=== design 1 ===
Figure 1. Placement by cell class (design 1).
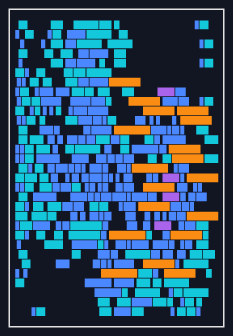

--- src/rtl/control_sequencer.sv ---
// Hardwired control sequencer for the single-bus datapath.
// Fetches through T0..T2 (memory handshake in T1) and executes register-to-register
// instructions in T3..T6. It runs while in_run is high and stops in HALT on a HALT
// opcode, an illegal opcode or a fetch timeout.
// Outputs are decoded combinationally from the state register and in_ir. The one
// exception is the mdr strobe in T1, which also follows in_mem_ready.
// Optional feature: define CTRL_INSTR_COUNT_EN to build the retired-instruction counter.
//   When the macro is undefined, out_instr_count is tied to zero.
// Ports:
//   clk, in_reset_n        clock (rising edge) and async active-low reset
//   in_run                 level enable for fetching / continuing
//   in_ir                  instruction register {op[31:27], Ra[26:23], Rb[22:19], Rc[18:15]}
//   in_mem_ready           memory read data valid during T1
//   out_read_sel           one-hot bus source {c,inport,mdr,pc,z_lo,z_hi,lo,hi,regfile}
//   out_write_en           strobes {mar,y,ir,mdr,pc,z,lo,hi,regfile}
//   out_regfile_location   register-file index
//   out_alu_opcode         ALU operation
//   out_inc_pc             PC loads PC+1
//   out_mdr_select         MDR source: 1 = memory, 0 = bus
//   out_reg_clear          datapath register clear
//   out_state              current state (debug)
//   out_halted             in HALT
//   out_illegal            sticky illegal-opcode flag
//   out_mem_fault          sticky fetch-timeout flag
//   out_instr_count        retired instruction count
module control_sequencer #(
   parameter int unsigned MEM_WAIT_MAX = 15,
   parameter int unsigned CLEAR_CYCLES = 1
) (
   input  logic        clk,
   input  logic        in_reset_n,
   input  logic        in_run,
   input  logic [31:0] in_ir,
   input  logic        in_mem_ready,
   output logic [8:0]  out_read_sel,
   output logic [8:0]  out_write_en,
   output logic [3:0]  out_regfile_location,
   output logic [3:0]  out_alu_opcode,
   output logic        out_inc_pc,
   output logic        out_mdr_select,
   output logic        out_reg_clear,
   output logic [3:0]  out_state,
   output logic        out_halted,
   output logic        out_illegal,
   output logic        out_mem_fault,
   output logic [31:0] out_instr_count
);

   typedef enum logic [3:0] {
      S_CLR  = 4'd0,
      S_IDLE = 4'd1,
      S_T0   = 4'd2,
      S_T1   = 4'd3,
      S_T2   = 4'd4,
      S_T3   = 4'd5,
      S_T4   = 4'd6,
      S_T5   = 4'd7,
      S_T6   = 4'd8,
      S_HALT = 4'd9
   } state_t;

   // Bit positions inside out_read_sel
   localparam int RS_REGFILE = 0;
   localparam int RS_ZHI     = 3;
   localparam int RS_ZLO     = 4;
   localparam int RS_PC      = 5;
   localparam int RS_MDR     = 6;

   // Bit positions inside out_write_en
   localparam int WE_REGFILE = 0;
   localparam int WE_HI      = 1;
   localparam int WE_LO      = 2;
   localparam int WE_Z       = 3;
   localparam int WE_PC      = 4;
   localparam int WE_MDR     = 5;
   localparam int WE_IR      = 6;
   localparam int WE_Y       = 7;
   localparam int WE_MAR     = 8;

   // Terminal values of the down-counting windows
   localparam logic [7:0] WAIT_LAST  = 8'(MEM_WAIT_MAX - 1);
   localparam logic [3:0] CLEAR_LAST = 4'(CLEAR_CYCLES - 1);

   state_t     state_q, state_d;
   logic [3:0] clr_cnt_q, clr_cnt_d;
   logic [7:0] wait_cnt_q, wait_cnt_d;
   logic       illegal_q, illegal_d;
   logic       mem_fault_q, mem_fault_d;

   // Instruction field decode
   logic [4:0] opcode;
   logic [3:0] ra, rb, rc;
   logic       is_rtype, is_muldiv, is_unary, is_nop, is_halt;
   logic [3:0] alu_op;

   assign opcode = in_ir[31:27];
   assign ra     = in_ir[26:23];
   assign rb     = in_ir[22:19];
   assign rc     = in_ir[18:15];
   assign is_nop  = (opcode == 5'h1A);
   assign is_halt = (opcode == 5'h1B);

   always_comb begin
      is_rtype  = 1'b1;
      is_muldiv = 1'b0;
      is_unary  = 1'b0;
      alu_op    = 4'h0;
      case (opcode)
         5'h03: alu_op = 4'h0;                       // add
         5'h04: alu_op = 4'h1;                       // sub
         5'h05: alu_op = 4'h2;                       // shr
         5'h06: alu_op = 4'h3;                       // shl
         5'h07: alu_op = 4'h4;                       // ror
         5'h08: alu_op = 4'h5;                       // rol
         5'h09: alu_op = 4'h6;                       // and
         5'h0A: alu_op = 4'h7;                       // or
         5'h0E: begin alu_op = 4'h8; is_muldiv = 1'b1; end
         5'h0F: begin alu_op = 4'h9; is_muldiv = 1'b1; end
         5'h10: begin alu_op = 4'hA; is_unary  = 1'b1; end
         5'h11: begin alu_op = 4'hB; is_unary  = 1'b1; end
         default: is_rtype = 1'b0;
      endcase
   end

   // Next-state logic
   always_comb begin
      state_d     = state_q;
      clr_cnt_d   = clr_cnt_q;
      wait_cnt_d  = wait_cnt_q;
      illegal_d   = illegal_q;
      mem_fault_d = mem_fault_q;
      case (state_q)
         S_CLR: begin
            if (clr_cnt_q == CLEAR_LAST) begin
               state_d = S_IDLE;
            end else begin
               clr_cnt_d = clr_cnt_q + 4'd1;
            end
         end
         S_IDLE: begin
            if (in_run) state_d = S_T0;
         end
         S_T0: begin
            wait_cnt_d = 8'd0;
            state_d    = S_T1;
         end
         S_T1: begin
            if (in_mem_ready) begin
               state_d = S_T2;
            end else if (wait_cnt_q == WAIT_LAST) begin
               mem_fault_d = 1'b1;
               state_d     = S_HALT;
            end else begin
               wait_cnt_d = wait_cnt_q + 8'd1;
            end
         end
         S_T2: state_d = S_T3;
         S_T3: begin
            if (is_rtype) begin
               state_d = S_T4;
            end else if (is_nop) begin
               state_d = in_run ? S_T0 : S_IDLE;
            end else if (is_halt) begin
               state_d = S_HALT;
            end else begin
               illegal_d = 1'b1;
               state_d   = S_HALT;
            end
         end
         S_T4: state_d = S_T5;
         S_T5: begin
            if (is_muldiv) state_d = S_T6;
            else           state_d = in_run ? S_T0 : S_IDLE;
         end
         S_T6: state_d = in_run ? S_T0 : S_IDLE;
         S_HALT: state_d = S_HALT;
         default: state_d = S_HALT;
      endcase
   end

   always_ff @(posedge clk or negedge in_reset_n) begin
      if (!in_reset_n) begin
         state_q     <= S_CLR;
         clr_cnt_q   <= 4'd0;
         wait_cnt_q  <= 8'd0;
         illegal_q   <= 1'b0;
         mem_fault_q <= 1'b0;
      end else begin
         state_q     <= state_d;
         clr_cnt_q   <= clr_cnt_d;
         wait_cnt_q  <= wait_cnt_d;
         illegal_q   <= illegal_d;
         mem_fault_q <= mem_fault_d;
      end
   end

   // Control decode; every state drives at most one read-select bit
   always_comb begin
      out_read_sel         = 9'd0;
      out_write_en         = 9'd0;
      out_regfile_location = 4'd0;
      out_alu_opcode       = 4'd0;
      out_inc_pc           = 1'b0;
      out_mdr_select       = 1'b0;
      out_reg_clear        = 1'b0;
      out_halted           = 1'b0;
      case (state_q)
         S_CLR: out_reg_clear = 1'b1;
         S_T0: begin
            out_read_sel[RS_PC]  = 1'b1;
            out_write_en[WE_MAR] = 1'b1;
            out_write_en[WE_PC]  = 1'b1;
            out_inc_pc           = 1'b1;
         end
         S_T1: begin
            out_mdr_select       = 1'b1;
            out_write_en[WE_MDR] = in_mem_ready;
         end
         S_T2: begin
            out_read_sel[RS_MDR] = 1'b1;
            out_write_en[WE_IR]  = 1'b1;
         end
         S_T3: begin
            if (is_rtype) begin
               out_read_sel[RS_REGFILE] = 1'b1;
               out_write_en[WE_Y]       = 1'b1;
               out_regfile_location     = rb;
            end
         end
         S_T4: begin
            out_read_sel[RS_REGFILE] = 1'b1;
            out_write_en[WE_Z]       = 1'b1;
            out_alu_opcode           = alu_op;
            out_regfile_location     = is_unary ? rb : rc;
         end
         S_T5: begin
            out_read_sel[RS_ZLO] = 1'b1;
            if (is_muldiv) begin
               out_write_en[WE_LO] = 1'b1;
            end else begin
               out_write_en[WE_REGFILE] = 1'b1;
               out_regfile_location     = ra;
            end
         end
         S_T6: begin
            out_read_sel[RS_ZHI] = 1'b1;
            out_write_en[WE_HI]  = 1'b1;
         end
         S_HALT: out_halted = 1'b1;
         default: ;
      endcase
   end

   assign out_state     = state_q;
   assign out_illegal   = illegal_q;
   assign out_mem_fault = mem_fault_q;

`ifdef CTRL_INSTR_COUNT_EN
   // An instruction retires as the sequencer leaves its last execute state
   logic [31:0] instr_cnt_q;
   logic        retire;

   assign retire = ((state_q == S_T5) && !is_muldiv) ||
                   (state_q == S_T6) ||
                   ((state_q == S_T3) && is_nop);

   always_ff @(posedge clk or negedge in_reset_n) begin
      if (!in_reset_n) begin
         instr_cnt_q <= 32'd0;
      end else if (retire) begin
         instr_cnt_q <= instr_cnt_q + 32'd1;
      end
   end

   assign out_instr_count = instr_cnt_q;
`else
   assign out_instr_count = 32'd0;
`endif

endmodule

--- config.mk ---
export PLATFORM = sky130hd
export DESIGN_NAME = control_sequencer
export DESIGN_NICKNAME = d
export VERILOG_FILES = /design/src/rtl/control_sequencer.sv
export SDC_FILE = /design/constraint.sdc
export NUM_CORES = 1
export LEC_CHECK = 0
export CORE_ASPECT_RATIO = 1.5
export CORE_UTILIZATION = 35
export CTS_CLUSTER_SIZE = 28
export DETAILED_ROUTE_END_ITERATION = 10
export GPL_ROUTABILITY_DRIVEN = 1
export GPL_TIMING_DRIVEN = 0
export PLACE_DENSITY = 0.84
export SLEW_MARGIN = 20
export SYNTH_ARGS = -nofsm -noshare
export SYNTH_HDL_FRONTEND = slang
export SYNTH_SLANG_ARGS = --single-unit
--- constraint.sdc ---
create_clock -name clk -period 2.3 [get_ports clk]
set_clock_uncertainty 0.05 [all_clocks]
set_input_delay 0.23 -clock clk [delete_from_list [all_inputs] [get_ports clk]]
set_output_delay 0.23 -clock clk [all_outputs]
set_load 0.1 [all_outputs]
=== design 2 ===
[config.mk]
export PLATFORM = sky130hd
export DESIGN_NAME = prog_loader
export DESIGN_NICKNAME = d
export VERILOG_FILES = /design/src/rtl/loader_pkg.sv /design/src/rtl/prog_loader_down_counter.sv /design/src/rtl/prog_loader.sv
export SDC_FILE = /design/constraint.sdc
export NUM_CORES = 1
export LEC_CHECK = 0
export ABC_CLOCK_PERIOD_IN_PS = 2200
export CAP_MARGIN = 20
export CORE_MARGIN = 2
export CORE_UTILIZATION = 45
export CTS_CLUSTER_DIAMETER = 30
export DETAILED_ROUTE_END_ITERATION = 7
export GPL_TIMING_DRIVEN = 0
export PLACE_DENSITY = 0.75
export REMOVE_ABC_BUFFERS = 1
export SLEW_MARGIN = 10
export SYNTH_ARGS = -nofsm -noshare
export SYNTH_HDL_FRONTEND = slang
export SYNTH_SLANG_ARGS = --single-unit
export TNS_END_PERCENT = 30
[constraint.sdc]
create_clock -name clk -period 2.2 [get_ports clk]
set_clock_uncertainty 0.15 [all_clocks]
set_input_delay 0.33 -clock clk [delete_from_list [all_inputs] [get_ports clk]]
set_output_delay 0.33 -clock clk [all_outputs]
set_load 0.03 [all_outputs]
[src/rtl/loader_pkg.sv]
// Shared definitions for the program loader.
//   state_t      : loader FSM states
//   DEF_ADDR_W   : default RAM address width
//   DEF_DATA_W   : default bus/data width
//   FULL_LEN     : byte count used when load_len is 0 (whole RAM)
package loader_pkg;

   localparam int unsigned DEF_ADDR_W = 4;
   localparam int unsigned DEF_DATA_W = 8;
   localparam int unsigned FULL_LEN   = 16;

   typedef enum logic [2:0] {
      IDLE,
      WAIT_BND,
      WAIT_BYTE,
      ADDR,
      DATA,
      RST_CPU,
      DONE
   } state_t;

endpackage

[src/rtl/prog_loader_down_counter.sv]
// Loadable down-counter with a zero flag; saturates at zero.
//   clk      : clock, rising edge
//   clr      : asynchronous active-low reset (count cleared)
//   load     : load load_val (has priority over dec)
//   load_val : value to load
//   dec      : decrement by one when non-zero
//   zero     : count is zero
module down_counter #(
   parameter int unsigned W = 4
) (
   input  logic         clk,
   input  logic         clr,
   input  logic         load,
   input  logic [W-1:0] load_val,
   input  logic         dec,
   output logic         zero
);

   logic [W-1:0] count;

   always_ff @(posedge clk or negedge clr) begin
      if (!clr) begin
         count <= '0;
      end else if (load) begin
         count <= load_val;
      end else if (dec && (count != '0)) begin
         count <= count - W'(1);
      end
   end

   assign zero = (count == '0);

endmodule

[src/rtl/prog_loader.sv]
// Host-driven program loader and bus-ownership controller for the SAP CPU.
// Halts the CPU at an instruction boundary, writes host bytes into RAM via
// the shared bus (mi then ri per byte), then pulses cpu_rst and releases.
//   clk, clr        : clock / asynchronous active-low reset
//   start           : load request (IDLE only); latches start_addr, load_len
//   abort           : cancel, honoured in WAIT_BND / WAIT_BYTE only
//   in_data/valid   : host byte stream, in_ready accepts
//   cpu_step_zero   : CPU at instruction boundary
//   cpu_hold        : halts the CPU clock
//   cpu_rst         : CPU reset pulse, RST_CYCLES long
//   bus_o, bus_oe   : shared bus drive
//   mi, ri          : MAR load / RAM write strobes
//   busy, done, aborted : status
module prog_loader
   import loader_pkg::*;
#(
   parameter int unsigned ADDR_W     = DEF_ADDR_W,
   parameter int unsigned DATA_W     = DEF_DATA_W,
   parameter int unsigned RST_CYCLES = 2
) (
   input  logic              clk,
   input  logic              clr,
   input  logic              start,
   input  logic [ADDR_W-1:0] start_addr,
   input  logic [ADDR_W:0]   load_len,
   input  logic              abort,
   input  logic [DATA_W-1:0] in_data,
   input  logic              in_valid,
   output logic              in_ready,
   input  logic              cpu_step_zero,
   output logic              cpu_hold,
   output logic              cpu_rst,
   output logic [DATA_W-1:0] bus_o,
   output logic              bus_oe,
   output logic              mi,
   output logic              ri,
   output logic              busy,
   output logic              done,
   output logic              aborted
);

   state_t              state, state_nxt;
   logic [ADDR_W-1:0]   addr;
   logic [DATA_W-1:0]   data_q;
   logic                aborted_q;
   logic [ADDR_W:0]     cnt_init;
   logic                cnt_load, cnt_dec, cnt_zero;
   logic                rst_load, rst_dec, rst_zero;
   logic                take_byte, take_abort;

   // The byte counter holds "bytes remaining after the current one", so the
   // zero flag during DATA marks the last write (same as new cnt == 0).
   assign cnt_init = (load_len == '0) ? (ADDR_W+1)'(FULL_LEN - 1)
                                      : load_len - (ADDR_W+1)'(1);

   assign take_byte  = (state == WAIT_BYTE) && in_valid && !abort;
   assign take_abort = ((state == WAIT_BND) || (state == WAIT_BYTE)) && abort;

   assign cnt_load = (state == IDLE) && start;
   assign cnt_dec  = (state == DATA);
   // Loaded with RST_CYCLES-1 and counted down to zero inside RST_CPU,
   // giving exactly RST_CYCLES cycles of cpu_rst.
   assign rst_load = (state == DATA) && cnt_zero;
   assign rst_dec  = (state == RST_CPU);

   down_counter #(.W(ADDR_W + 1)) u_byte_cnt (
      .clk      (clk),
      .clr      (clr),
      .load     (cnt_load),
      .load_val (cnt_init),
      .dec      (cnt_dec),
      .zero     (cnt_zero)
   );

   down_counter #(.W(4)) u_rst_cnt (
      .clk      (clk),
      .clr      (clr),
      .load     (rst_load),
      .load_val (4'(RST_CYCLES - 1)),
      .dec      (rst_dec),
      .zero     (rst_zero)
   );

   always_ff @(posedge clk or negedge clr) begin
      if (!clr) begin
         state     <= IDLE;
         addr      <= '0;
         data_q    <= '0;
         aborted_q <= 1'b0;
      end else begin
         state     <= state_nxt;
         aborted_q <= take_abort;
         if ((state == IDLE) && start) begin
            addr <= start_addr;
         end else if (state == DATA) begin
            addr <= addr + ADDR_W'(1);
         end
         if (take_byte) begin
            data_q <= in_data;
         end
      end
   end

   always_comb begin
      state_nxt = state;
      unique case (state)
         IDLE:      if (start) state_nxt = WAIT_BND;
         WAIT_BND: begin
            if (abort)              state_nxt = IDLE;
            else if (cpu_step_zero) state_nxt = WAIT_BYTE;
         end
         WAIT_BYTE: begin
            if (abort)         state_nxt = IDLE;
            else if (in_valid) state_nxt = ADDR;
         end
         ADDR:      state_nxt = DATA;
         DATA:      state_nxt = cnt_zero ? RST_CPU : WAIT_BYTE;
         RST_CPU:   if (rst_zero) state_nxt = DONE;
         DONE:      state_nxt = IDLE;
         default:   state_nxt = IDLE;
      endcase
   end

   always_comb begin
      in_ready = 1'b0;
      cpu_hold = 1'b0;
      cpu_rst  = 1'b0;
      bus_o    = '0;
      bus_oe   = 1'b0;
      mi       = 1'b0;
      ri       = 1'b0;
      done     = 1'b0;
      busy     = (state != IDLE);
      aborted  = aborted_q;
      unique case (state)
         IDLE, WAIT_BND: ;
         WAIT_BYTE: begin
            cpu_hold = 1'b1;
            in_ready = !abort;
         end
         ADDR: begin
            cpu_hold = 1'b1;
            bus_oe   = 1'b1;
            bus_o    = DATA_W'(addr);
            mi       = 1'b1;
         end
         DATA: begin
            cpu_hold = 1'b1;
            bus_oe   = 1'b1;
            bus_o    = data_q;
            ri       = 1'b1;
         end
         RST_CPU: begin
            cpu_hold = 1'b1;
            cpu_rst  = 1'b1;
         end
         DONE:    done = 1'b1;
         default: ;
      endcase
   end

endmodule

=== design 3 ===
File: src/rtl/line_clear_detector_if.sv
// Bundles the line-clear detector's control, board-RAM and score signals.
// LINE_CLEAR_STATS_EN adds the cumulative total_lines output.
interface line_clear_detector_if #(
   parameter int unsigned COLS = 10,
   parameter int unsigned ROWS = 20,
   parameter int unsigned AW   = $clog2(ROWS)
);
   logic            start;
   logic [AW-1:0]   rd_addr;
   logic [COLS-1:0] rd_data;
   logic            wr_en;
   logic [AW-1:0]   wr_addr;
   logic [COLS-1:0] wr_data;
   logic            busy;
   logic            done;
   logic [2:0]      num_lines;
`ifdef LINE_CLEAR_STATS_EN
   logic [15:0]     total_lines;

   modport slave (
      input  start, rd_data,
      output rd_addr, wr_en, wr_addr, wr_data, busy, done, num_lines, total_lines
   );
   modport master (
      output start, rd_data,
      input  rd_addr, wr_en, wr_addr, wr_data, busy, done, num_lines, total_lines
   );
`else
   modport slave (
      input  start, rd_data,
      output rd_addr, wr_en, wr_addr, wr_data, busy, done, num_lines
   );
   modport master (
      output start, rd_data,
      input  rd_addr, wr_en, wr_addr, wr_data, busy, done, num_lines
   );
`endif
endinterface

File: src/rtl/line_clear_detector.sv
// Finds full rows bottom-up, compacts the board in place and zero-fills the top rows.
// Define LINE_CLEAR_STATS_EN to add a saturating 16-bit cumulative cleared-row counter.
module line_clear_detector #(
   parameter int unsigned COLS = 10,
   parameter int unsigned ROWS = 20,
   localparam int unsigned AW  = $clog2(ROWS)
) (
   input logic                  clk_i,
   input logic                  rst_ni,
   line_clear_detector_if.slave bus_io
);

   typedef enum logic [2:0] {
      StIdle,
      StRead,
      StEval,
      StClear,
      StDone
   } state_e;

   localparam logic [AW-1:0] LastRow = AW'(ROWS - 1);
   localparam logic [AW-1:0] RowOne  = AW'(1);
   localparam logic [AW:0]   CntOne  = (AW+1)'(1);
   localparam logic [AW:0]   CntSat  = (AW+1)'(7);

   state_e        state_q, state_d;
   logic [AW-1:0] rd_row_q, rd_row_d;
   logic [AW-1:0] wr_row_q, wr_row_d;
   logic [AW:0]   cnt_q, cnt_d;
   logic          row_full;

   assign row_full = &bus_io.rd_data;

   always_ff @(posedge clk_i or negedge rst_ni) begin
      if (!rst_ni) begin
         state_q  <= StIdle;
         rd_row_q <= '0;
         wr_row_q <= '0;
         cnt_q    <= '0;
      end else begin
         state_q  <= state_d;
         rd_row_q <= rd_row_d;
         wr_row_q <= wr_row_d;
         cnt_q    <= cnt_d;
      end
   end

   always_comb begin
      state_d          = state_q;
      rd_row_d         = rd_row_q;
      wr_row_d         = wr_row_q;
      cnt_d            = cnt_q;
      bus_io.wr_en     = 1'b0;
      bus_io.wr_addr   = '0;
      bus_io.wr_data   = '0;
      bus_io.done      = 1'b0;
      bus_io.num_lines = 3'd0;

      unique case (state_q)
         StIdle: begin
            if (bus_io.start) begin
               rd_row_d = LastRow;
               wr_row_d = LastRow;
               cnt_d    = '0;
               state_d  = StRead;
            end
         end

         StRead: begin
            state_d = StEval;
         end

         StEval: begin
            if (row_full) begin
               cnt_d = cnt_q + CntOne;
            end else begin
               // A row already in its final position needs no rewrite.
               if (rd_row_q != wr_row_q) begin
                  bus_io.wr_en   = 1'b1;
                  bus_io.wr_addr = wr_row_q;
                  bus_io.wr_data = bus_io.rd_data;
               end
               if (wr_row_q != '0) begin
                  wr_row_d = wr_row_q - RowOne;
               end
            end

            if (rd_row_q == '0) begin
               state_d = (cnt_d == '0) ? StDone : StClear;
            end else begin
               rd_row_d = rd_row_q - RowOne;
               state_d  = StRead;
            end
         end

         StClear: begin
            // wr_row enters at cnt-1, so counting it down to 0 gives exactly cnt writes.
            bus_io.wr_en   = 1'b1;
            bus_io.wr_addr = wr_row_q;
            bus_io.wr_data = '0;
            if (wr_row_q == '0) begin
               state_d = StDone;
            end else begin
               wr_row_d = wr_row_q - RowOne;
            end
         end

         StDone: begin
            bus_io.done      = 1'b1;
            bus_io.num_lines = (cnt_q > CntSat) ? 3'd7 : cnt_q[2:0];
            state_d          = StIdle;
         end

         default: begin
            state_d = StIdle;
         end
      endcase
   end

   assign bus_io.rd_addr = rd_row_q;
   assign bus_io.busy    = (state_q != StIdle);

`ifdef LINE_CLEAR_STATS_EN
   logic [15:0] total_q, total_d;
   logic [16:0] total_sum;

   assign total_sum = {1'b0, total_q} + 17'(cnt_q);

   always_comb begin
      total_d = total_q;
      if (state_q == StDone) begin
         total_d = total_sum[16] ? 16'hFFFF : total_sum[15:0];
      end
   end

   always_ff @(posedge clk_i or negedge rst_ni) begin
      if (!rst_ni) begin
         total_q <= '0;
      end else begin
         total_q <= total_d;
      end
   end

   assign bus_io.total_lines = total_q;
`endif

   // Board writes only ever come from the compaction and zero-fill phases.
   assert property (@(posedge clk_i) disable iff (!rst_ni)
      bus_io.wr_en |-> (state_q inside {StEval, StClear}));

   assert property (@(posedge clk_i) disable iff (!rst_ni)
      (bus_io.num_lines != 3'd0) |-> bus_io.done);

   assert property (@(posedge clk_i) disable iff (!rst_ni)
      (state_q == StClear) |-> (cnt_q != '0));

endmodule

File: src/flat_wrapper.sv
// flat-port wrapper written by rule: the top's interface ports become plain ports
module line_clear_detector_flat 
#(
   parameter int unsigned COLS = 10,
   parameter int unsigned ROWS = 20,
   localparam int unsigned AW  = $clog2(ROWS)
)
  (clk_i, rst_ni, bus_io_start, bus_io_rd_data, bus_io_rd_addr, bus_io_wr_en, bus_io_wr_addr, bus_io_wr_data, bus_io_busy, bus_io_done, bus_io_num_lines);
  line_clear_detector_if #(.COLS(COLS), .ROWS(ROWS)) bus_io_i ();
  input logic clk_i;
  input logic rst_ni;
  input wire logic [$bits(bus_io_i.start)-1:0] bus_io_start;
  input wire logic [$bits(bus_io_i.rd_data)-1:0] bus_io_rd_data;
  output wire logic [$bits(bus_io_i.rd_addr)-1:0] bus_io_rd_addr;
  output wire logic [$bits(bus_io_i.wr_en)-1:0] bus_io_wr_en;
  output wire logic [$bits(bus_io_i.wr_addr)-1:0] bus_io_wr_addr;
  output wire logic [$bits(bus_io_i.wr_data)-1:0] bus_io_wr_data;
  output wire logic [$bits(bus_io_i.busy)-1:0] bus_io_busy;
  output wire logic [$bits(bus_io_i.done)-1:0] bus_io_done;
  output wire logic [$bits(bus_io_i.num_lines)-1:0] bus_io_num_lines;
  assign bus_io_i.start = bus_io_start;
  assign bus_io_i.rd_data = bus_io_rd_data;
  assign bus_io_rd_addr = bus_io_i.rd_addr;
  assign bus_io_wr_en = bus_io_i.wr_en;
  assign bus_io_wr_addr = bus_io_i.wr_addr;
  assign bus_io_wr_data = bus_io_i.wr_data;
  assign bus_io_busy = bus_io_i.busy;
  assign bus_io_done = bus_io_i.done;
  assign bus_io_num_lines = bus_io_i.num_lines;
  line_clear_detector #(.COLS(COLS), .ROWS(ROWS)) u_core (.clk_i(clk_i), .rst_ni(rst_ni), .bus_io(bus_io_i));
endmodule
File: config.mk
export PLATFORM = sky130hd
export DESIGN_NAME = line_clear_detector_flat
export DESIGN_NICKNAME = d
export VERILOG_FILES = /design/src/rtl/line_clear_detector_if.sv /design/src/rtl/line_clear_detector.sv /design/src/flat_wrapper.sv
export SDC_FILE = /design/constraint.sdc
export NUM_CORES = 1
export LEC_CHECK = 0
export ABC_AREA = 1
export CAP_MARGIN = 20
export CORE_UTILIZATION = 35
export DETAILED_ROUTE_END_ITERATION = 6
export SLEW_MARGIN = 20
export SYNTH_ARGS = -nofsm -noshare
export SYNTH_HDL_FRONTEND = slang
export SYNTH_SLANG_ARGS = --single-unit
export TNS_END_PERCENT = 10
File: constraint.sdc
create_clock -name clk_i -period 3 [get_ports clk_i]
set_clock_uncertainty 0.2 [all_clocks]
set_input_delay 0.6 -clock clk_i [delete_from_list [all_inputs] [get_ports clk_i]]
set_output_delay 0.6 -clock clk_i [all_outputs]
set_load 0.005 [all_outputs]
Figure 2. Placement by cell class (design 2).
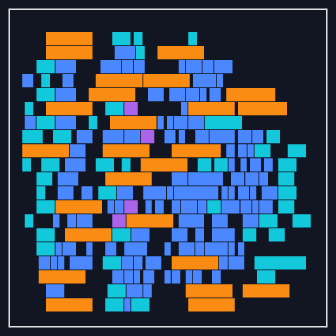
- all other logic: blue (cells 115; share of their area 43%)
- clock drivers and dummy loads: purple (cells 4; share of their area 1.6%)
- other buffers and delay cells: cyan (cells 46; share of their area 22%)
- flip-flops: orange (cells 25; share of their area 33%)

Figure 3. Where the registers sit (design 2).
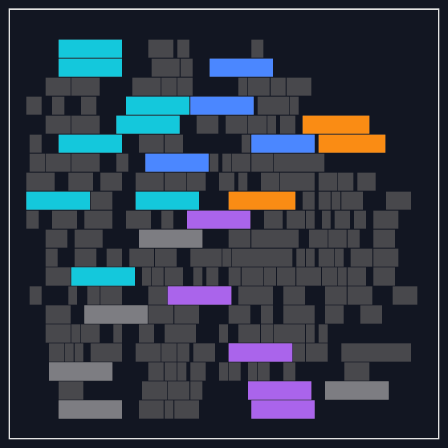
- `u_byte_cnt.count`: purple (placed flops 5; where bottom middle)
- `u_rst_cnt.count`: blue (placed flops 4; where top middle)
- `data_q`: cyan (placed flops 8)
- `state`: orange (placed flops 3)

==> notes.md, design 2 <==
Summary of the current implementation state.

- The most used standard cell by instance count after synthesis is dfrtp_1, for reference.
- In the final layout, the registers with the most flip-flops are data_q x8, u_byte_cnt.count x5.
- The post-synthesis instance area is 1480 um2, for reference.
- Global routing finished with a remaining overflow of 0.
- The combinational group power is 1.26 mW, for reference.
- In this run the register-to-register setup slack is 170 ps.
- The largest register by flop count is data_q, for reference.
- The fraction of registers with async set/reset is 1.00, for reference.
- The yosys stat chip area is 1480 um2, for reference.
- Ranking logic cells in the layout by count gives the top entries clkdlybuf4s50_1, dfrtp_1, inv_1, nor2_1, nand2_1.
- The cell count listed in synth_stat.txt is 145, for reference.
- The post-synth count of flops with an enable pin is 0.
- The met1 layer usage reported by global route is 0.226, for reference.
- The count of warnings emitted by yosys is 0, for reference.
- The flow ran to the end, and the final reports show no timing, DRC or antenna violations.
- Derived from the worst setup path, the maximum achievable clock frequency is 461 MHz.
- The area inside the core boundary is 3080 um2, for reference.
- In the routed layout, each cell is associated on average with a via count of 5.18.
- The area overhead of the layout relative to synthesis is 32.4%, for reference.
- The maximum number of pins on one net before global-route repair is 18, for reference.
- The layout has 270 filler cells.
- The number of detailed-routing iterations run before antenna repair is 4, for reference.
- Tap insertion was completed with 44 tapcells.
- The maximum ir drop on the vdd rail is 544 uV, for reference.
- The number of hold-repair buffers added at the cts stage is 0, for reference.
- Counting endpoints that fail hold in the final report gives 0.
- The wire length of the first global-routing pass is 5310 um, for reference.
- The initial antenna violation count is 0, for reference.
- The fraction of final cell area spent on clock buffers and inverters in this run is 0.0153.
- The power report attributes to the clock group a share of 0.089.
- The simple-gate area share of the yosys netlist is 0.235, for reference.
- The final setup violation count is 0, for reference.
- For reference, the top cells by count after synthesis are dfrtp_1, inv_1, nor2_1.
- The floorplan step records an initial core utilization of 0.480.
- The final report gives the core utilization as 0.636.
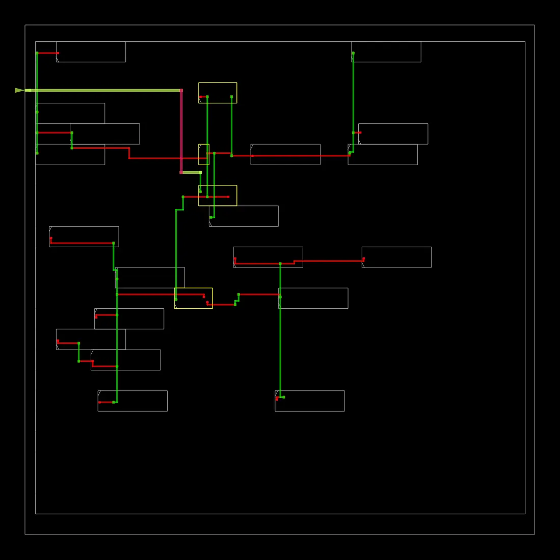
Figure 4: design 3, the clock network.
Clock Sink Count: 19
total clock network power: 0.179 mW

==> notes.md, design 3 <==
Summary of the current implementation state.

- The number of placement rows is 23, for reference.
- Dividing the final minimum period by the clock period gives 0.978.
- Yosys stat counts 217 cells in the synthesized netlist.
- The synthesis run shows the most used standard cells to be inv_1, nand2_1, nor2_1.
- The proportion of total power due to net switching is 0.465, for reference.
- Buffers inserted during clock tree synthesis total 3.
- The fraction of registers with async set/reset is 1.00, for reference.
- The yosys stat chip area is 1500 um2, for reference.
- Counting endpoints that fail hold in the final report gives 0.
- The tap cell count is 50, for reference.
- The critical path runs through a total of 7 cells.
- dfrtp_1 takes more of the synthesized area than any other cell.
- The cell family contributing the most delay on the critical path is buffers and inverters, for reference.
- Per the OpenROAD power report, switching power amounts to 0.698 mW.
- The report lists the cells along the critical path as clkdlybuf4s50_1 -> nand2_2 -> nor2_8 -> nand3_4 -> a21oi_4 -> nor2_1 -> clkdlybuf4s50_1.
- The cell-mix breakdown from Yosys lists the simple-gate area share as 0.403.
- The run finished with clean final reports.
Figure 5. The clock network (design 1).
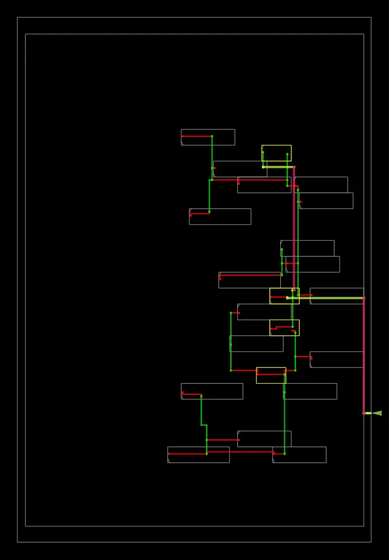
Clock Sink Count: 18
Clock buffer cells: 4
total clock network power: 0.263 mW

## Picture notes: Figure 1
- flip-flops: orange (cells 18; share of their area 15%)
- clock drivers and dummy loads: purple (cells 4; share of their area 1.8%)
- other buffers and delay cells: cyan (cells 120; share of their area 38%)
- all other logic: blue (cells 190; share of their area 45%)

==> notes.md, design 1 <==
Summary of the current implementation state.

- The area growth from synthesis to layout is 74.5%.
- The total of cells resized after clock tree synthesis is 145, for reference.
- After layout, the buffer instance count without clock buffers stands at 120.
- After synthesis, the largest family of logic cells by area is simple AND/OR/NAND/NOR gates.
- The worst setup path endpoint is out_read_sel[0], for reference.
- Data arrives at the worst endpoint at 1990 ps.
- Ranked by total cell area, the synthesized netlist is headed by dfrtp_1, buf_4, nor2_1.
- The maximum number of pins on one net before global-route repair is 19, for reference.
- Sequential power for this build is 0.485 mW.
- The flow ran to the end, and the final reports show no timing, DRC or antenna violations.
- The area taken by sequential standard cells is reported as 465 um2.
- After detailed routing, no signal wire sits above met4.
- The number of flip-flops under the largest register name is 8, for reference.
- After detailed routing, the wire length on met1 is 1950 um.
- The area inside the core boundary is 4890 um2, for reference.
- The summed negative setup slack over all endpoints is 0 ps, for reference.
- The multi-input gate share of total cell area is 0.428, for reference.
- The worst setup path category is in2out, for reference.
- Including well taps, the total number of placed cells is 377.
- The library cell occupying the most area in the post-synthesis netlist is dfrtp_1, for reference.
- Detailed-route iteration 0 reported a violation count of 58.
- The detailed route wirelength on metal3 is 232 um, for reference.
- The proportion of total power due to net switching is 0.596, for reference.
- The most critical min-delay path falls under in2async.
- The final report gives the core utilization as 0.644.
- The antenna diode count is 0, for reference.
- The chip width is 60.6 um, for reference.
- In the floorplan report the effective utilization is 0.369.
- The number of placement rows is 31, for reference.
- Of all the cell area in the finished design, the clock network holds 0.0175.
- The total overflow left after global routing is 0.
- The global-route total usage across every layer is 0.181, for reference.
- The post-synthesis instance area is 1800 um2, for reference.
- The top achievable clock speed is 441 MHz, for reference.
- The library cells used most frequently in the layout, excluding fill and tap cells, are buf_4, conb_1, clkdlybuf4s50_1, dfrtp_1.
- The timing report shows that the slowest cell on the worst path is clkdlybuf4s50_1.
- The yosys stat chip area is 1800 um2, for reference.
- The endpoint identified for the worst register-to-register timing path is wait_cnt_q[3].
- The final net count is 373, for reference.

==> notes/layouts.md <==
Pictures saved along the way, in no particular order.

Wiring heat map.
(a)
The die is cut into 12 by 18 equal tiles; dark blue is low, red is high, scaled to the fullest tile. Values are wire area over tile area, all layers added.
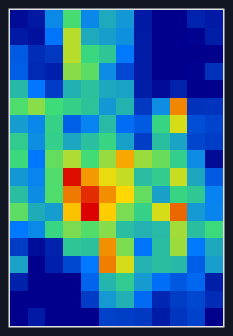
(b)
The die is cut into 12 by 12 equal tiles; dark blue is low, red is high, scaled to the fullest tile. Values are wire area over tile area, all layers added.
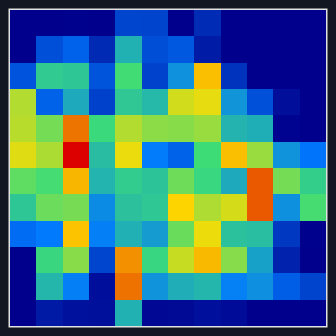
(c)
The die is cut into 13 by 13 equal tiles; dark blue is low, red is high, scaled to the fullest tile. Values are wire area over tile area, all layers added.
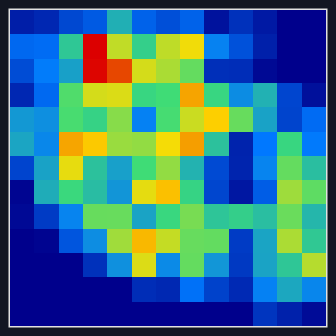
(b) is design 2.
(c) is design 3.
(a) is design 1.

Key to (a):
- fullest tile: 0.47
- emptiest ninth of the die: top right
- tiles over half the peak: 20%
- densest ninth of the die: middle


=== design 4 ===
**src/rtl/io_stream_write_array_pkg.sv**
```systemverilog
// -----------------------------------------------------------------------------
// io_stream_write_array_pkg
// Shared defaults for the stream-to-array writer and its helpers.
//   INT_N  : default data word width
//   ADDR_N : default array address width (capacity 2**ADDR_N words)
// -----------------------------------------------------------------------------
package io_stream_write_array_pkg;

    localparam int INT_N  = 8;
    localparam int ADDR_N = 8;

endpackage : io_stream_write_array_pkg

```
**src/rtl/io_stream_write_array_if.sv**
```systemverilog
// -----------------------------------------------------------------------------
// io_stream_write_array_if
// Bundles the three handshakes of the stream-to-array writer:
//   request/result sync : in_valid/in_ready/len, out_valid/out_ready/count
//   input stream        : sIn/sIn_valid/sIn_ready
//   array write port    : arr_addr/arr_di/arr_we/arr_valid/arr_ready
// Modports:
//   master : the environment (request issuer, stream producer, array)
//   slave  : the writer block itself
// -----------------------------------------------------------------------------
interface io_stream_write_array_if
    import io_stream_write_array_pkg::*;
#(
    parameter int intN  = INT_N,
    parameter int addrN = ADDR_N
);

    logic             in_valid;
    logic             in_ready;
    logic [addrN:0]   len;
    logic             out_valid;
    logic             out_ready;
    logic [addrN:0]   count;

    logic [intN-1:0]  sIn;
    logic             sIn_valid;
    logic             sIn_ready;

    logic [addrN-1:0] arr_addr;
    logic [intN-1:0]  arr_di;
    logic             arr_we;
    logic             arr_valid;
    logic             arr_ready;

    modport master (
        output in_valid, len, out_ready, sIn, sIn_valid, arr_ready,
        input  in_ready, out_valid, count, sIn_ready,
               arr_addr, arr_di, arr_we, arr_valid
    );

    modport slave (
        input  in_valid, len, out_ready, sIn, sIn_valid, arr_ready,
        output in_ready, out_valid, count, sIn_ready,
               arr_addr, arr_di, arr_we, arr_valid
    );

endinterface : io_stream_write_array_if

```
**src/rtl/io_stream_write_array_hold.sv**
```systemverilog
// -----------------------------------------------------------------------------
// io_stream_write_array_hold
// One-entry valid/data hold register for stream sinks. A word is loaded when
// the upstream handshake fires and drained when the downstream side accepts
// it; a drain and a load in the same cycle keep the entry full.
// Ports:
//   clk, nrst        : clock, asynchronous active-low reset
//   en               : sink is allowed to take more words
//   s_data/s_valid   : upstream word and valid
//   s_ready          : upstream ready (combinational from en/h_valid/drain)
//   drain            : downstream accepts the held word this cycle
//   h_valid/h_data   : held entry
// -----------------------------------------------------------------------------
module io_stream_write_array_hold
    import io_stream_write_array_pkg::*;
#(
    parameter int W = INT_N
) (
    input  logic         clk,
    input  logic         nrst,
    input  logic         en,
    input  logic [W-1:0] s_data,
    input  logic         s_valid,
    output logic         s_ready,
    input  logic         drain,
    output logic         h_valid,
    output logic [W-1:0] h_data
);

    logic load;

    // A full entry can take a new word only in the cycle it is being drained.
    assign s_ready = en && (!h_valid || drain);
    assign load    = s_valid && s_ready;

    // NOTE: sequential state uses non-blocking assignments so every flop
    // samples pre-edge values regardless of statement order.
    always_ff @(posedge clk or negedge nrst) begin
        if (!nrst) begin
            h_valid <= 1'b0;
            // NOTE: the data register is reset because it drives the array
            // data bus directly and must read 0 out of reset.
            h_data  <= '0;
        end else if (load) begin
            h_valid <= 1'b1;
            h_data  <= s_data;
        end else if (drain) begin
            h_valid <= 1'b0;
        end
    end

endmodule : io_stream_write_array_hold

```
**src/rtl/io_stream_write_array.sv**
```systemverilog
// -----------------------------------------------------------------------------
// io_stream_write_array
// Stream-to-memory sink. Accepts a length request, then writes that many
// stream words to consecutive array addresses starting at 0, and finally
// reports the number of words written on the result handshake.
// Ports:
//   clk, nrst : clock (rising edge), asynchronous active-low reset
//   bus       : slave side of io_stream_write_array_if (request/result,
//               input stream, array write port)
// -----------------------------------------------------------------------------
module io_stream_write_array
    import io_stream_write_array_pkg::*;
#(
    parameter int intN  = INT_N,
    parameter int addrN = ADDR_N
) (
    input  logic                     clk,
    input  logic                     nrst,
    io_stream_write_array_if.slave   bus
);

    typedef enum logic [1:0] {
        ST_IDLE = 2'd0,
        ST_RUN  = 2'd1,
        ST_DONE = 2'd2
    } state_t;

    localparam logic [addrN:0] CNT_ZERO = '0;
    localparam logic [addrN:0] CNT_ONE  = 1;

    state_t           state, state_nx;
    logic [addrN:0]   remaining;   // words still to be taken from the stream
    logic [addrN:0]   written;     // words committed to the array
    logic [addrN:0]   len_q;
    logic [addrN-1:0] addr_q;

    logic             accept;
    logic             commit;
    logic             load;
    logic             hold_en;
    logic             hold_valid;
    logic [intN-1:0]  hold_data;
    logic [addrN:0]   written_inc;

    // in_ready is qualified by nrst so the block never advertises readiness
    // while it is held in reset.
    assign bus.in_ready  = (state == ST_IDLE) && nrst;
    assign bus.out_valid = (state == ST_DONE);
    assign bus.count     = written;

    assign accept      = bus.in_valid && bus.in_ready;
    assign commit      = hold_valid && bus.arr_ready;
    assign load        = bus.sIn_valid && bus.sIn_ready;
    assign hold_en     = (state == ST_RUN) && (remaining != CNT_ZERO);
    assign written_inc = written + CNT_ONE;

    io_stream_write_array_hold #(
        .W (intN)
    ) u_hold (
        .clk     (clk),
        .nrst    (nrst),
        .en      (hold_en),
        .s_data  (bus.sIn),
        .s_valid (bus.sIn_valid),
        .s_ready (bus.sIn_ready),
        .drain   (bus.arr_ready),
        .h_valid (hold_valid),
        .h_data  (hold_data)
    );

    assign bus.arr_valid = hold_valid;
    assign bus.arr_we    = hold_valid;
    assign bus.arr_di    = hold_data;
    assign bus.arr_addr  = addr_q;

    always_ff @(posedge clk or negedge nrst) begin
        if (!nrst) state <= ST_IDLE;
        else       state <= state_nx;
    end

    always_comb begin
        // NOTE: next state defaults to the current state so no path through
        // the case leaves it unassigned (which would infer a latch).
        state_nx = state;
        unique case (state)
            ST_IDLE: if (accept) state_nx = (bus.len == CNT_ZERO) ? ST_DONE : ST_RUN;
            // The final commit is the only way out of RUN; by then every
            // accepted word has drained, so the hold entry is empty.
            ST_RUN:  if (commit && (written_inc == len_q)) state_nx = ST_DONE;
            ST_DONE: if (bus.out_ready) state_nx = ST_IDLE;
            default: state_nx = ST_IDLE;
        endcase
    end

    always_ff @(posedge clk or negedge nrst) begin
        if (!nrst) begin
            remaining <= '0;
            written   <= '0;
            len_q     <= '0;
            addr_q    <= '0;
        end else if (accept) begin
            remaining <= bus.len;
            written   <= '0;
            len_q     <= bus.len;
            addr_q    <= '0;
        end else begin
            if (load) remaining <= remaining - CNT_ONE;
            // addr_q wraps naturally after the last address of a full array.
            if (commit) begin
                addr_q  <= addr_q + 1'b1;
                written <= written_inc;
            end
        end
    end

endmodule : io_stream_write_array

```
**src/flat_wrapper.sv**
```systemverilog
// flat-port wrapper written by rule: the top's interface ports become plain ports
module io_stream_write_array_flat import io_stream_write_array_pkg::*;
#(
    parameter int intN  = INT_N,
    parameter int addrN = ADDR_N
)
  (clk, nrst, bus_in_valid, bus_len, bus_out_ready, bus_sIn, bus_sIn_valid, bus_arr_ready, bus_in_ready, bus_out_valid, bus_count, bus_sIn_ready, bus_arr_addr, bus_arr_di, bus_arr_we, bus_arr_valid);
  io_stream_write_array_if #(.intN(intN), .addrN(addrN)) bus_i ();
  input  logic clk;
  input  logic nrst;
  input wire logic [$bits(bus_i.in_valid)-1:0] bus_in_valid;
  input wire logic [$bits(bus_i.len)-1:0] bus_len;
  input wire logic [$bits(bus_i.out_ready)-1:0] bus_out_ready;
  input wire logic [$bits(bus_i.sIn)-1:0] bus_sIn;
  input wire logic [$bits(bus_i.sIn_valid)-1:0] bus_sIn_valid;
  input wire logic [$bits(bus_i.arr_ready)-1:0] bus_arr_ready;
  output wire logic [$bits(bus_i.in_ready)-1:0] bus_in_ready;
  output wire logic [$bits(bus_i.out_valid)-1:0] bus_out_valid;
  output wire logic [$bits(bus_i.count)-1:0] bus_count;
  output wire logic [$bits(bus_i.sIn_ready)-1:0] bus_sIn_ready;
  output wire logic [$bits(bus_i.arr_addr)-1:0] bus_arr_addr;
  output wire logic [$bits(bus_i.arr_di)-1:0] bus_arr_di;
  output wire logic [$bits(bus_i.arr_we)-1:0] bus_arr_we;
  output wire logic [$bits(bus_i.arr_valid)-1:0] bus_arr_valid;
  assign bus_i.in_valid = bus_in_valid;
  assign bus_i.len = bus_len;
  assign bus_i.out_ready = bus_out_ready;
  assign bus_i.sIn = bus_sIn;
  assign bus_i.sIn_valid = bus_sIn_valid;
  assign bus_i.arr_ready = bus_arr_ready;
  assign bus_in_ready = bus_i.in_ready;
  assign bus_out_valid = bus_i.out_valid;
  assign bus_count = bus_i.count;
  assign bus_sIn_ready = bus_i.sIn_ready;
  assign bus_arr_addr = bus_i.arr_addr;
  assign bus_arr_di = bus_i.arr_di;
  assign bus_arr_we = bus_i.arr_we;
  assign bus_arr_valid = bus_i.arr_valid;
  io_stream_write_array #(.intN(intN), .addrN(addrN)) u_core (.clk(clk), .nrst(nrst), .bus(bus_i));
endmodule
```
**config.mk**
```make
export PLATFORM = sky130hd
export DESIGN_NAME = io_stream_write_array_flat
export DESIGN_NICKNAME = d
export VERILOG_FILES = /design/src/rtl/io_stream_write_array_pkg.sv /design/src/rtl/io_stream_write_array_if.sv /design/src/rtl/io_stream_write_array_hold.sv /design/src/rtl/io_stream_write_array.sv /design/src/flat_wrapper.sv
export SDC_FILE = /design/constraint.sdc
export NUM_CORES = 1
export LEC_CHECK = 0
export CAP_MARGIN = 5
export CORE_ASPECT_RATIO = 2
export CORE_MARGIN = 10
export CORE_UTILIZATION = 38
export CTS_BUF_LIST = sky130_fd_sc_hd__clkbuf_4 sky130_fd_sc_hd__clkbuf_8 sky130_fd_sc_hd__clkbuf_16
export CTS_CLUSTER_SIZE = 8
export DETAILED_ROUTE_END_ITERATION = 6
export SYNTH_ARGS = -nofsm -noshare
export SYNTH_HDL_FRONTEND = slang
export SYNTH_SLANG_ARGS = --single-unit
```
**constraint.sdc**
```tcl
create_clock -name clk -period 5.5 [get_ports clk]
set_clock_uncertainty 0.05 [all_clocks]
set_input_delay 1.1 -clock clk [delete_from_list [all_inputs] [get_ports clk]]
set_output_delay 1.1 -clock clk [all_outputs]
set_load 0.01 [all_outputs]
```
=== design 5 ===
--- config.mk ---
export PLATFORM = sky130hd
export DESIGN_NAME = add_rr_arbiter
export DESIGN_NICKNAME = d
export VERILOG_FILES = /design/src/rtl/add_rr_arbiter.sv
export SDC_FILE = /design/constraint.sdc
export NUM_CORES = 1
export LEC_CHECK = 0
export CAP_MARGIN = 0
export CORE_ASPECT_RATIO = 0.9
export CORE_MARGIN = 4
export CORE_UTILIZATION = 45
export DETAILED_ROUTE_END_ITERATION = 10
export PLACE_DENSITY = 0.83
export SYNTH_ARGS = -nofsm -noshare
export SYNTH_HDL_FRONTEND = slang
export SYNTH_SLANG_ARGS = --single-unit
--- constraint.sdc ---
create_clock -name clk -period 5.5 [get_ports clk]
set_input_delay 0.55 -clock clk [delete_from_list [all_inputs] [get_ports clk]]
set_output_delay 0.55 -clock clk [all_outputs]
set_load 0.01 [all_outputs]
--- src/rtl/add_rr_arbiter.sv ---
// rtl/add_rr_arbiter.sv - round-robin arbiter sharing one registered 16-bit adder
//
// Purpose: NREQ requesters each offer an operand pair over a valid/ready handshake.
//   One pair is granted in round-robin order and its sum is computed in a registered
//   add stage. The sum comes back over a valid/ready response channel, tagged with
//   the index of the requester that owns it.
//
// Optional feature macro: ADD_ARB_CARRY_EN. When it is defined, the rsp_carry output
//   is added. It is registered alongside rsp_sum.
//
// Ports:
//   clk        in   1        clock, rising edge
//   rst        in   1        asynchronous reset, active-low
//   req_valid  in   NREQ     bit i: requester i offers an operand pair
//   req_ready  out  NREQ     bit i: requester i is accepted this cycle (one-hot or zero)
//   req_a      in   NREQ*16  operand A, requester i at [16*i+15:16*i]
//   req_b      in   NREQ*16  operand B, same packing
//   rsp_valid  out  1        result available
//   rsp_ready  in   1        consumer takes the result
//   rsp_id     out  IDW      owner of the result
//   rsp_sum    out  16       (a+b) mod 2^16
//   busy       out  1        high whenever the FSM is not idle
//   rsp_carry  out  1        bit 16 of the sum (ADD_ARB_CARRY_EN only)
module add_rr_arbiter #(
  parameter int NREQ = 4,
  parameter int IDW  = 2
) (
  input  logic               clk,
  input  logic               rst,
  input  logic [NREQ-1:0]    req_valid,
  output logic [NREQ-1:0]    req_ready,
  input  logic [NREQ*16-1:0] req_a,
  input  logic [NREQ*16-1:0] req_b,
  output logic               rsp_valid,
  input  logic               rsp_ready,
  output logic [IDW-1:0]     rsp_id,
  output logic               busy,
  output logic [15:0]        rsp_sum
`ifdef ADD_ARB_CARRY_EN
  ,
  output logic               rsp_carry
`endif
);

  typedef enum logic [1:0] {IDLE, CALC, RESP} state_t;

  localparam logic [IDW-1:0] LAST_IDX = IDW'(NREQ - 1);

  state_t         state, state_nxt;
  logic [IDW-1:0] rr_ptr;
  logic [IDW-1:0] id_q;
  logic [15:0]    op_a, op_b;
  logic [15:0]    sum_q;
`ifdef ADD_ARB_CARRY_EN
  logic           carry_q;
`endif

  logic [IDW-1:0] gnt_idx;
  logic           gnt_found;
  logic [15:0]    sel_a, sel_b;
  logic           accept;

  // Search from rr_ptr upward, modulo NREQ. The loop runs from the farthest
  // offset down to offset 0, so the nearest valid requester is written last
  // and wins.
  always_comb begin
    logic [IDW:0] pos;
    pos       = '0;
    gnt_idx   = '0;
    gnt_found = 1'b0;
    for (int k = NREQ - 1; k >= 0; k--) begin
      pos = {1'b0, rr_ptr} + (IDW+1)'(k);
      if (pos >= (IDW+1)'(NREQ)) pos = pos - (IDW+1)'(NREQ);
      if (req_valid[pos[IDW-1:0]]) begin
        gnt_idx   = pos[IDW-1:0];
        gnt_found = 1'b1;
      end
    end
  end

  // Operand mux and one-hot ready. Constant part-select bases keep this
  // decode free of variable-width indexing.
  always_comb begin
    sel_a     = '0;
    sel_b     = '0;
    req_ready = '0;
    for (int i = 0; i < NREQ; i++) begin
      if (gnt_idx == IDW'(i)) begin
        sel_a = req_a[16*i +: 16];
        sel_b = req_b[16*i +: 16];
        // Gated by rst so that ready stays low while reset is asserted.
        req_ready[i] = rst && (state == IDLE) && gnt_found;
      end
    end
  end

  assign accept = (state == IDLE) && gnt_found;

  always_comb begin
    state_nxt = state;
    case (state)
      IDLE:    if (accept) state_nxt = CALC;
      CALC:    state_nxt = RESP;
      RESP:    if (rsp_ready) state_nxt = IDLE;
      default: state_nxt = IDLE;
    endcase
  end

  always_ff @(posedge clk or negedge rst) begin
    if (!rst) begin
      state   <= IDLE;
      rr_ptr  <= '0;
      id_q    <= '0;
      op_a    <= '0;
      op_b    <= '0;
      sum_q   <= '0;
`ifdef ADD_ARB_CARRY_EN
      carry_q <= 1'b0;
`endif
    end else begin
      state <= state_nxt;
      if (accept) begin
        op_a   <= sel_a;
        op_b   <= sel_b;
        id_q   <= gnt_idx;
        rr_ptr <= (gnt_idx == LAST_IDX) ? '0 : gnt_idx + 1'b1;
      end
      if (state == CALC) begin
`ifdef ADD_ARB_CARRY_EN
        {carry_q, sum_q} <= {1'b0, op_a} + {1'b0, op_b};
`else
        sum_q <= op_a + op_b;
`endif
      end
    end
  end

  assign rsp_valid = (state == RESP);
  assign busy      = (state != IDLE);
  assign rsp_id    = id_q;
  assign rsp_sum   = sum_q;
`ifdef ADD_ARB_CARRY_EN
  assign rsp_carry = carry_q;
`endif

endmodule
=== design 6 ===
==> src/rtl/bram_stream_ctrl.sv <==
// Frame buffer between a valid/ready input stream and a single-port block RAM:
// fills 2^ADDR_W words, then plays them back with read latency hidden by a small FIFO.
module bram_stream_ctrl #(
  parameter int unsigned DATA_W  = 16,
  parameter int unsigned ADDR_W  = 4,
  parameter int unsigned RD_LAT  = 1,
  parameter int unsigned REVERSE = 0
) (
  input  logic              clk,
  input  logic              rst,
  input  logic [DATA_W-1:0] s_data,
  input  logic              s_valid,
  output logic              s_ready,
  output logic [DATA_W-1:0] m_data,
  output logic              m_valid,
  input  logic              m_ready,
  output logic              frame_done,
  output logic              bram_we,
  output logic [ADDR_W-1:0] bram_addr,
  output logic [DATA_W-1:0] bram_din,
  input  logic [DATA_W-1:0] bram_dout
);

  localparam int unsigned FRAME_LEN = 1 << ADDR_W;
  localparam int unsigned CNT_W     = ADDR_W + 1;
  localparam int unsigned FIFO_D    = RD_LAT + 1;
  localparam int unsigned PTR_W     = 2;
  localparam int unsigned SLOTS     = 1 << PTR_W;
  localparam int unsigned OCC_W     = 3;

  typedef enum logic {
    FILL  = 1'b0,
    DRAIN = 1'b1
  } state_t;

  state_t              state_q, state_d;
  logic [ADDR_W-1:0]   wr_ptr_q;
  logic [CNT_W-1:0]    issued_q;
  logic [CNT_W-1:0]    out_q;
  logic [RD_LAT-1:0]   pipe_q;
  logic [DATA_W-1:0]   fifo_mem [SLOTS];
  logic [PTR_W-1:0]    rd_idx_q, wr_idx_q;
  logic [PTR_W-1:0]    fifo_cnt_q;

  logic                rd_issue;
  logic                ret;
  logic                fifo_empty;
  logic                out_hs;
  logic                push;
  logic                pop;
  logic [OCC_W-1:0]    occ;
  logic [ADDR_W-1:0]   rd_addr;

  // Reads in flight plus buffered words; bounded by the FIFO depth so pushes never overflow.
  always_comb begin
    occ = OCC_W'(fifo_cnt_q);
    for (int i = 0; i < RD_LAT; i++) begin
      occ = occ + OCC_W'(pipe_q[i]);
    end
  end

  assign rd_addr = (REVERSE != 0) ? ~issued_q[ADDR_W-1:0] : issued_q[ADDR_W-1:0];
  assign ret        = pipe_q[RD_LAT-1];
  assign fifo_empty = (fifo_cnt_q == '0);

  // Next state and all handshake / RAM port decode; a returning word bypasses an empty FIFO.
  always_comb begin
    state_d    = state_q;
    s_ready    = 1'b0;
    bram_we    = 1'b0;
    bram_addr  = '0;
    bram_din   = s_data;
    rd_issue   = 1'b0;
    frame_done = 1'b0;
    m_valid    = 1'b0;
    m_data     = fifo_empty ? bram_dout : fifo_mem[rd_idx_q];
    out_hs     = 1'b0;
    if (!rst) begin
      m_valid = ~fifo_empty | ret;
      out_hs  = m_valid & m_ready;
      case (state_q)
        FILL: begin
          s_ready = 1'b1;
          if (s_valid) begin
            bram_we   = 1'b1;
            bram_addr = wr_ptr_q;
            if (wr_ptr_q == {ADDR_W{1'b1}}) begin
              state_d = DRAIN;
            end
          end
        end
        DRAIN: begin
          if ((issued_q < CNT_W'(FRAME_LEN)) && (occ < OCC_W'(FIFO_D))) begin
            rd_issue  = 1'b1;
            bram_addr = rd_addr;
          end
          if (out_hs && (out_q == CNT_W'(FRAME_LEN - 1))) begin
            frame_done = 1'b1;
            state_d    = FILL;
          end
        end
        default: state_d = FILL;
      endcase
    end
  end

  assign push = ret & ~(fifo_empty & m_ready);
  assign pop  = out_hs & ~fifo_empty;

  always_ff @(posedge clk) begin
    if (rst) begin
      state_q    <= FILL;
      wr_ptr_q   <= '0;
      issued_q   <= '0;
      out_q      <= '0;
      pipe_q     <= '0;
      rd_idx_q   <= '0;
      wr_idx_q   <= '0;
      fifo_cnt_q <= '0;
    end else begin
      state_q <= state_d;
      if (bram_we) begin
        wr_ptr_q <= wr_ptr_q + ADDR_W'(1);
      end
      pipe_q <= RD_LAT'({pipe_q, rd_issue});
      if (frame_done) begin
        issued_q <= '0;
        out_q    <= '0;
      end else begin
        if (rd_issue) issued_q <= issued_q + CNT_W'(1);
        if (out_hs)   out_q    <= out_q + CNT_W'(1);
      end
      if (push) wr_idx_q <= wr_idx_q + PTR_W'(1);
      if (pop)  rd_idx_q <= rd_idx_q + PTR_W'(1);
      fifo_cnt_q <= fifo_cnt_q + PTR_W'(push) - PTR_W'(pop);
    end
  end

  // Payload storage needs no reset; occupancy is tracked by the counters above.
  always_ff @(posedge clk) begin
    if (push) begin
      fifo_mem[wr_idx_q] <= bram_dout;
    end
  end

endmodule

==> config.mk <==
export PLATFORM = sky130hd
export DESIGN_NAME = bram_stream_ctrl
export DESIGN_NICKNAME = d
export VERILOG_FILES = /design/src/rtl/bram_stream_ctrl.sv
export SDC_FILE = /design/constraint.sdc
export NUM_CORES = 1
export LEC_CHECK = 0
export CAP_MARGIN = 20
export CORE_MARGIN = 1.5
export CORE_UTILIZATION = 50
export CTS_BUF_LIST = sky130_fd_sc_hd__clkbuf_2
export DETAILED_ROUTE_END_ITERATION = 7
export PLACE_DENSITY = 0.78
export SLEW_MARGIN = 15
export SYNTH_ARGS = -nofsm -noshare
export SYNTH_HDL_FRONTEND = slang
export SYNTH_SLANG_ARGS = --single-unit
==> constraint.sdc <==
create_clock -name clk -period 5.4 [get_ports clk]
set_clock_uncertainty 0.2 [all_clocks]
set_input_delay 1.35 -clock clk [delete_from_list [all_inputs] [get_ports clk]]
set_output_delay 1.35 -clock clk [all_outputs]
set_load 0.02 [all_outputs]
=== design 7 ===
==> src/rtl/carregador_de_programa_if.sv <==
// carregador_de_programa_if: byte stream into the loader and instruction memory write port out of it.
interface carregador_de_programa_if;
    logic        byte_valid;
    logic [7:0]  byte_data;
    logic        byte_ready;
    logic        mem_we;
    logic [31:0] mem_addr;
    logic [31:0] mem_datain;
    modport master (input byte_valid, byte_data, output byte_ready, mem_we, mem_addr, mem_datain);
    modport slave (output byte_valid, byte_data, input byte_ready, mem_we, mem_addr, mem_datain);
endinterface

==> src/rtl/carregador_de_programa.sv <==
// carregador_de_programa: loads a length-prefixed big-endian byte stream into instruction memory
// and keeps the CPU halted until a complete, valid image has been written.
module carregador_de_programa #(
    parameter int MEM_WORDS = 1024,
    parameter int BASE_ADDR = 0
) (
    input  logic                            clk,
    input  logic                            rst_n,
    input  logic                            start_i,
    carregador_de_programa_if.master        bus,
    output logic                            cpu_halt_o,
    output logic                            busy_o,
    output logic                            done_o,
    output logic                            error_o,
    output logic [15:0]                     words_loaded_o
);
    typedef enum logic [2:0] {IDLE, LEN_HI, LEN_LO, CHECK, BYTE, WRITE, DONE, ERROR} state_t;
    state_t      state_q;
    logic [15:0] len_q, words_q, words_d;
    logic [1:0]  idx_q;
    logic [23:0] asm_q;
    logic [31:0] addr_q, data_q, word_d;
    logic        ready_q, we_q, halt_q, busy_q, done_q, error_q;
    logic        xfer;
    assign xfer    = bus.byte_valid && ready_q;
    assign words_d = words_q + 16'd1;
    assign word_d  = {asm_q, bus.byte_data};
    always_ff @(posedge clk) begin
        if (!rst_n) begin
            state_q <= IDLE;
            len_q   <= '0;
            words_q <= '0;
            idx_q   <= '0;
            asm_q   <= '0;
            addr_q  <= '0;
            data_q  <= '0;
            ready_q <= 1'b0;
            we_q    <= 1'b0;
            halt_q  <= 1'b1;
            busy_q  <= 1'b0;
            done_q  <= 1'b0;
            error_q <= 1'b0;
        end else begin
            we_q <= 1'b0;
            case (state_q)
                IDLE, DONE, ERROR: if (start_i) begin
                    state_q <= LEN_HI;
                    ready_q <= 1'b1;
                    busy_q  <= 1'b1;
                    halt_q  <= 1'b1;
                    done_q  <= 1'b0;
                    error_q <= 1'b0;
                    words_q <= '0;
                    addr_q  <= 32'(BASE_ADDR);
                end
                LEN_HI: if (xfer) begin
                    len_q[15:8] <= bus.byte_data;
                    state_q     <= LEN_LO;
                end
                LEN_LO: if (xfer) begin
                    len_q[7:0] <= bus.byte_data;
                    state_q    <= CHECK;
                    ready_q    <= 1'b0;
                end
                CHECK: if (len_q == 16'd0 || 32'(len_q) > 32'(MEM_WORDS)) begin
                    state_q <= ERROR;
                    error_q <= 1'b1;
                    busy_q  <= 1'b0;
                end else begin
                    state_q <= BYTE;
                    idx_q   <= '0;
                    ready_q <= 1'b1;
                end
                BYTE: if (xfer) begin
                    asm_q <= word_d[23:0];
                    idx_q <= idx_q + 2'd1;
                    if (idx_q == 2'd3) begin
                        state_q <= WRITE;
                        ready_q <= 1'b0;
                        we_q    <= 1'b1;
                        data_q  <= word_d;
                    end
                end
                WRITE: begin
                    words_q <= words_d;
                    addr_q  <= addr_q + 32'd1;
                    if (words_d == len_q) begin
                        state_q <= DONE;
                        done_q  <= 1'b1;
                        busy_q  <= 1'b0;
                        halt_q  <= 1'b0;
                    end else begin
                        state_q <= BYTE;
                        ready_q <= 1'b1;
                    end
                end
                default: state_q <= IDLE;
            endcase
        end
    end
    assign bus.byte_ready = ready_q;
    assign bus.mem_we     = we_q;
    assign bus.mem_addr   = addr_q;
    assign bus.mem_datain = data_q;
    assign cpu_halt_o     = halt_q;
    assign busy_o         = busy_q;
    assign done_o         = done_q;
    assign error_o        = error_q;
    assign words_loaded_o = words_q;
endmodule

==> src/flat_wrapper.sv <==
// flat-port wrapper written by rule: the top's interface ports become plain ports
module carregador_de_programa_flat 
#(
    parameter int MEM_WORDS = 1024,
    parameter int BASE_ADDR = 0
)
  (clk, rst_n, start_i, cpu_halt_o, busy_o, done_o, error_o, words_loaded_o, bus_byte_valid, bus_byte_data, bus_byte_ready, bus_mem_we, bus_mem_addr, bus_mem_datain);
  carregador_de_programa_if bus_i ();
  input  logic clk;
  input  logic rst_n;
  input  logic start_i;
  output logic cpu_halt_o;
  output logic busy_o;
  output logic done_o;
  output logic error_o;
  output logic [15:0] words_loaded_o;
  input wire logic [$bits(bus_i.byte_valid)-1:0] bus_byte_valid;
  input wire logic [$bits(bus_i.byte_data)-1:0] bus_byte_data;
  output wire logic [$bits(bus_i.byte_ready)-1:0] bus_byte_ready;
  output wire logic [$bits(bus_i.mem_we)-1:0] bus_mem_we;
  output wire logic [$bits(bus_i.mem_addr)-1:0] bus_mem_addr;
  output wire logic [$bits(bus_i.mem_datain)-1:0] bus_mem_datain;
  assign bus_i.byte_valid = bus_byte_valid;
  assign bus_i.byte_data = bus_byte_data;
  assign bus_byte_ready = bus_i.byte_ready;
  assign bus_mem_we = bus_i.mem_we;
  assign bus_mem_addr = bus_i.mem_addr;
  assign bus_mem_datain = bus_i.mem_datain;
  carregador_de_programa #(.MEM_WORDS(MEM_WORDS), .BASE_ADDR(BASE_ADDR)) u_core (.clk(clk), .rst_n(rst_n), .start_i(start_i), .bus(bus_i), .cpu_halt_o(cpu_halt_o), .busy_o(busy_o), .done_o(done_o), .error_o(error_o), .words_loaded_o(words_loaded_o));
endmodule
==> config.mk <==
export PLATFORM = sky130hd
export DESIGN_NAME = carregador_de_programa_flat
export DESIGN_NICKNAME = d
export VERILOG_FILES = /design/src/rtl/carregador_de_programa_if.sv /design/src/rtl/carregador_de_programa.sv /design/src/flat_wrapper.sv
export SDC_FILE = /design/constraint.sdc
export NUM_CORES = 1
export LEC_CHECK = 0
export CAP_MARGIN = 40
export CORE_UTILIZATION = 45
export DETAILED_ROUTE_END_ITERATION = 16
export PLACE_DENSITY = 0.65
export SYNTH_ARGS = -nofsm -noshare
export SYNTH_HDL_FRONTEND = slang
export SYNTH_SLANG_ARGS = --single-unit
==> constraint.sdc <==
create_clock -name clk -period 4.1 [get_ports clk]
set_input_delay 0.41 -clock clk [delete_from_list [all_inputs] [get_ports clk]]
set_output_delay 0.41 -clock clk [all_outputs]
set_load 0.01 [all_outputs]
Figure 6. The clock network (design 6).
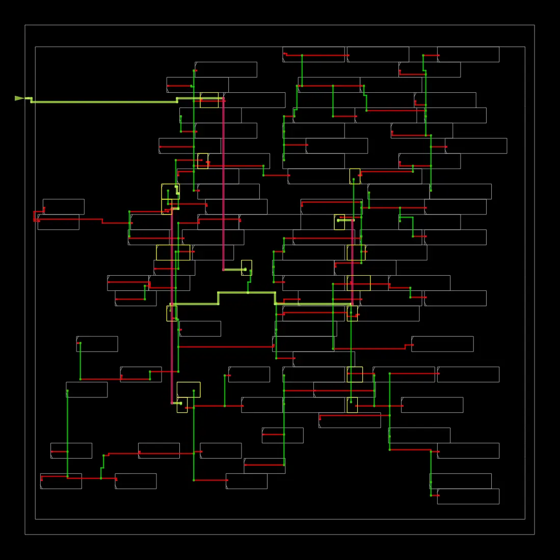
num sequential: 88
Clock buffer cells: 9
Clock Sink Count: 88
total clock network power: 0.327 mW
clock latency at the later pin of the worst-skew pair: 520 ps

Figure 7. Wiring heat map (design 6).
The die is cut into 18 by 18 equal tiles; dark blue is low, red is high, scaled to the fullest tile. Values are wire area over tile area, all layers added.
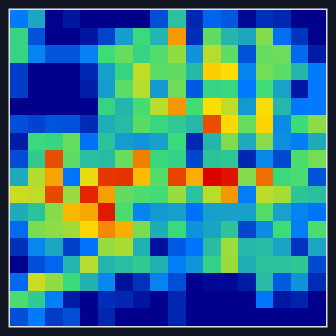
- tiles over half the peak: 29%
- emptiest ninth of the die: top left
- fullest tile: 0.34
- nearly empty tiles: 14%
- mean over tiles: 0.12

==> notes.md, design 6 <==
Summary of the current implementation state.

- For this block, the initial DRC count from the detailed router was 97.
- Counting only logic cells after layout, the most numerous master is edfxtp_1.
- Of the post-synthesis cell area, the dominant cell type holds 0.497.
- The count of warnings emitted by yosys is 0, for reference.
- The most used cell along the critical path is clkdlybuf4s50_1, for reference.
- The area of all placed cells without fillers is 4350 um2, for reference.
- The run finished with clean final reports.
- The top cell types in the final layout, fill and taps aside, are edfxtp_1, clkdlybuf4s50_1, dfxtp_1, nor2_1, mux2_2.
- Row generation in the floorplan step produced 31 rows.
- The largest registers in the layout are fifo_mem x64, issued_q x5, out_q x5.
- The power report attributes to the sequential group a share of 0.650.
- The power per cell area is 257 nW/um2, for reference.
- The initial antenna violation count was 0.
- The instance count of the mapped netlist is 258, for reference.
- The non-clock buffer share of cell area is 0.103, for reference.
- The synthesis stat section lists a flop and latch total of 88.
- Post-route period utilization is reported as 0.867.
- The number of detailed-routing iterations run before antenna repair is 4, for reference.
- The required time at the worst endpoint is listed as 3850 ps.
- The critical path maximum fanout is 7.
- The layout contains a multi-input combinational cell count of 135.
- The fraction of registers with async set/reset is 0, for reference.
- The cell sequence reported for the critical path is clkdlybuf4s50_1 -> nor2b_1 -> a32oi_1 -> nor2_1 -> clkdlybuf4s50_1.
- The met3 global-route usage is 0.0360, for reference.
- The layout filler cell count is 552, for reference.
- The internal power component is 0.835 mW, for reference.
- Compared with the post-synthesis result, the final layout area differs by 12.4%.
- The most used flip-flop cell after synthesis is edfxtp_1.
- The worst setup path is captured at a primary output.
- Counting instances in the post-synthesis netlist gives the leading cell types as edfxtp_1, dfxtp_1, buf_4, nor2_1, mux2_2.
- The synthesized-area fraction occupied by ao, oa, aoi and oai cells is 0.0511, for reference.
- Looking at the clock tree report, the H-tree level count equals 3.
- The worst path needs 4680 ps of the cycle, external delays included.
- The instance count along the most critical hold path is 2, for reference.
- When the netlist entered floorplanning its net count stood at 304.
- Once layout is complete, the utilization of the core stands at 0.590.
- By area the synthesized netlist is led by edfxtp_1, dfxtp_1, mux4_2.
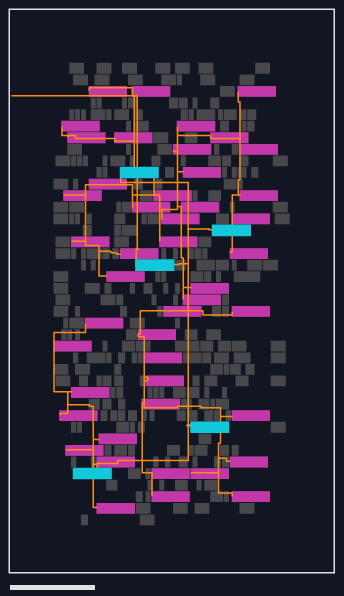
Figure 8: design 4, clock network drawn from the DEF.
Scale bar: 20 um.
- cells driving clock nets: cyan (count 5)
- flip-flops: magenta (count 46)
- clock wires: orange (length 648 um)
- routed clock nets: 6

Figure 9. Wiring heat map (design 4).
The die is cut into 15 by 26 equal tiles; dark blue is low, red is high, scaled to the fullest tile. Values are wire area over tile area, all layers added.
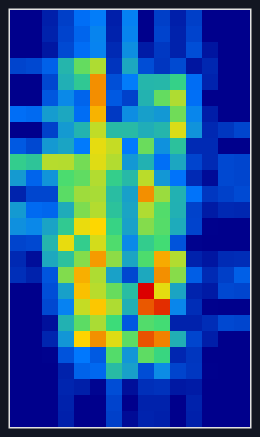
- mean over tiles: 0.097
- densest ninth of the die: middle
- nearly empty tiles: 23%
- tiles over half the peak: 19%
- fullest tile: 0.39
- emptiest ninth of the die: bottom right

==> notes.md, design 4 <==
Summary of the current implementation state.

- The startpoint kind of the worst setup timing path is an input pin, for reference.
- Entering global routing, the biggest net connects 47 pins.
- The flow ran to the end, and the final reports show no timing, DRC or antenna violations.
- During synthesis, Yosys emitted a total of 0 warnings.
- met2 track demand over resource after global routing is 0.233.
- The initial antenna violation count is 0, for reference.
- Buffers placed on the I/O ports in this run total 52.
- The detailed router finished its first iteration with 93 violations.
- The post-placement cell area is 2950 um2.
- The clock distribution power is 0.297 mW, for reference.
- In this run, the synthesized area fraction spent on adder and majority cells is recorded as 0.0157.
- The final timing report counts setup violations totalling 0.
- The number of clock buffers inserted by TritonCTS is 5, for reference.
- The share of Yosys cell area claimed by the top area cell type is 0.483, for reference.
- Buffers added to address setup during post-CTS repair amount to 0.
- The count of cells in the finished layout, fillers not included, comes to 393.
- Per the summary, power density relative to cell area is 487 nW/um2.
- The cell-mix breakdown from Yosys lists the simple-gate area share as 0.276.
- The number of placement rows is 40, for reference.
- The maximum single-stage delay on the critical path is 540 ps, for reference.
- The die is 132 um tall.
- Yosys reported that registers with async set or reset make up 1.00.
- The worst setup path startpoint is bus_arr_ready, for reference.
- The synthesized area per cell is 9.17 um2, for reference.
- The layout filler cell count is 577, for reference.
- Once layout is complete, the utilization of the core stands at 0.510.
- The chip width is 76 um, for reference.
- The detailed route wirelength on metal3 is 293 um, for reference.
- By instance count after routing, the leading logic cell types are nand2_1, clkdlybuf4s50_1, dfrtp_1, nor2_1, xor2_1.
- The layout stage reports a final design area of 3090 um2.
- The worst setup path category is in2out, for reference.
- Of the synthesized area, sequential elements account for 0.483.
- The startpoint of the lowest-slack register-to-register path is u_core.remaining[1], for reference.
- The count of non-CTS inverters in the layout is 4, for reference.
- Of the total power, the share spent switching nets is 0.366.
- OpenSTA lists the critical path endpoint as bus_sIn_ready.
- Overall routing resource usage recorded by global route was 0.128.
- The clock tree from TritonCTS is done, for reference.
- Of the total power, combinational logic draws 0.401.
- 198 cells are multi-input combinational gates.
- The worst path meets setup with 1910 ps of slack.
- After synthesis, the most frequently instantiated cells are nand2_1, dfrtp_1, nor2_1.
- The XOR/XNOR share of the synthesized area is 0.0950, for reference.
- The number of primary I/O pins is 53, for reference.
- On met3, the global router reports a usage of 0.0389.
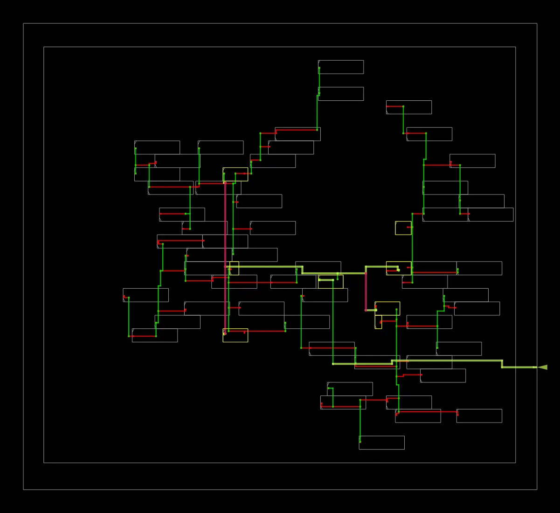
Figure 10: design 5, the clock network.
number of buffers created by CTS: 5
Clock Sink Count: 54
total clock network power: 0.218 mW
num sequential: 54
clock latency at the later pin of the worst-skew pair: 310 ps

==> notes.md, design 5 <==
Summary of the current implementation state.

- The final setup violation count is 0, for reference.
- The final layout report lists a filler cell count of 685.
- Measured on the final layout, the clock distribution area share stands at 0.0159.
- Per the OpenROAD power report, leakage power amounts to 2.16 nW.
- After clock tree synthesis, the setup repair step added 0 buffers.
- The post-route minimum period is 3820 ps, for reference.
- The total stage count of the critical path is 8, for reference.
- The routed metal-1 wirelength is 4870 um, for reference.
- The path category of the worst min-delay check is in2async, for reference.
- The cell count listed in synth_stat.txt is 451, for reference.
- The cell-mix breakdown from Yosys lists the adder-cell area share as 0.0688.
- The non-clock buffer share of cell area is 0.297, for reference.
- The summed negative setup slack over all endpoints is 0 ps, for reference.
- For the worst flop-to-flop path, the logic depth is 10.
- After synthesis, the share of flip-flops with an asynchronous set or reset is 1.00.
- The flow ran to the end, and the final reports show no timing, DRC or antenna violations.
- After synthesis, the most frequently instantiated cells are a21oi_1, dfrtp_1, nor2_1.
Figure 11. The metal 4 layer (design 7).
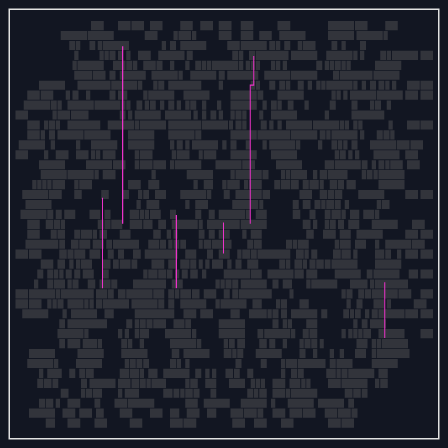
- share of all routed wire: 1.1%
- nets with wire on the layer: 4
- longest straight run: 48.3 um

==> notes.md, design 7 <==
Summary of the current implementation state.

- The startpoint of the lowest-slack register-to-register path is u_core.words_loaded_o[2], for reference.
- The highest-count logic cell in the final layout is nand2_1, for reference.
- The power after layout is 3.34 mW, for reference.
- The area recorded from the Yosys report for this design is 5970 um2.
- In this run the post-CTS setup repair buffer count came out at 0.
- The worst setup path category is reg2reg, for reference.
- Buffers inserted during clock tree synthesis total 17.
- After the flow finishes, the layout carries non-filler instances totaling 1,038.
- Routability-driven placement finished with a final weighted congestion of 0.883.
- In the final routing, the length of wire on met1 measures 7220 um.
- Per the detail_route report, the via count comes to 5,712.
- The power in sequential cells is 1.38 mW, for reference.
- For this run, the post-layout net count is 868.
- The total stage count of the critical path is 7, for reference.
- For the clock group, total power comes out at 1.49 mW.
- The post-synthesis instance area is 5970 um2, for reference.
- The worst setup path endpoint is u_core.cpu_halt_o, for reference.
- Post-CTS repair changed the size of 0 cells.
- The power report attributes to the clock group a share of 0.446.
- The aggregate routed wire length is 15,500 um, for reference.
- Setup repair after global routing left no endpoint under its margin.
- The critical path in the final layout is reported with a setup slack of 1300 ps.
- The number of combinational gates with multiple inputs is 583, for reference.
- Counting the clock-network buffers in the layout gives 24.
- The run finished with clean final reports.
- The met3 global-route usage is 0.0577, for reference.
- The number of DRC markers after the initial detailed-route iteration is 458, for reference.
- Buffers placed on the I/O ports in this run total 97.
- The flop and latch count out of synthesis is 131, for reference.
- The power per cell area is 437 nW/um2, for reference.

==> gallery <==
Placement by cell class.
picture 1
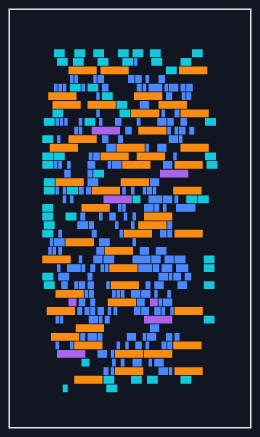
picture 2
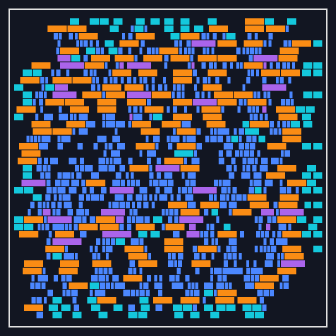
picture 3
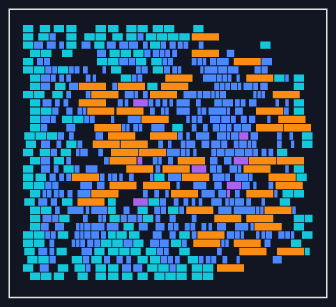
picture 4
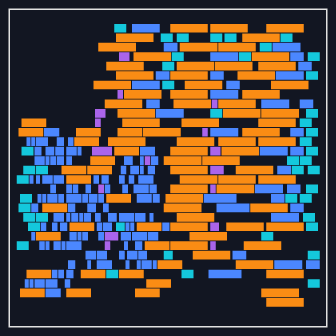
Design 4 is picture 1.
Design 6 is picture 4.
Design 7 is picture 2.
Design 5 is picture 3.



==> notes/layouts.md <==
Pictures saved along the way, in no particular order.

Clock network drawn from the DEF.
Scale bar: 20 um.
Plate I
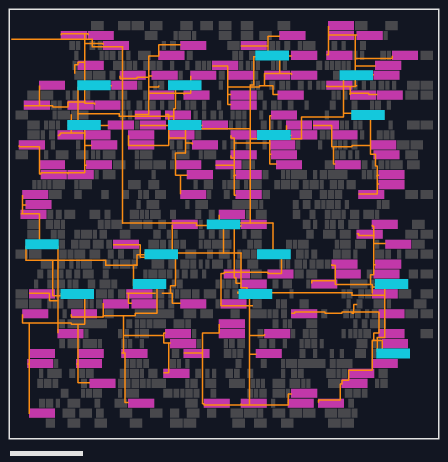
Plate II
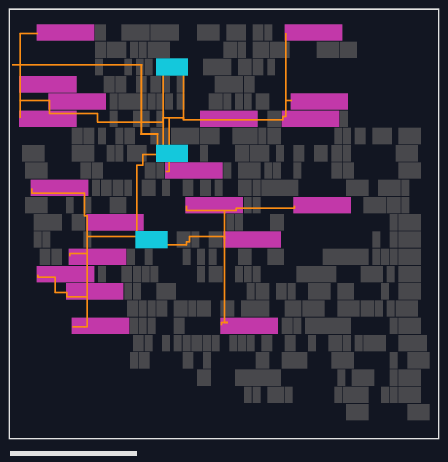
Plate III
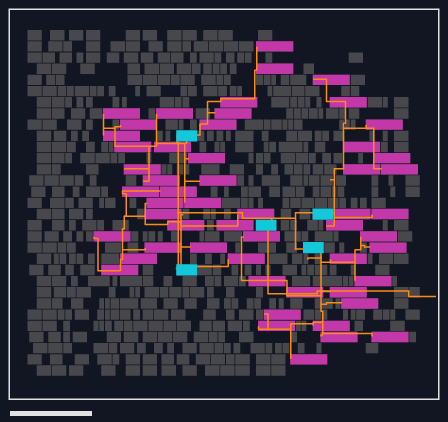
Plate IV
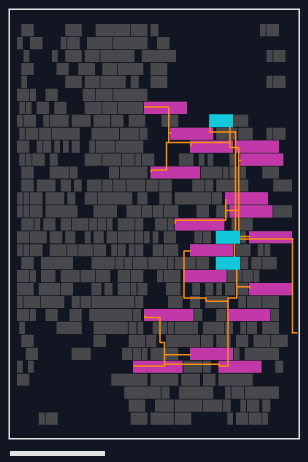
Plate V
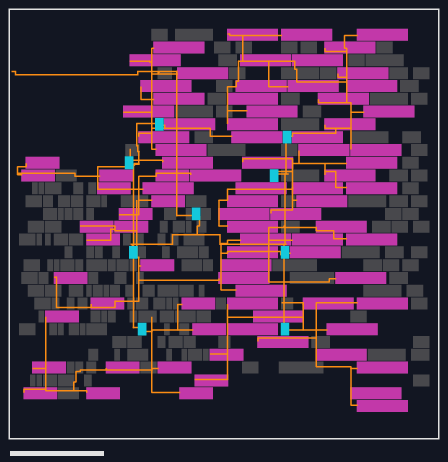
Plate VI
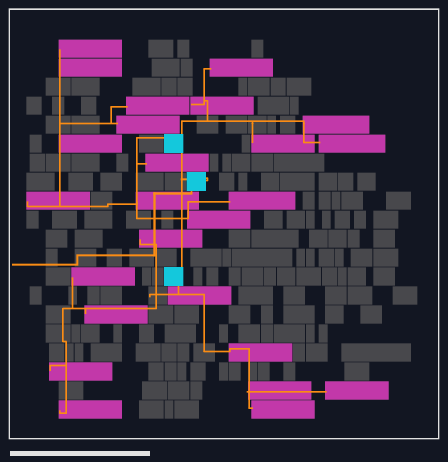
- largest die: Plate I
- smallest die: Plate VI
Plate IV: design 1
Plate III: design 5
Plate II: design 3
Plate VI: design 2
Plate I: design 7
Plate V: design 6


==> layout pictures side by side <==
Where the registers sit.
image #1
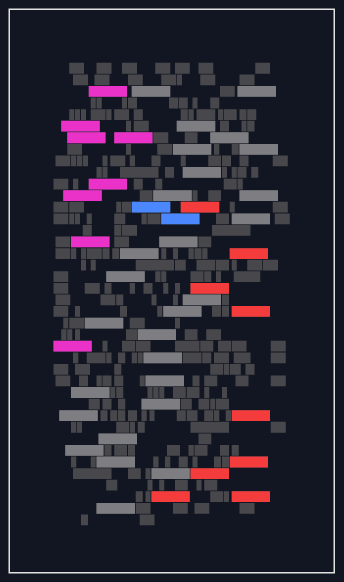
image #2
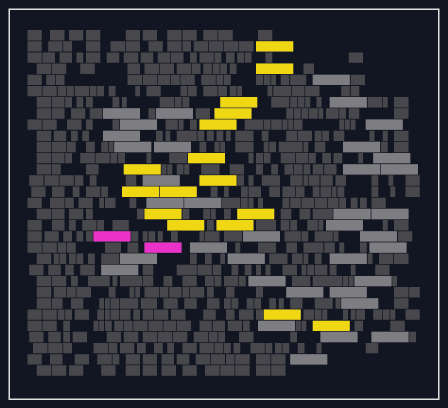
image #3
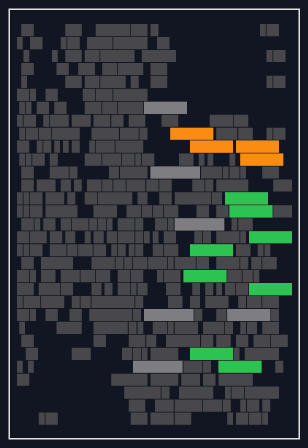
image #4
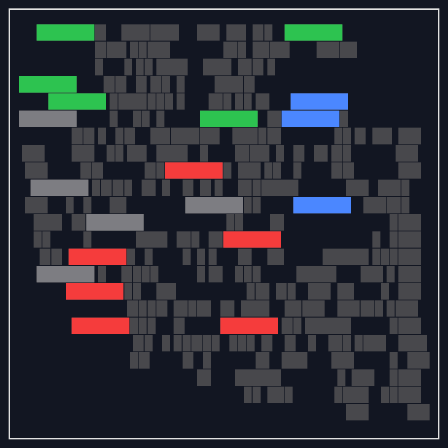
image #5
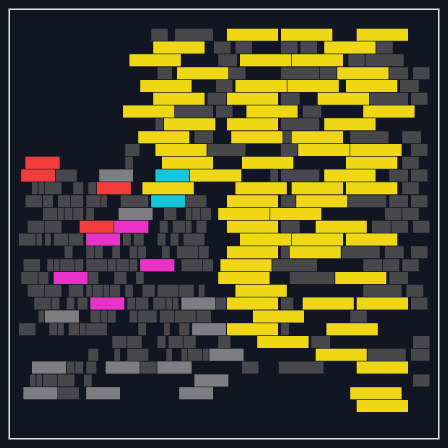
image #1 -> design 4
image #5 -> design 6
image #2 -> design 5
image #4 -> design 3
image #3 -> design 1
Of these, fewest cells: image #4

Key to image #2:
- `rr_ptr`: magenta (placed flops 2)
- `op_a`: yellow (placed flops 16)

Power figures rest on the tool's default switching activity, not on a simulated workload.
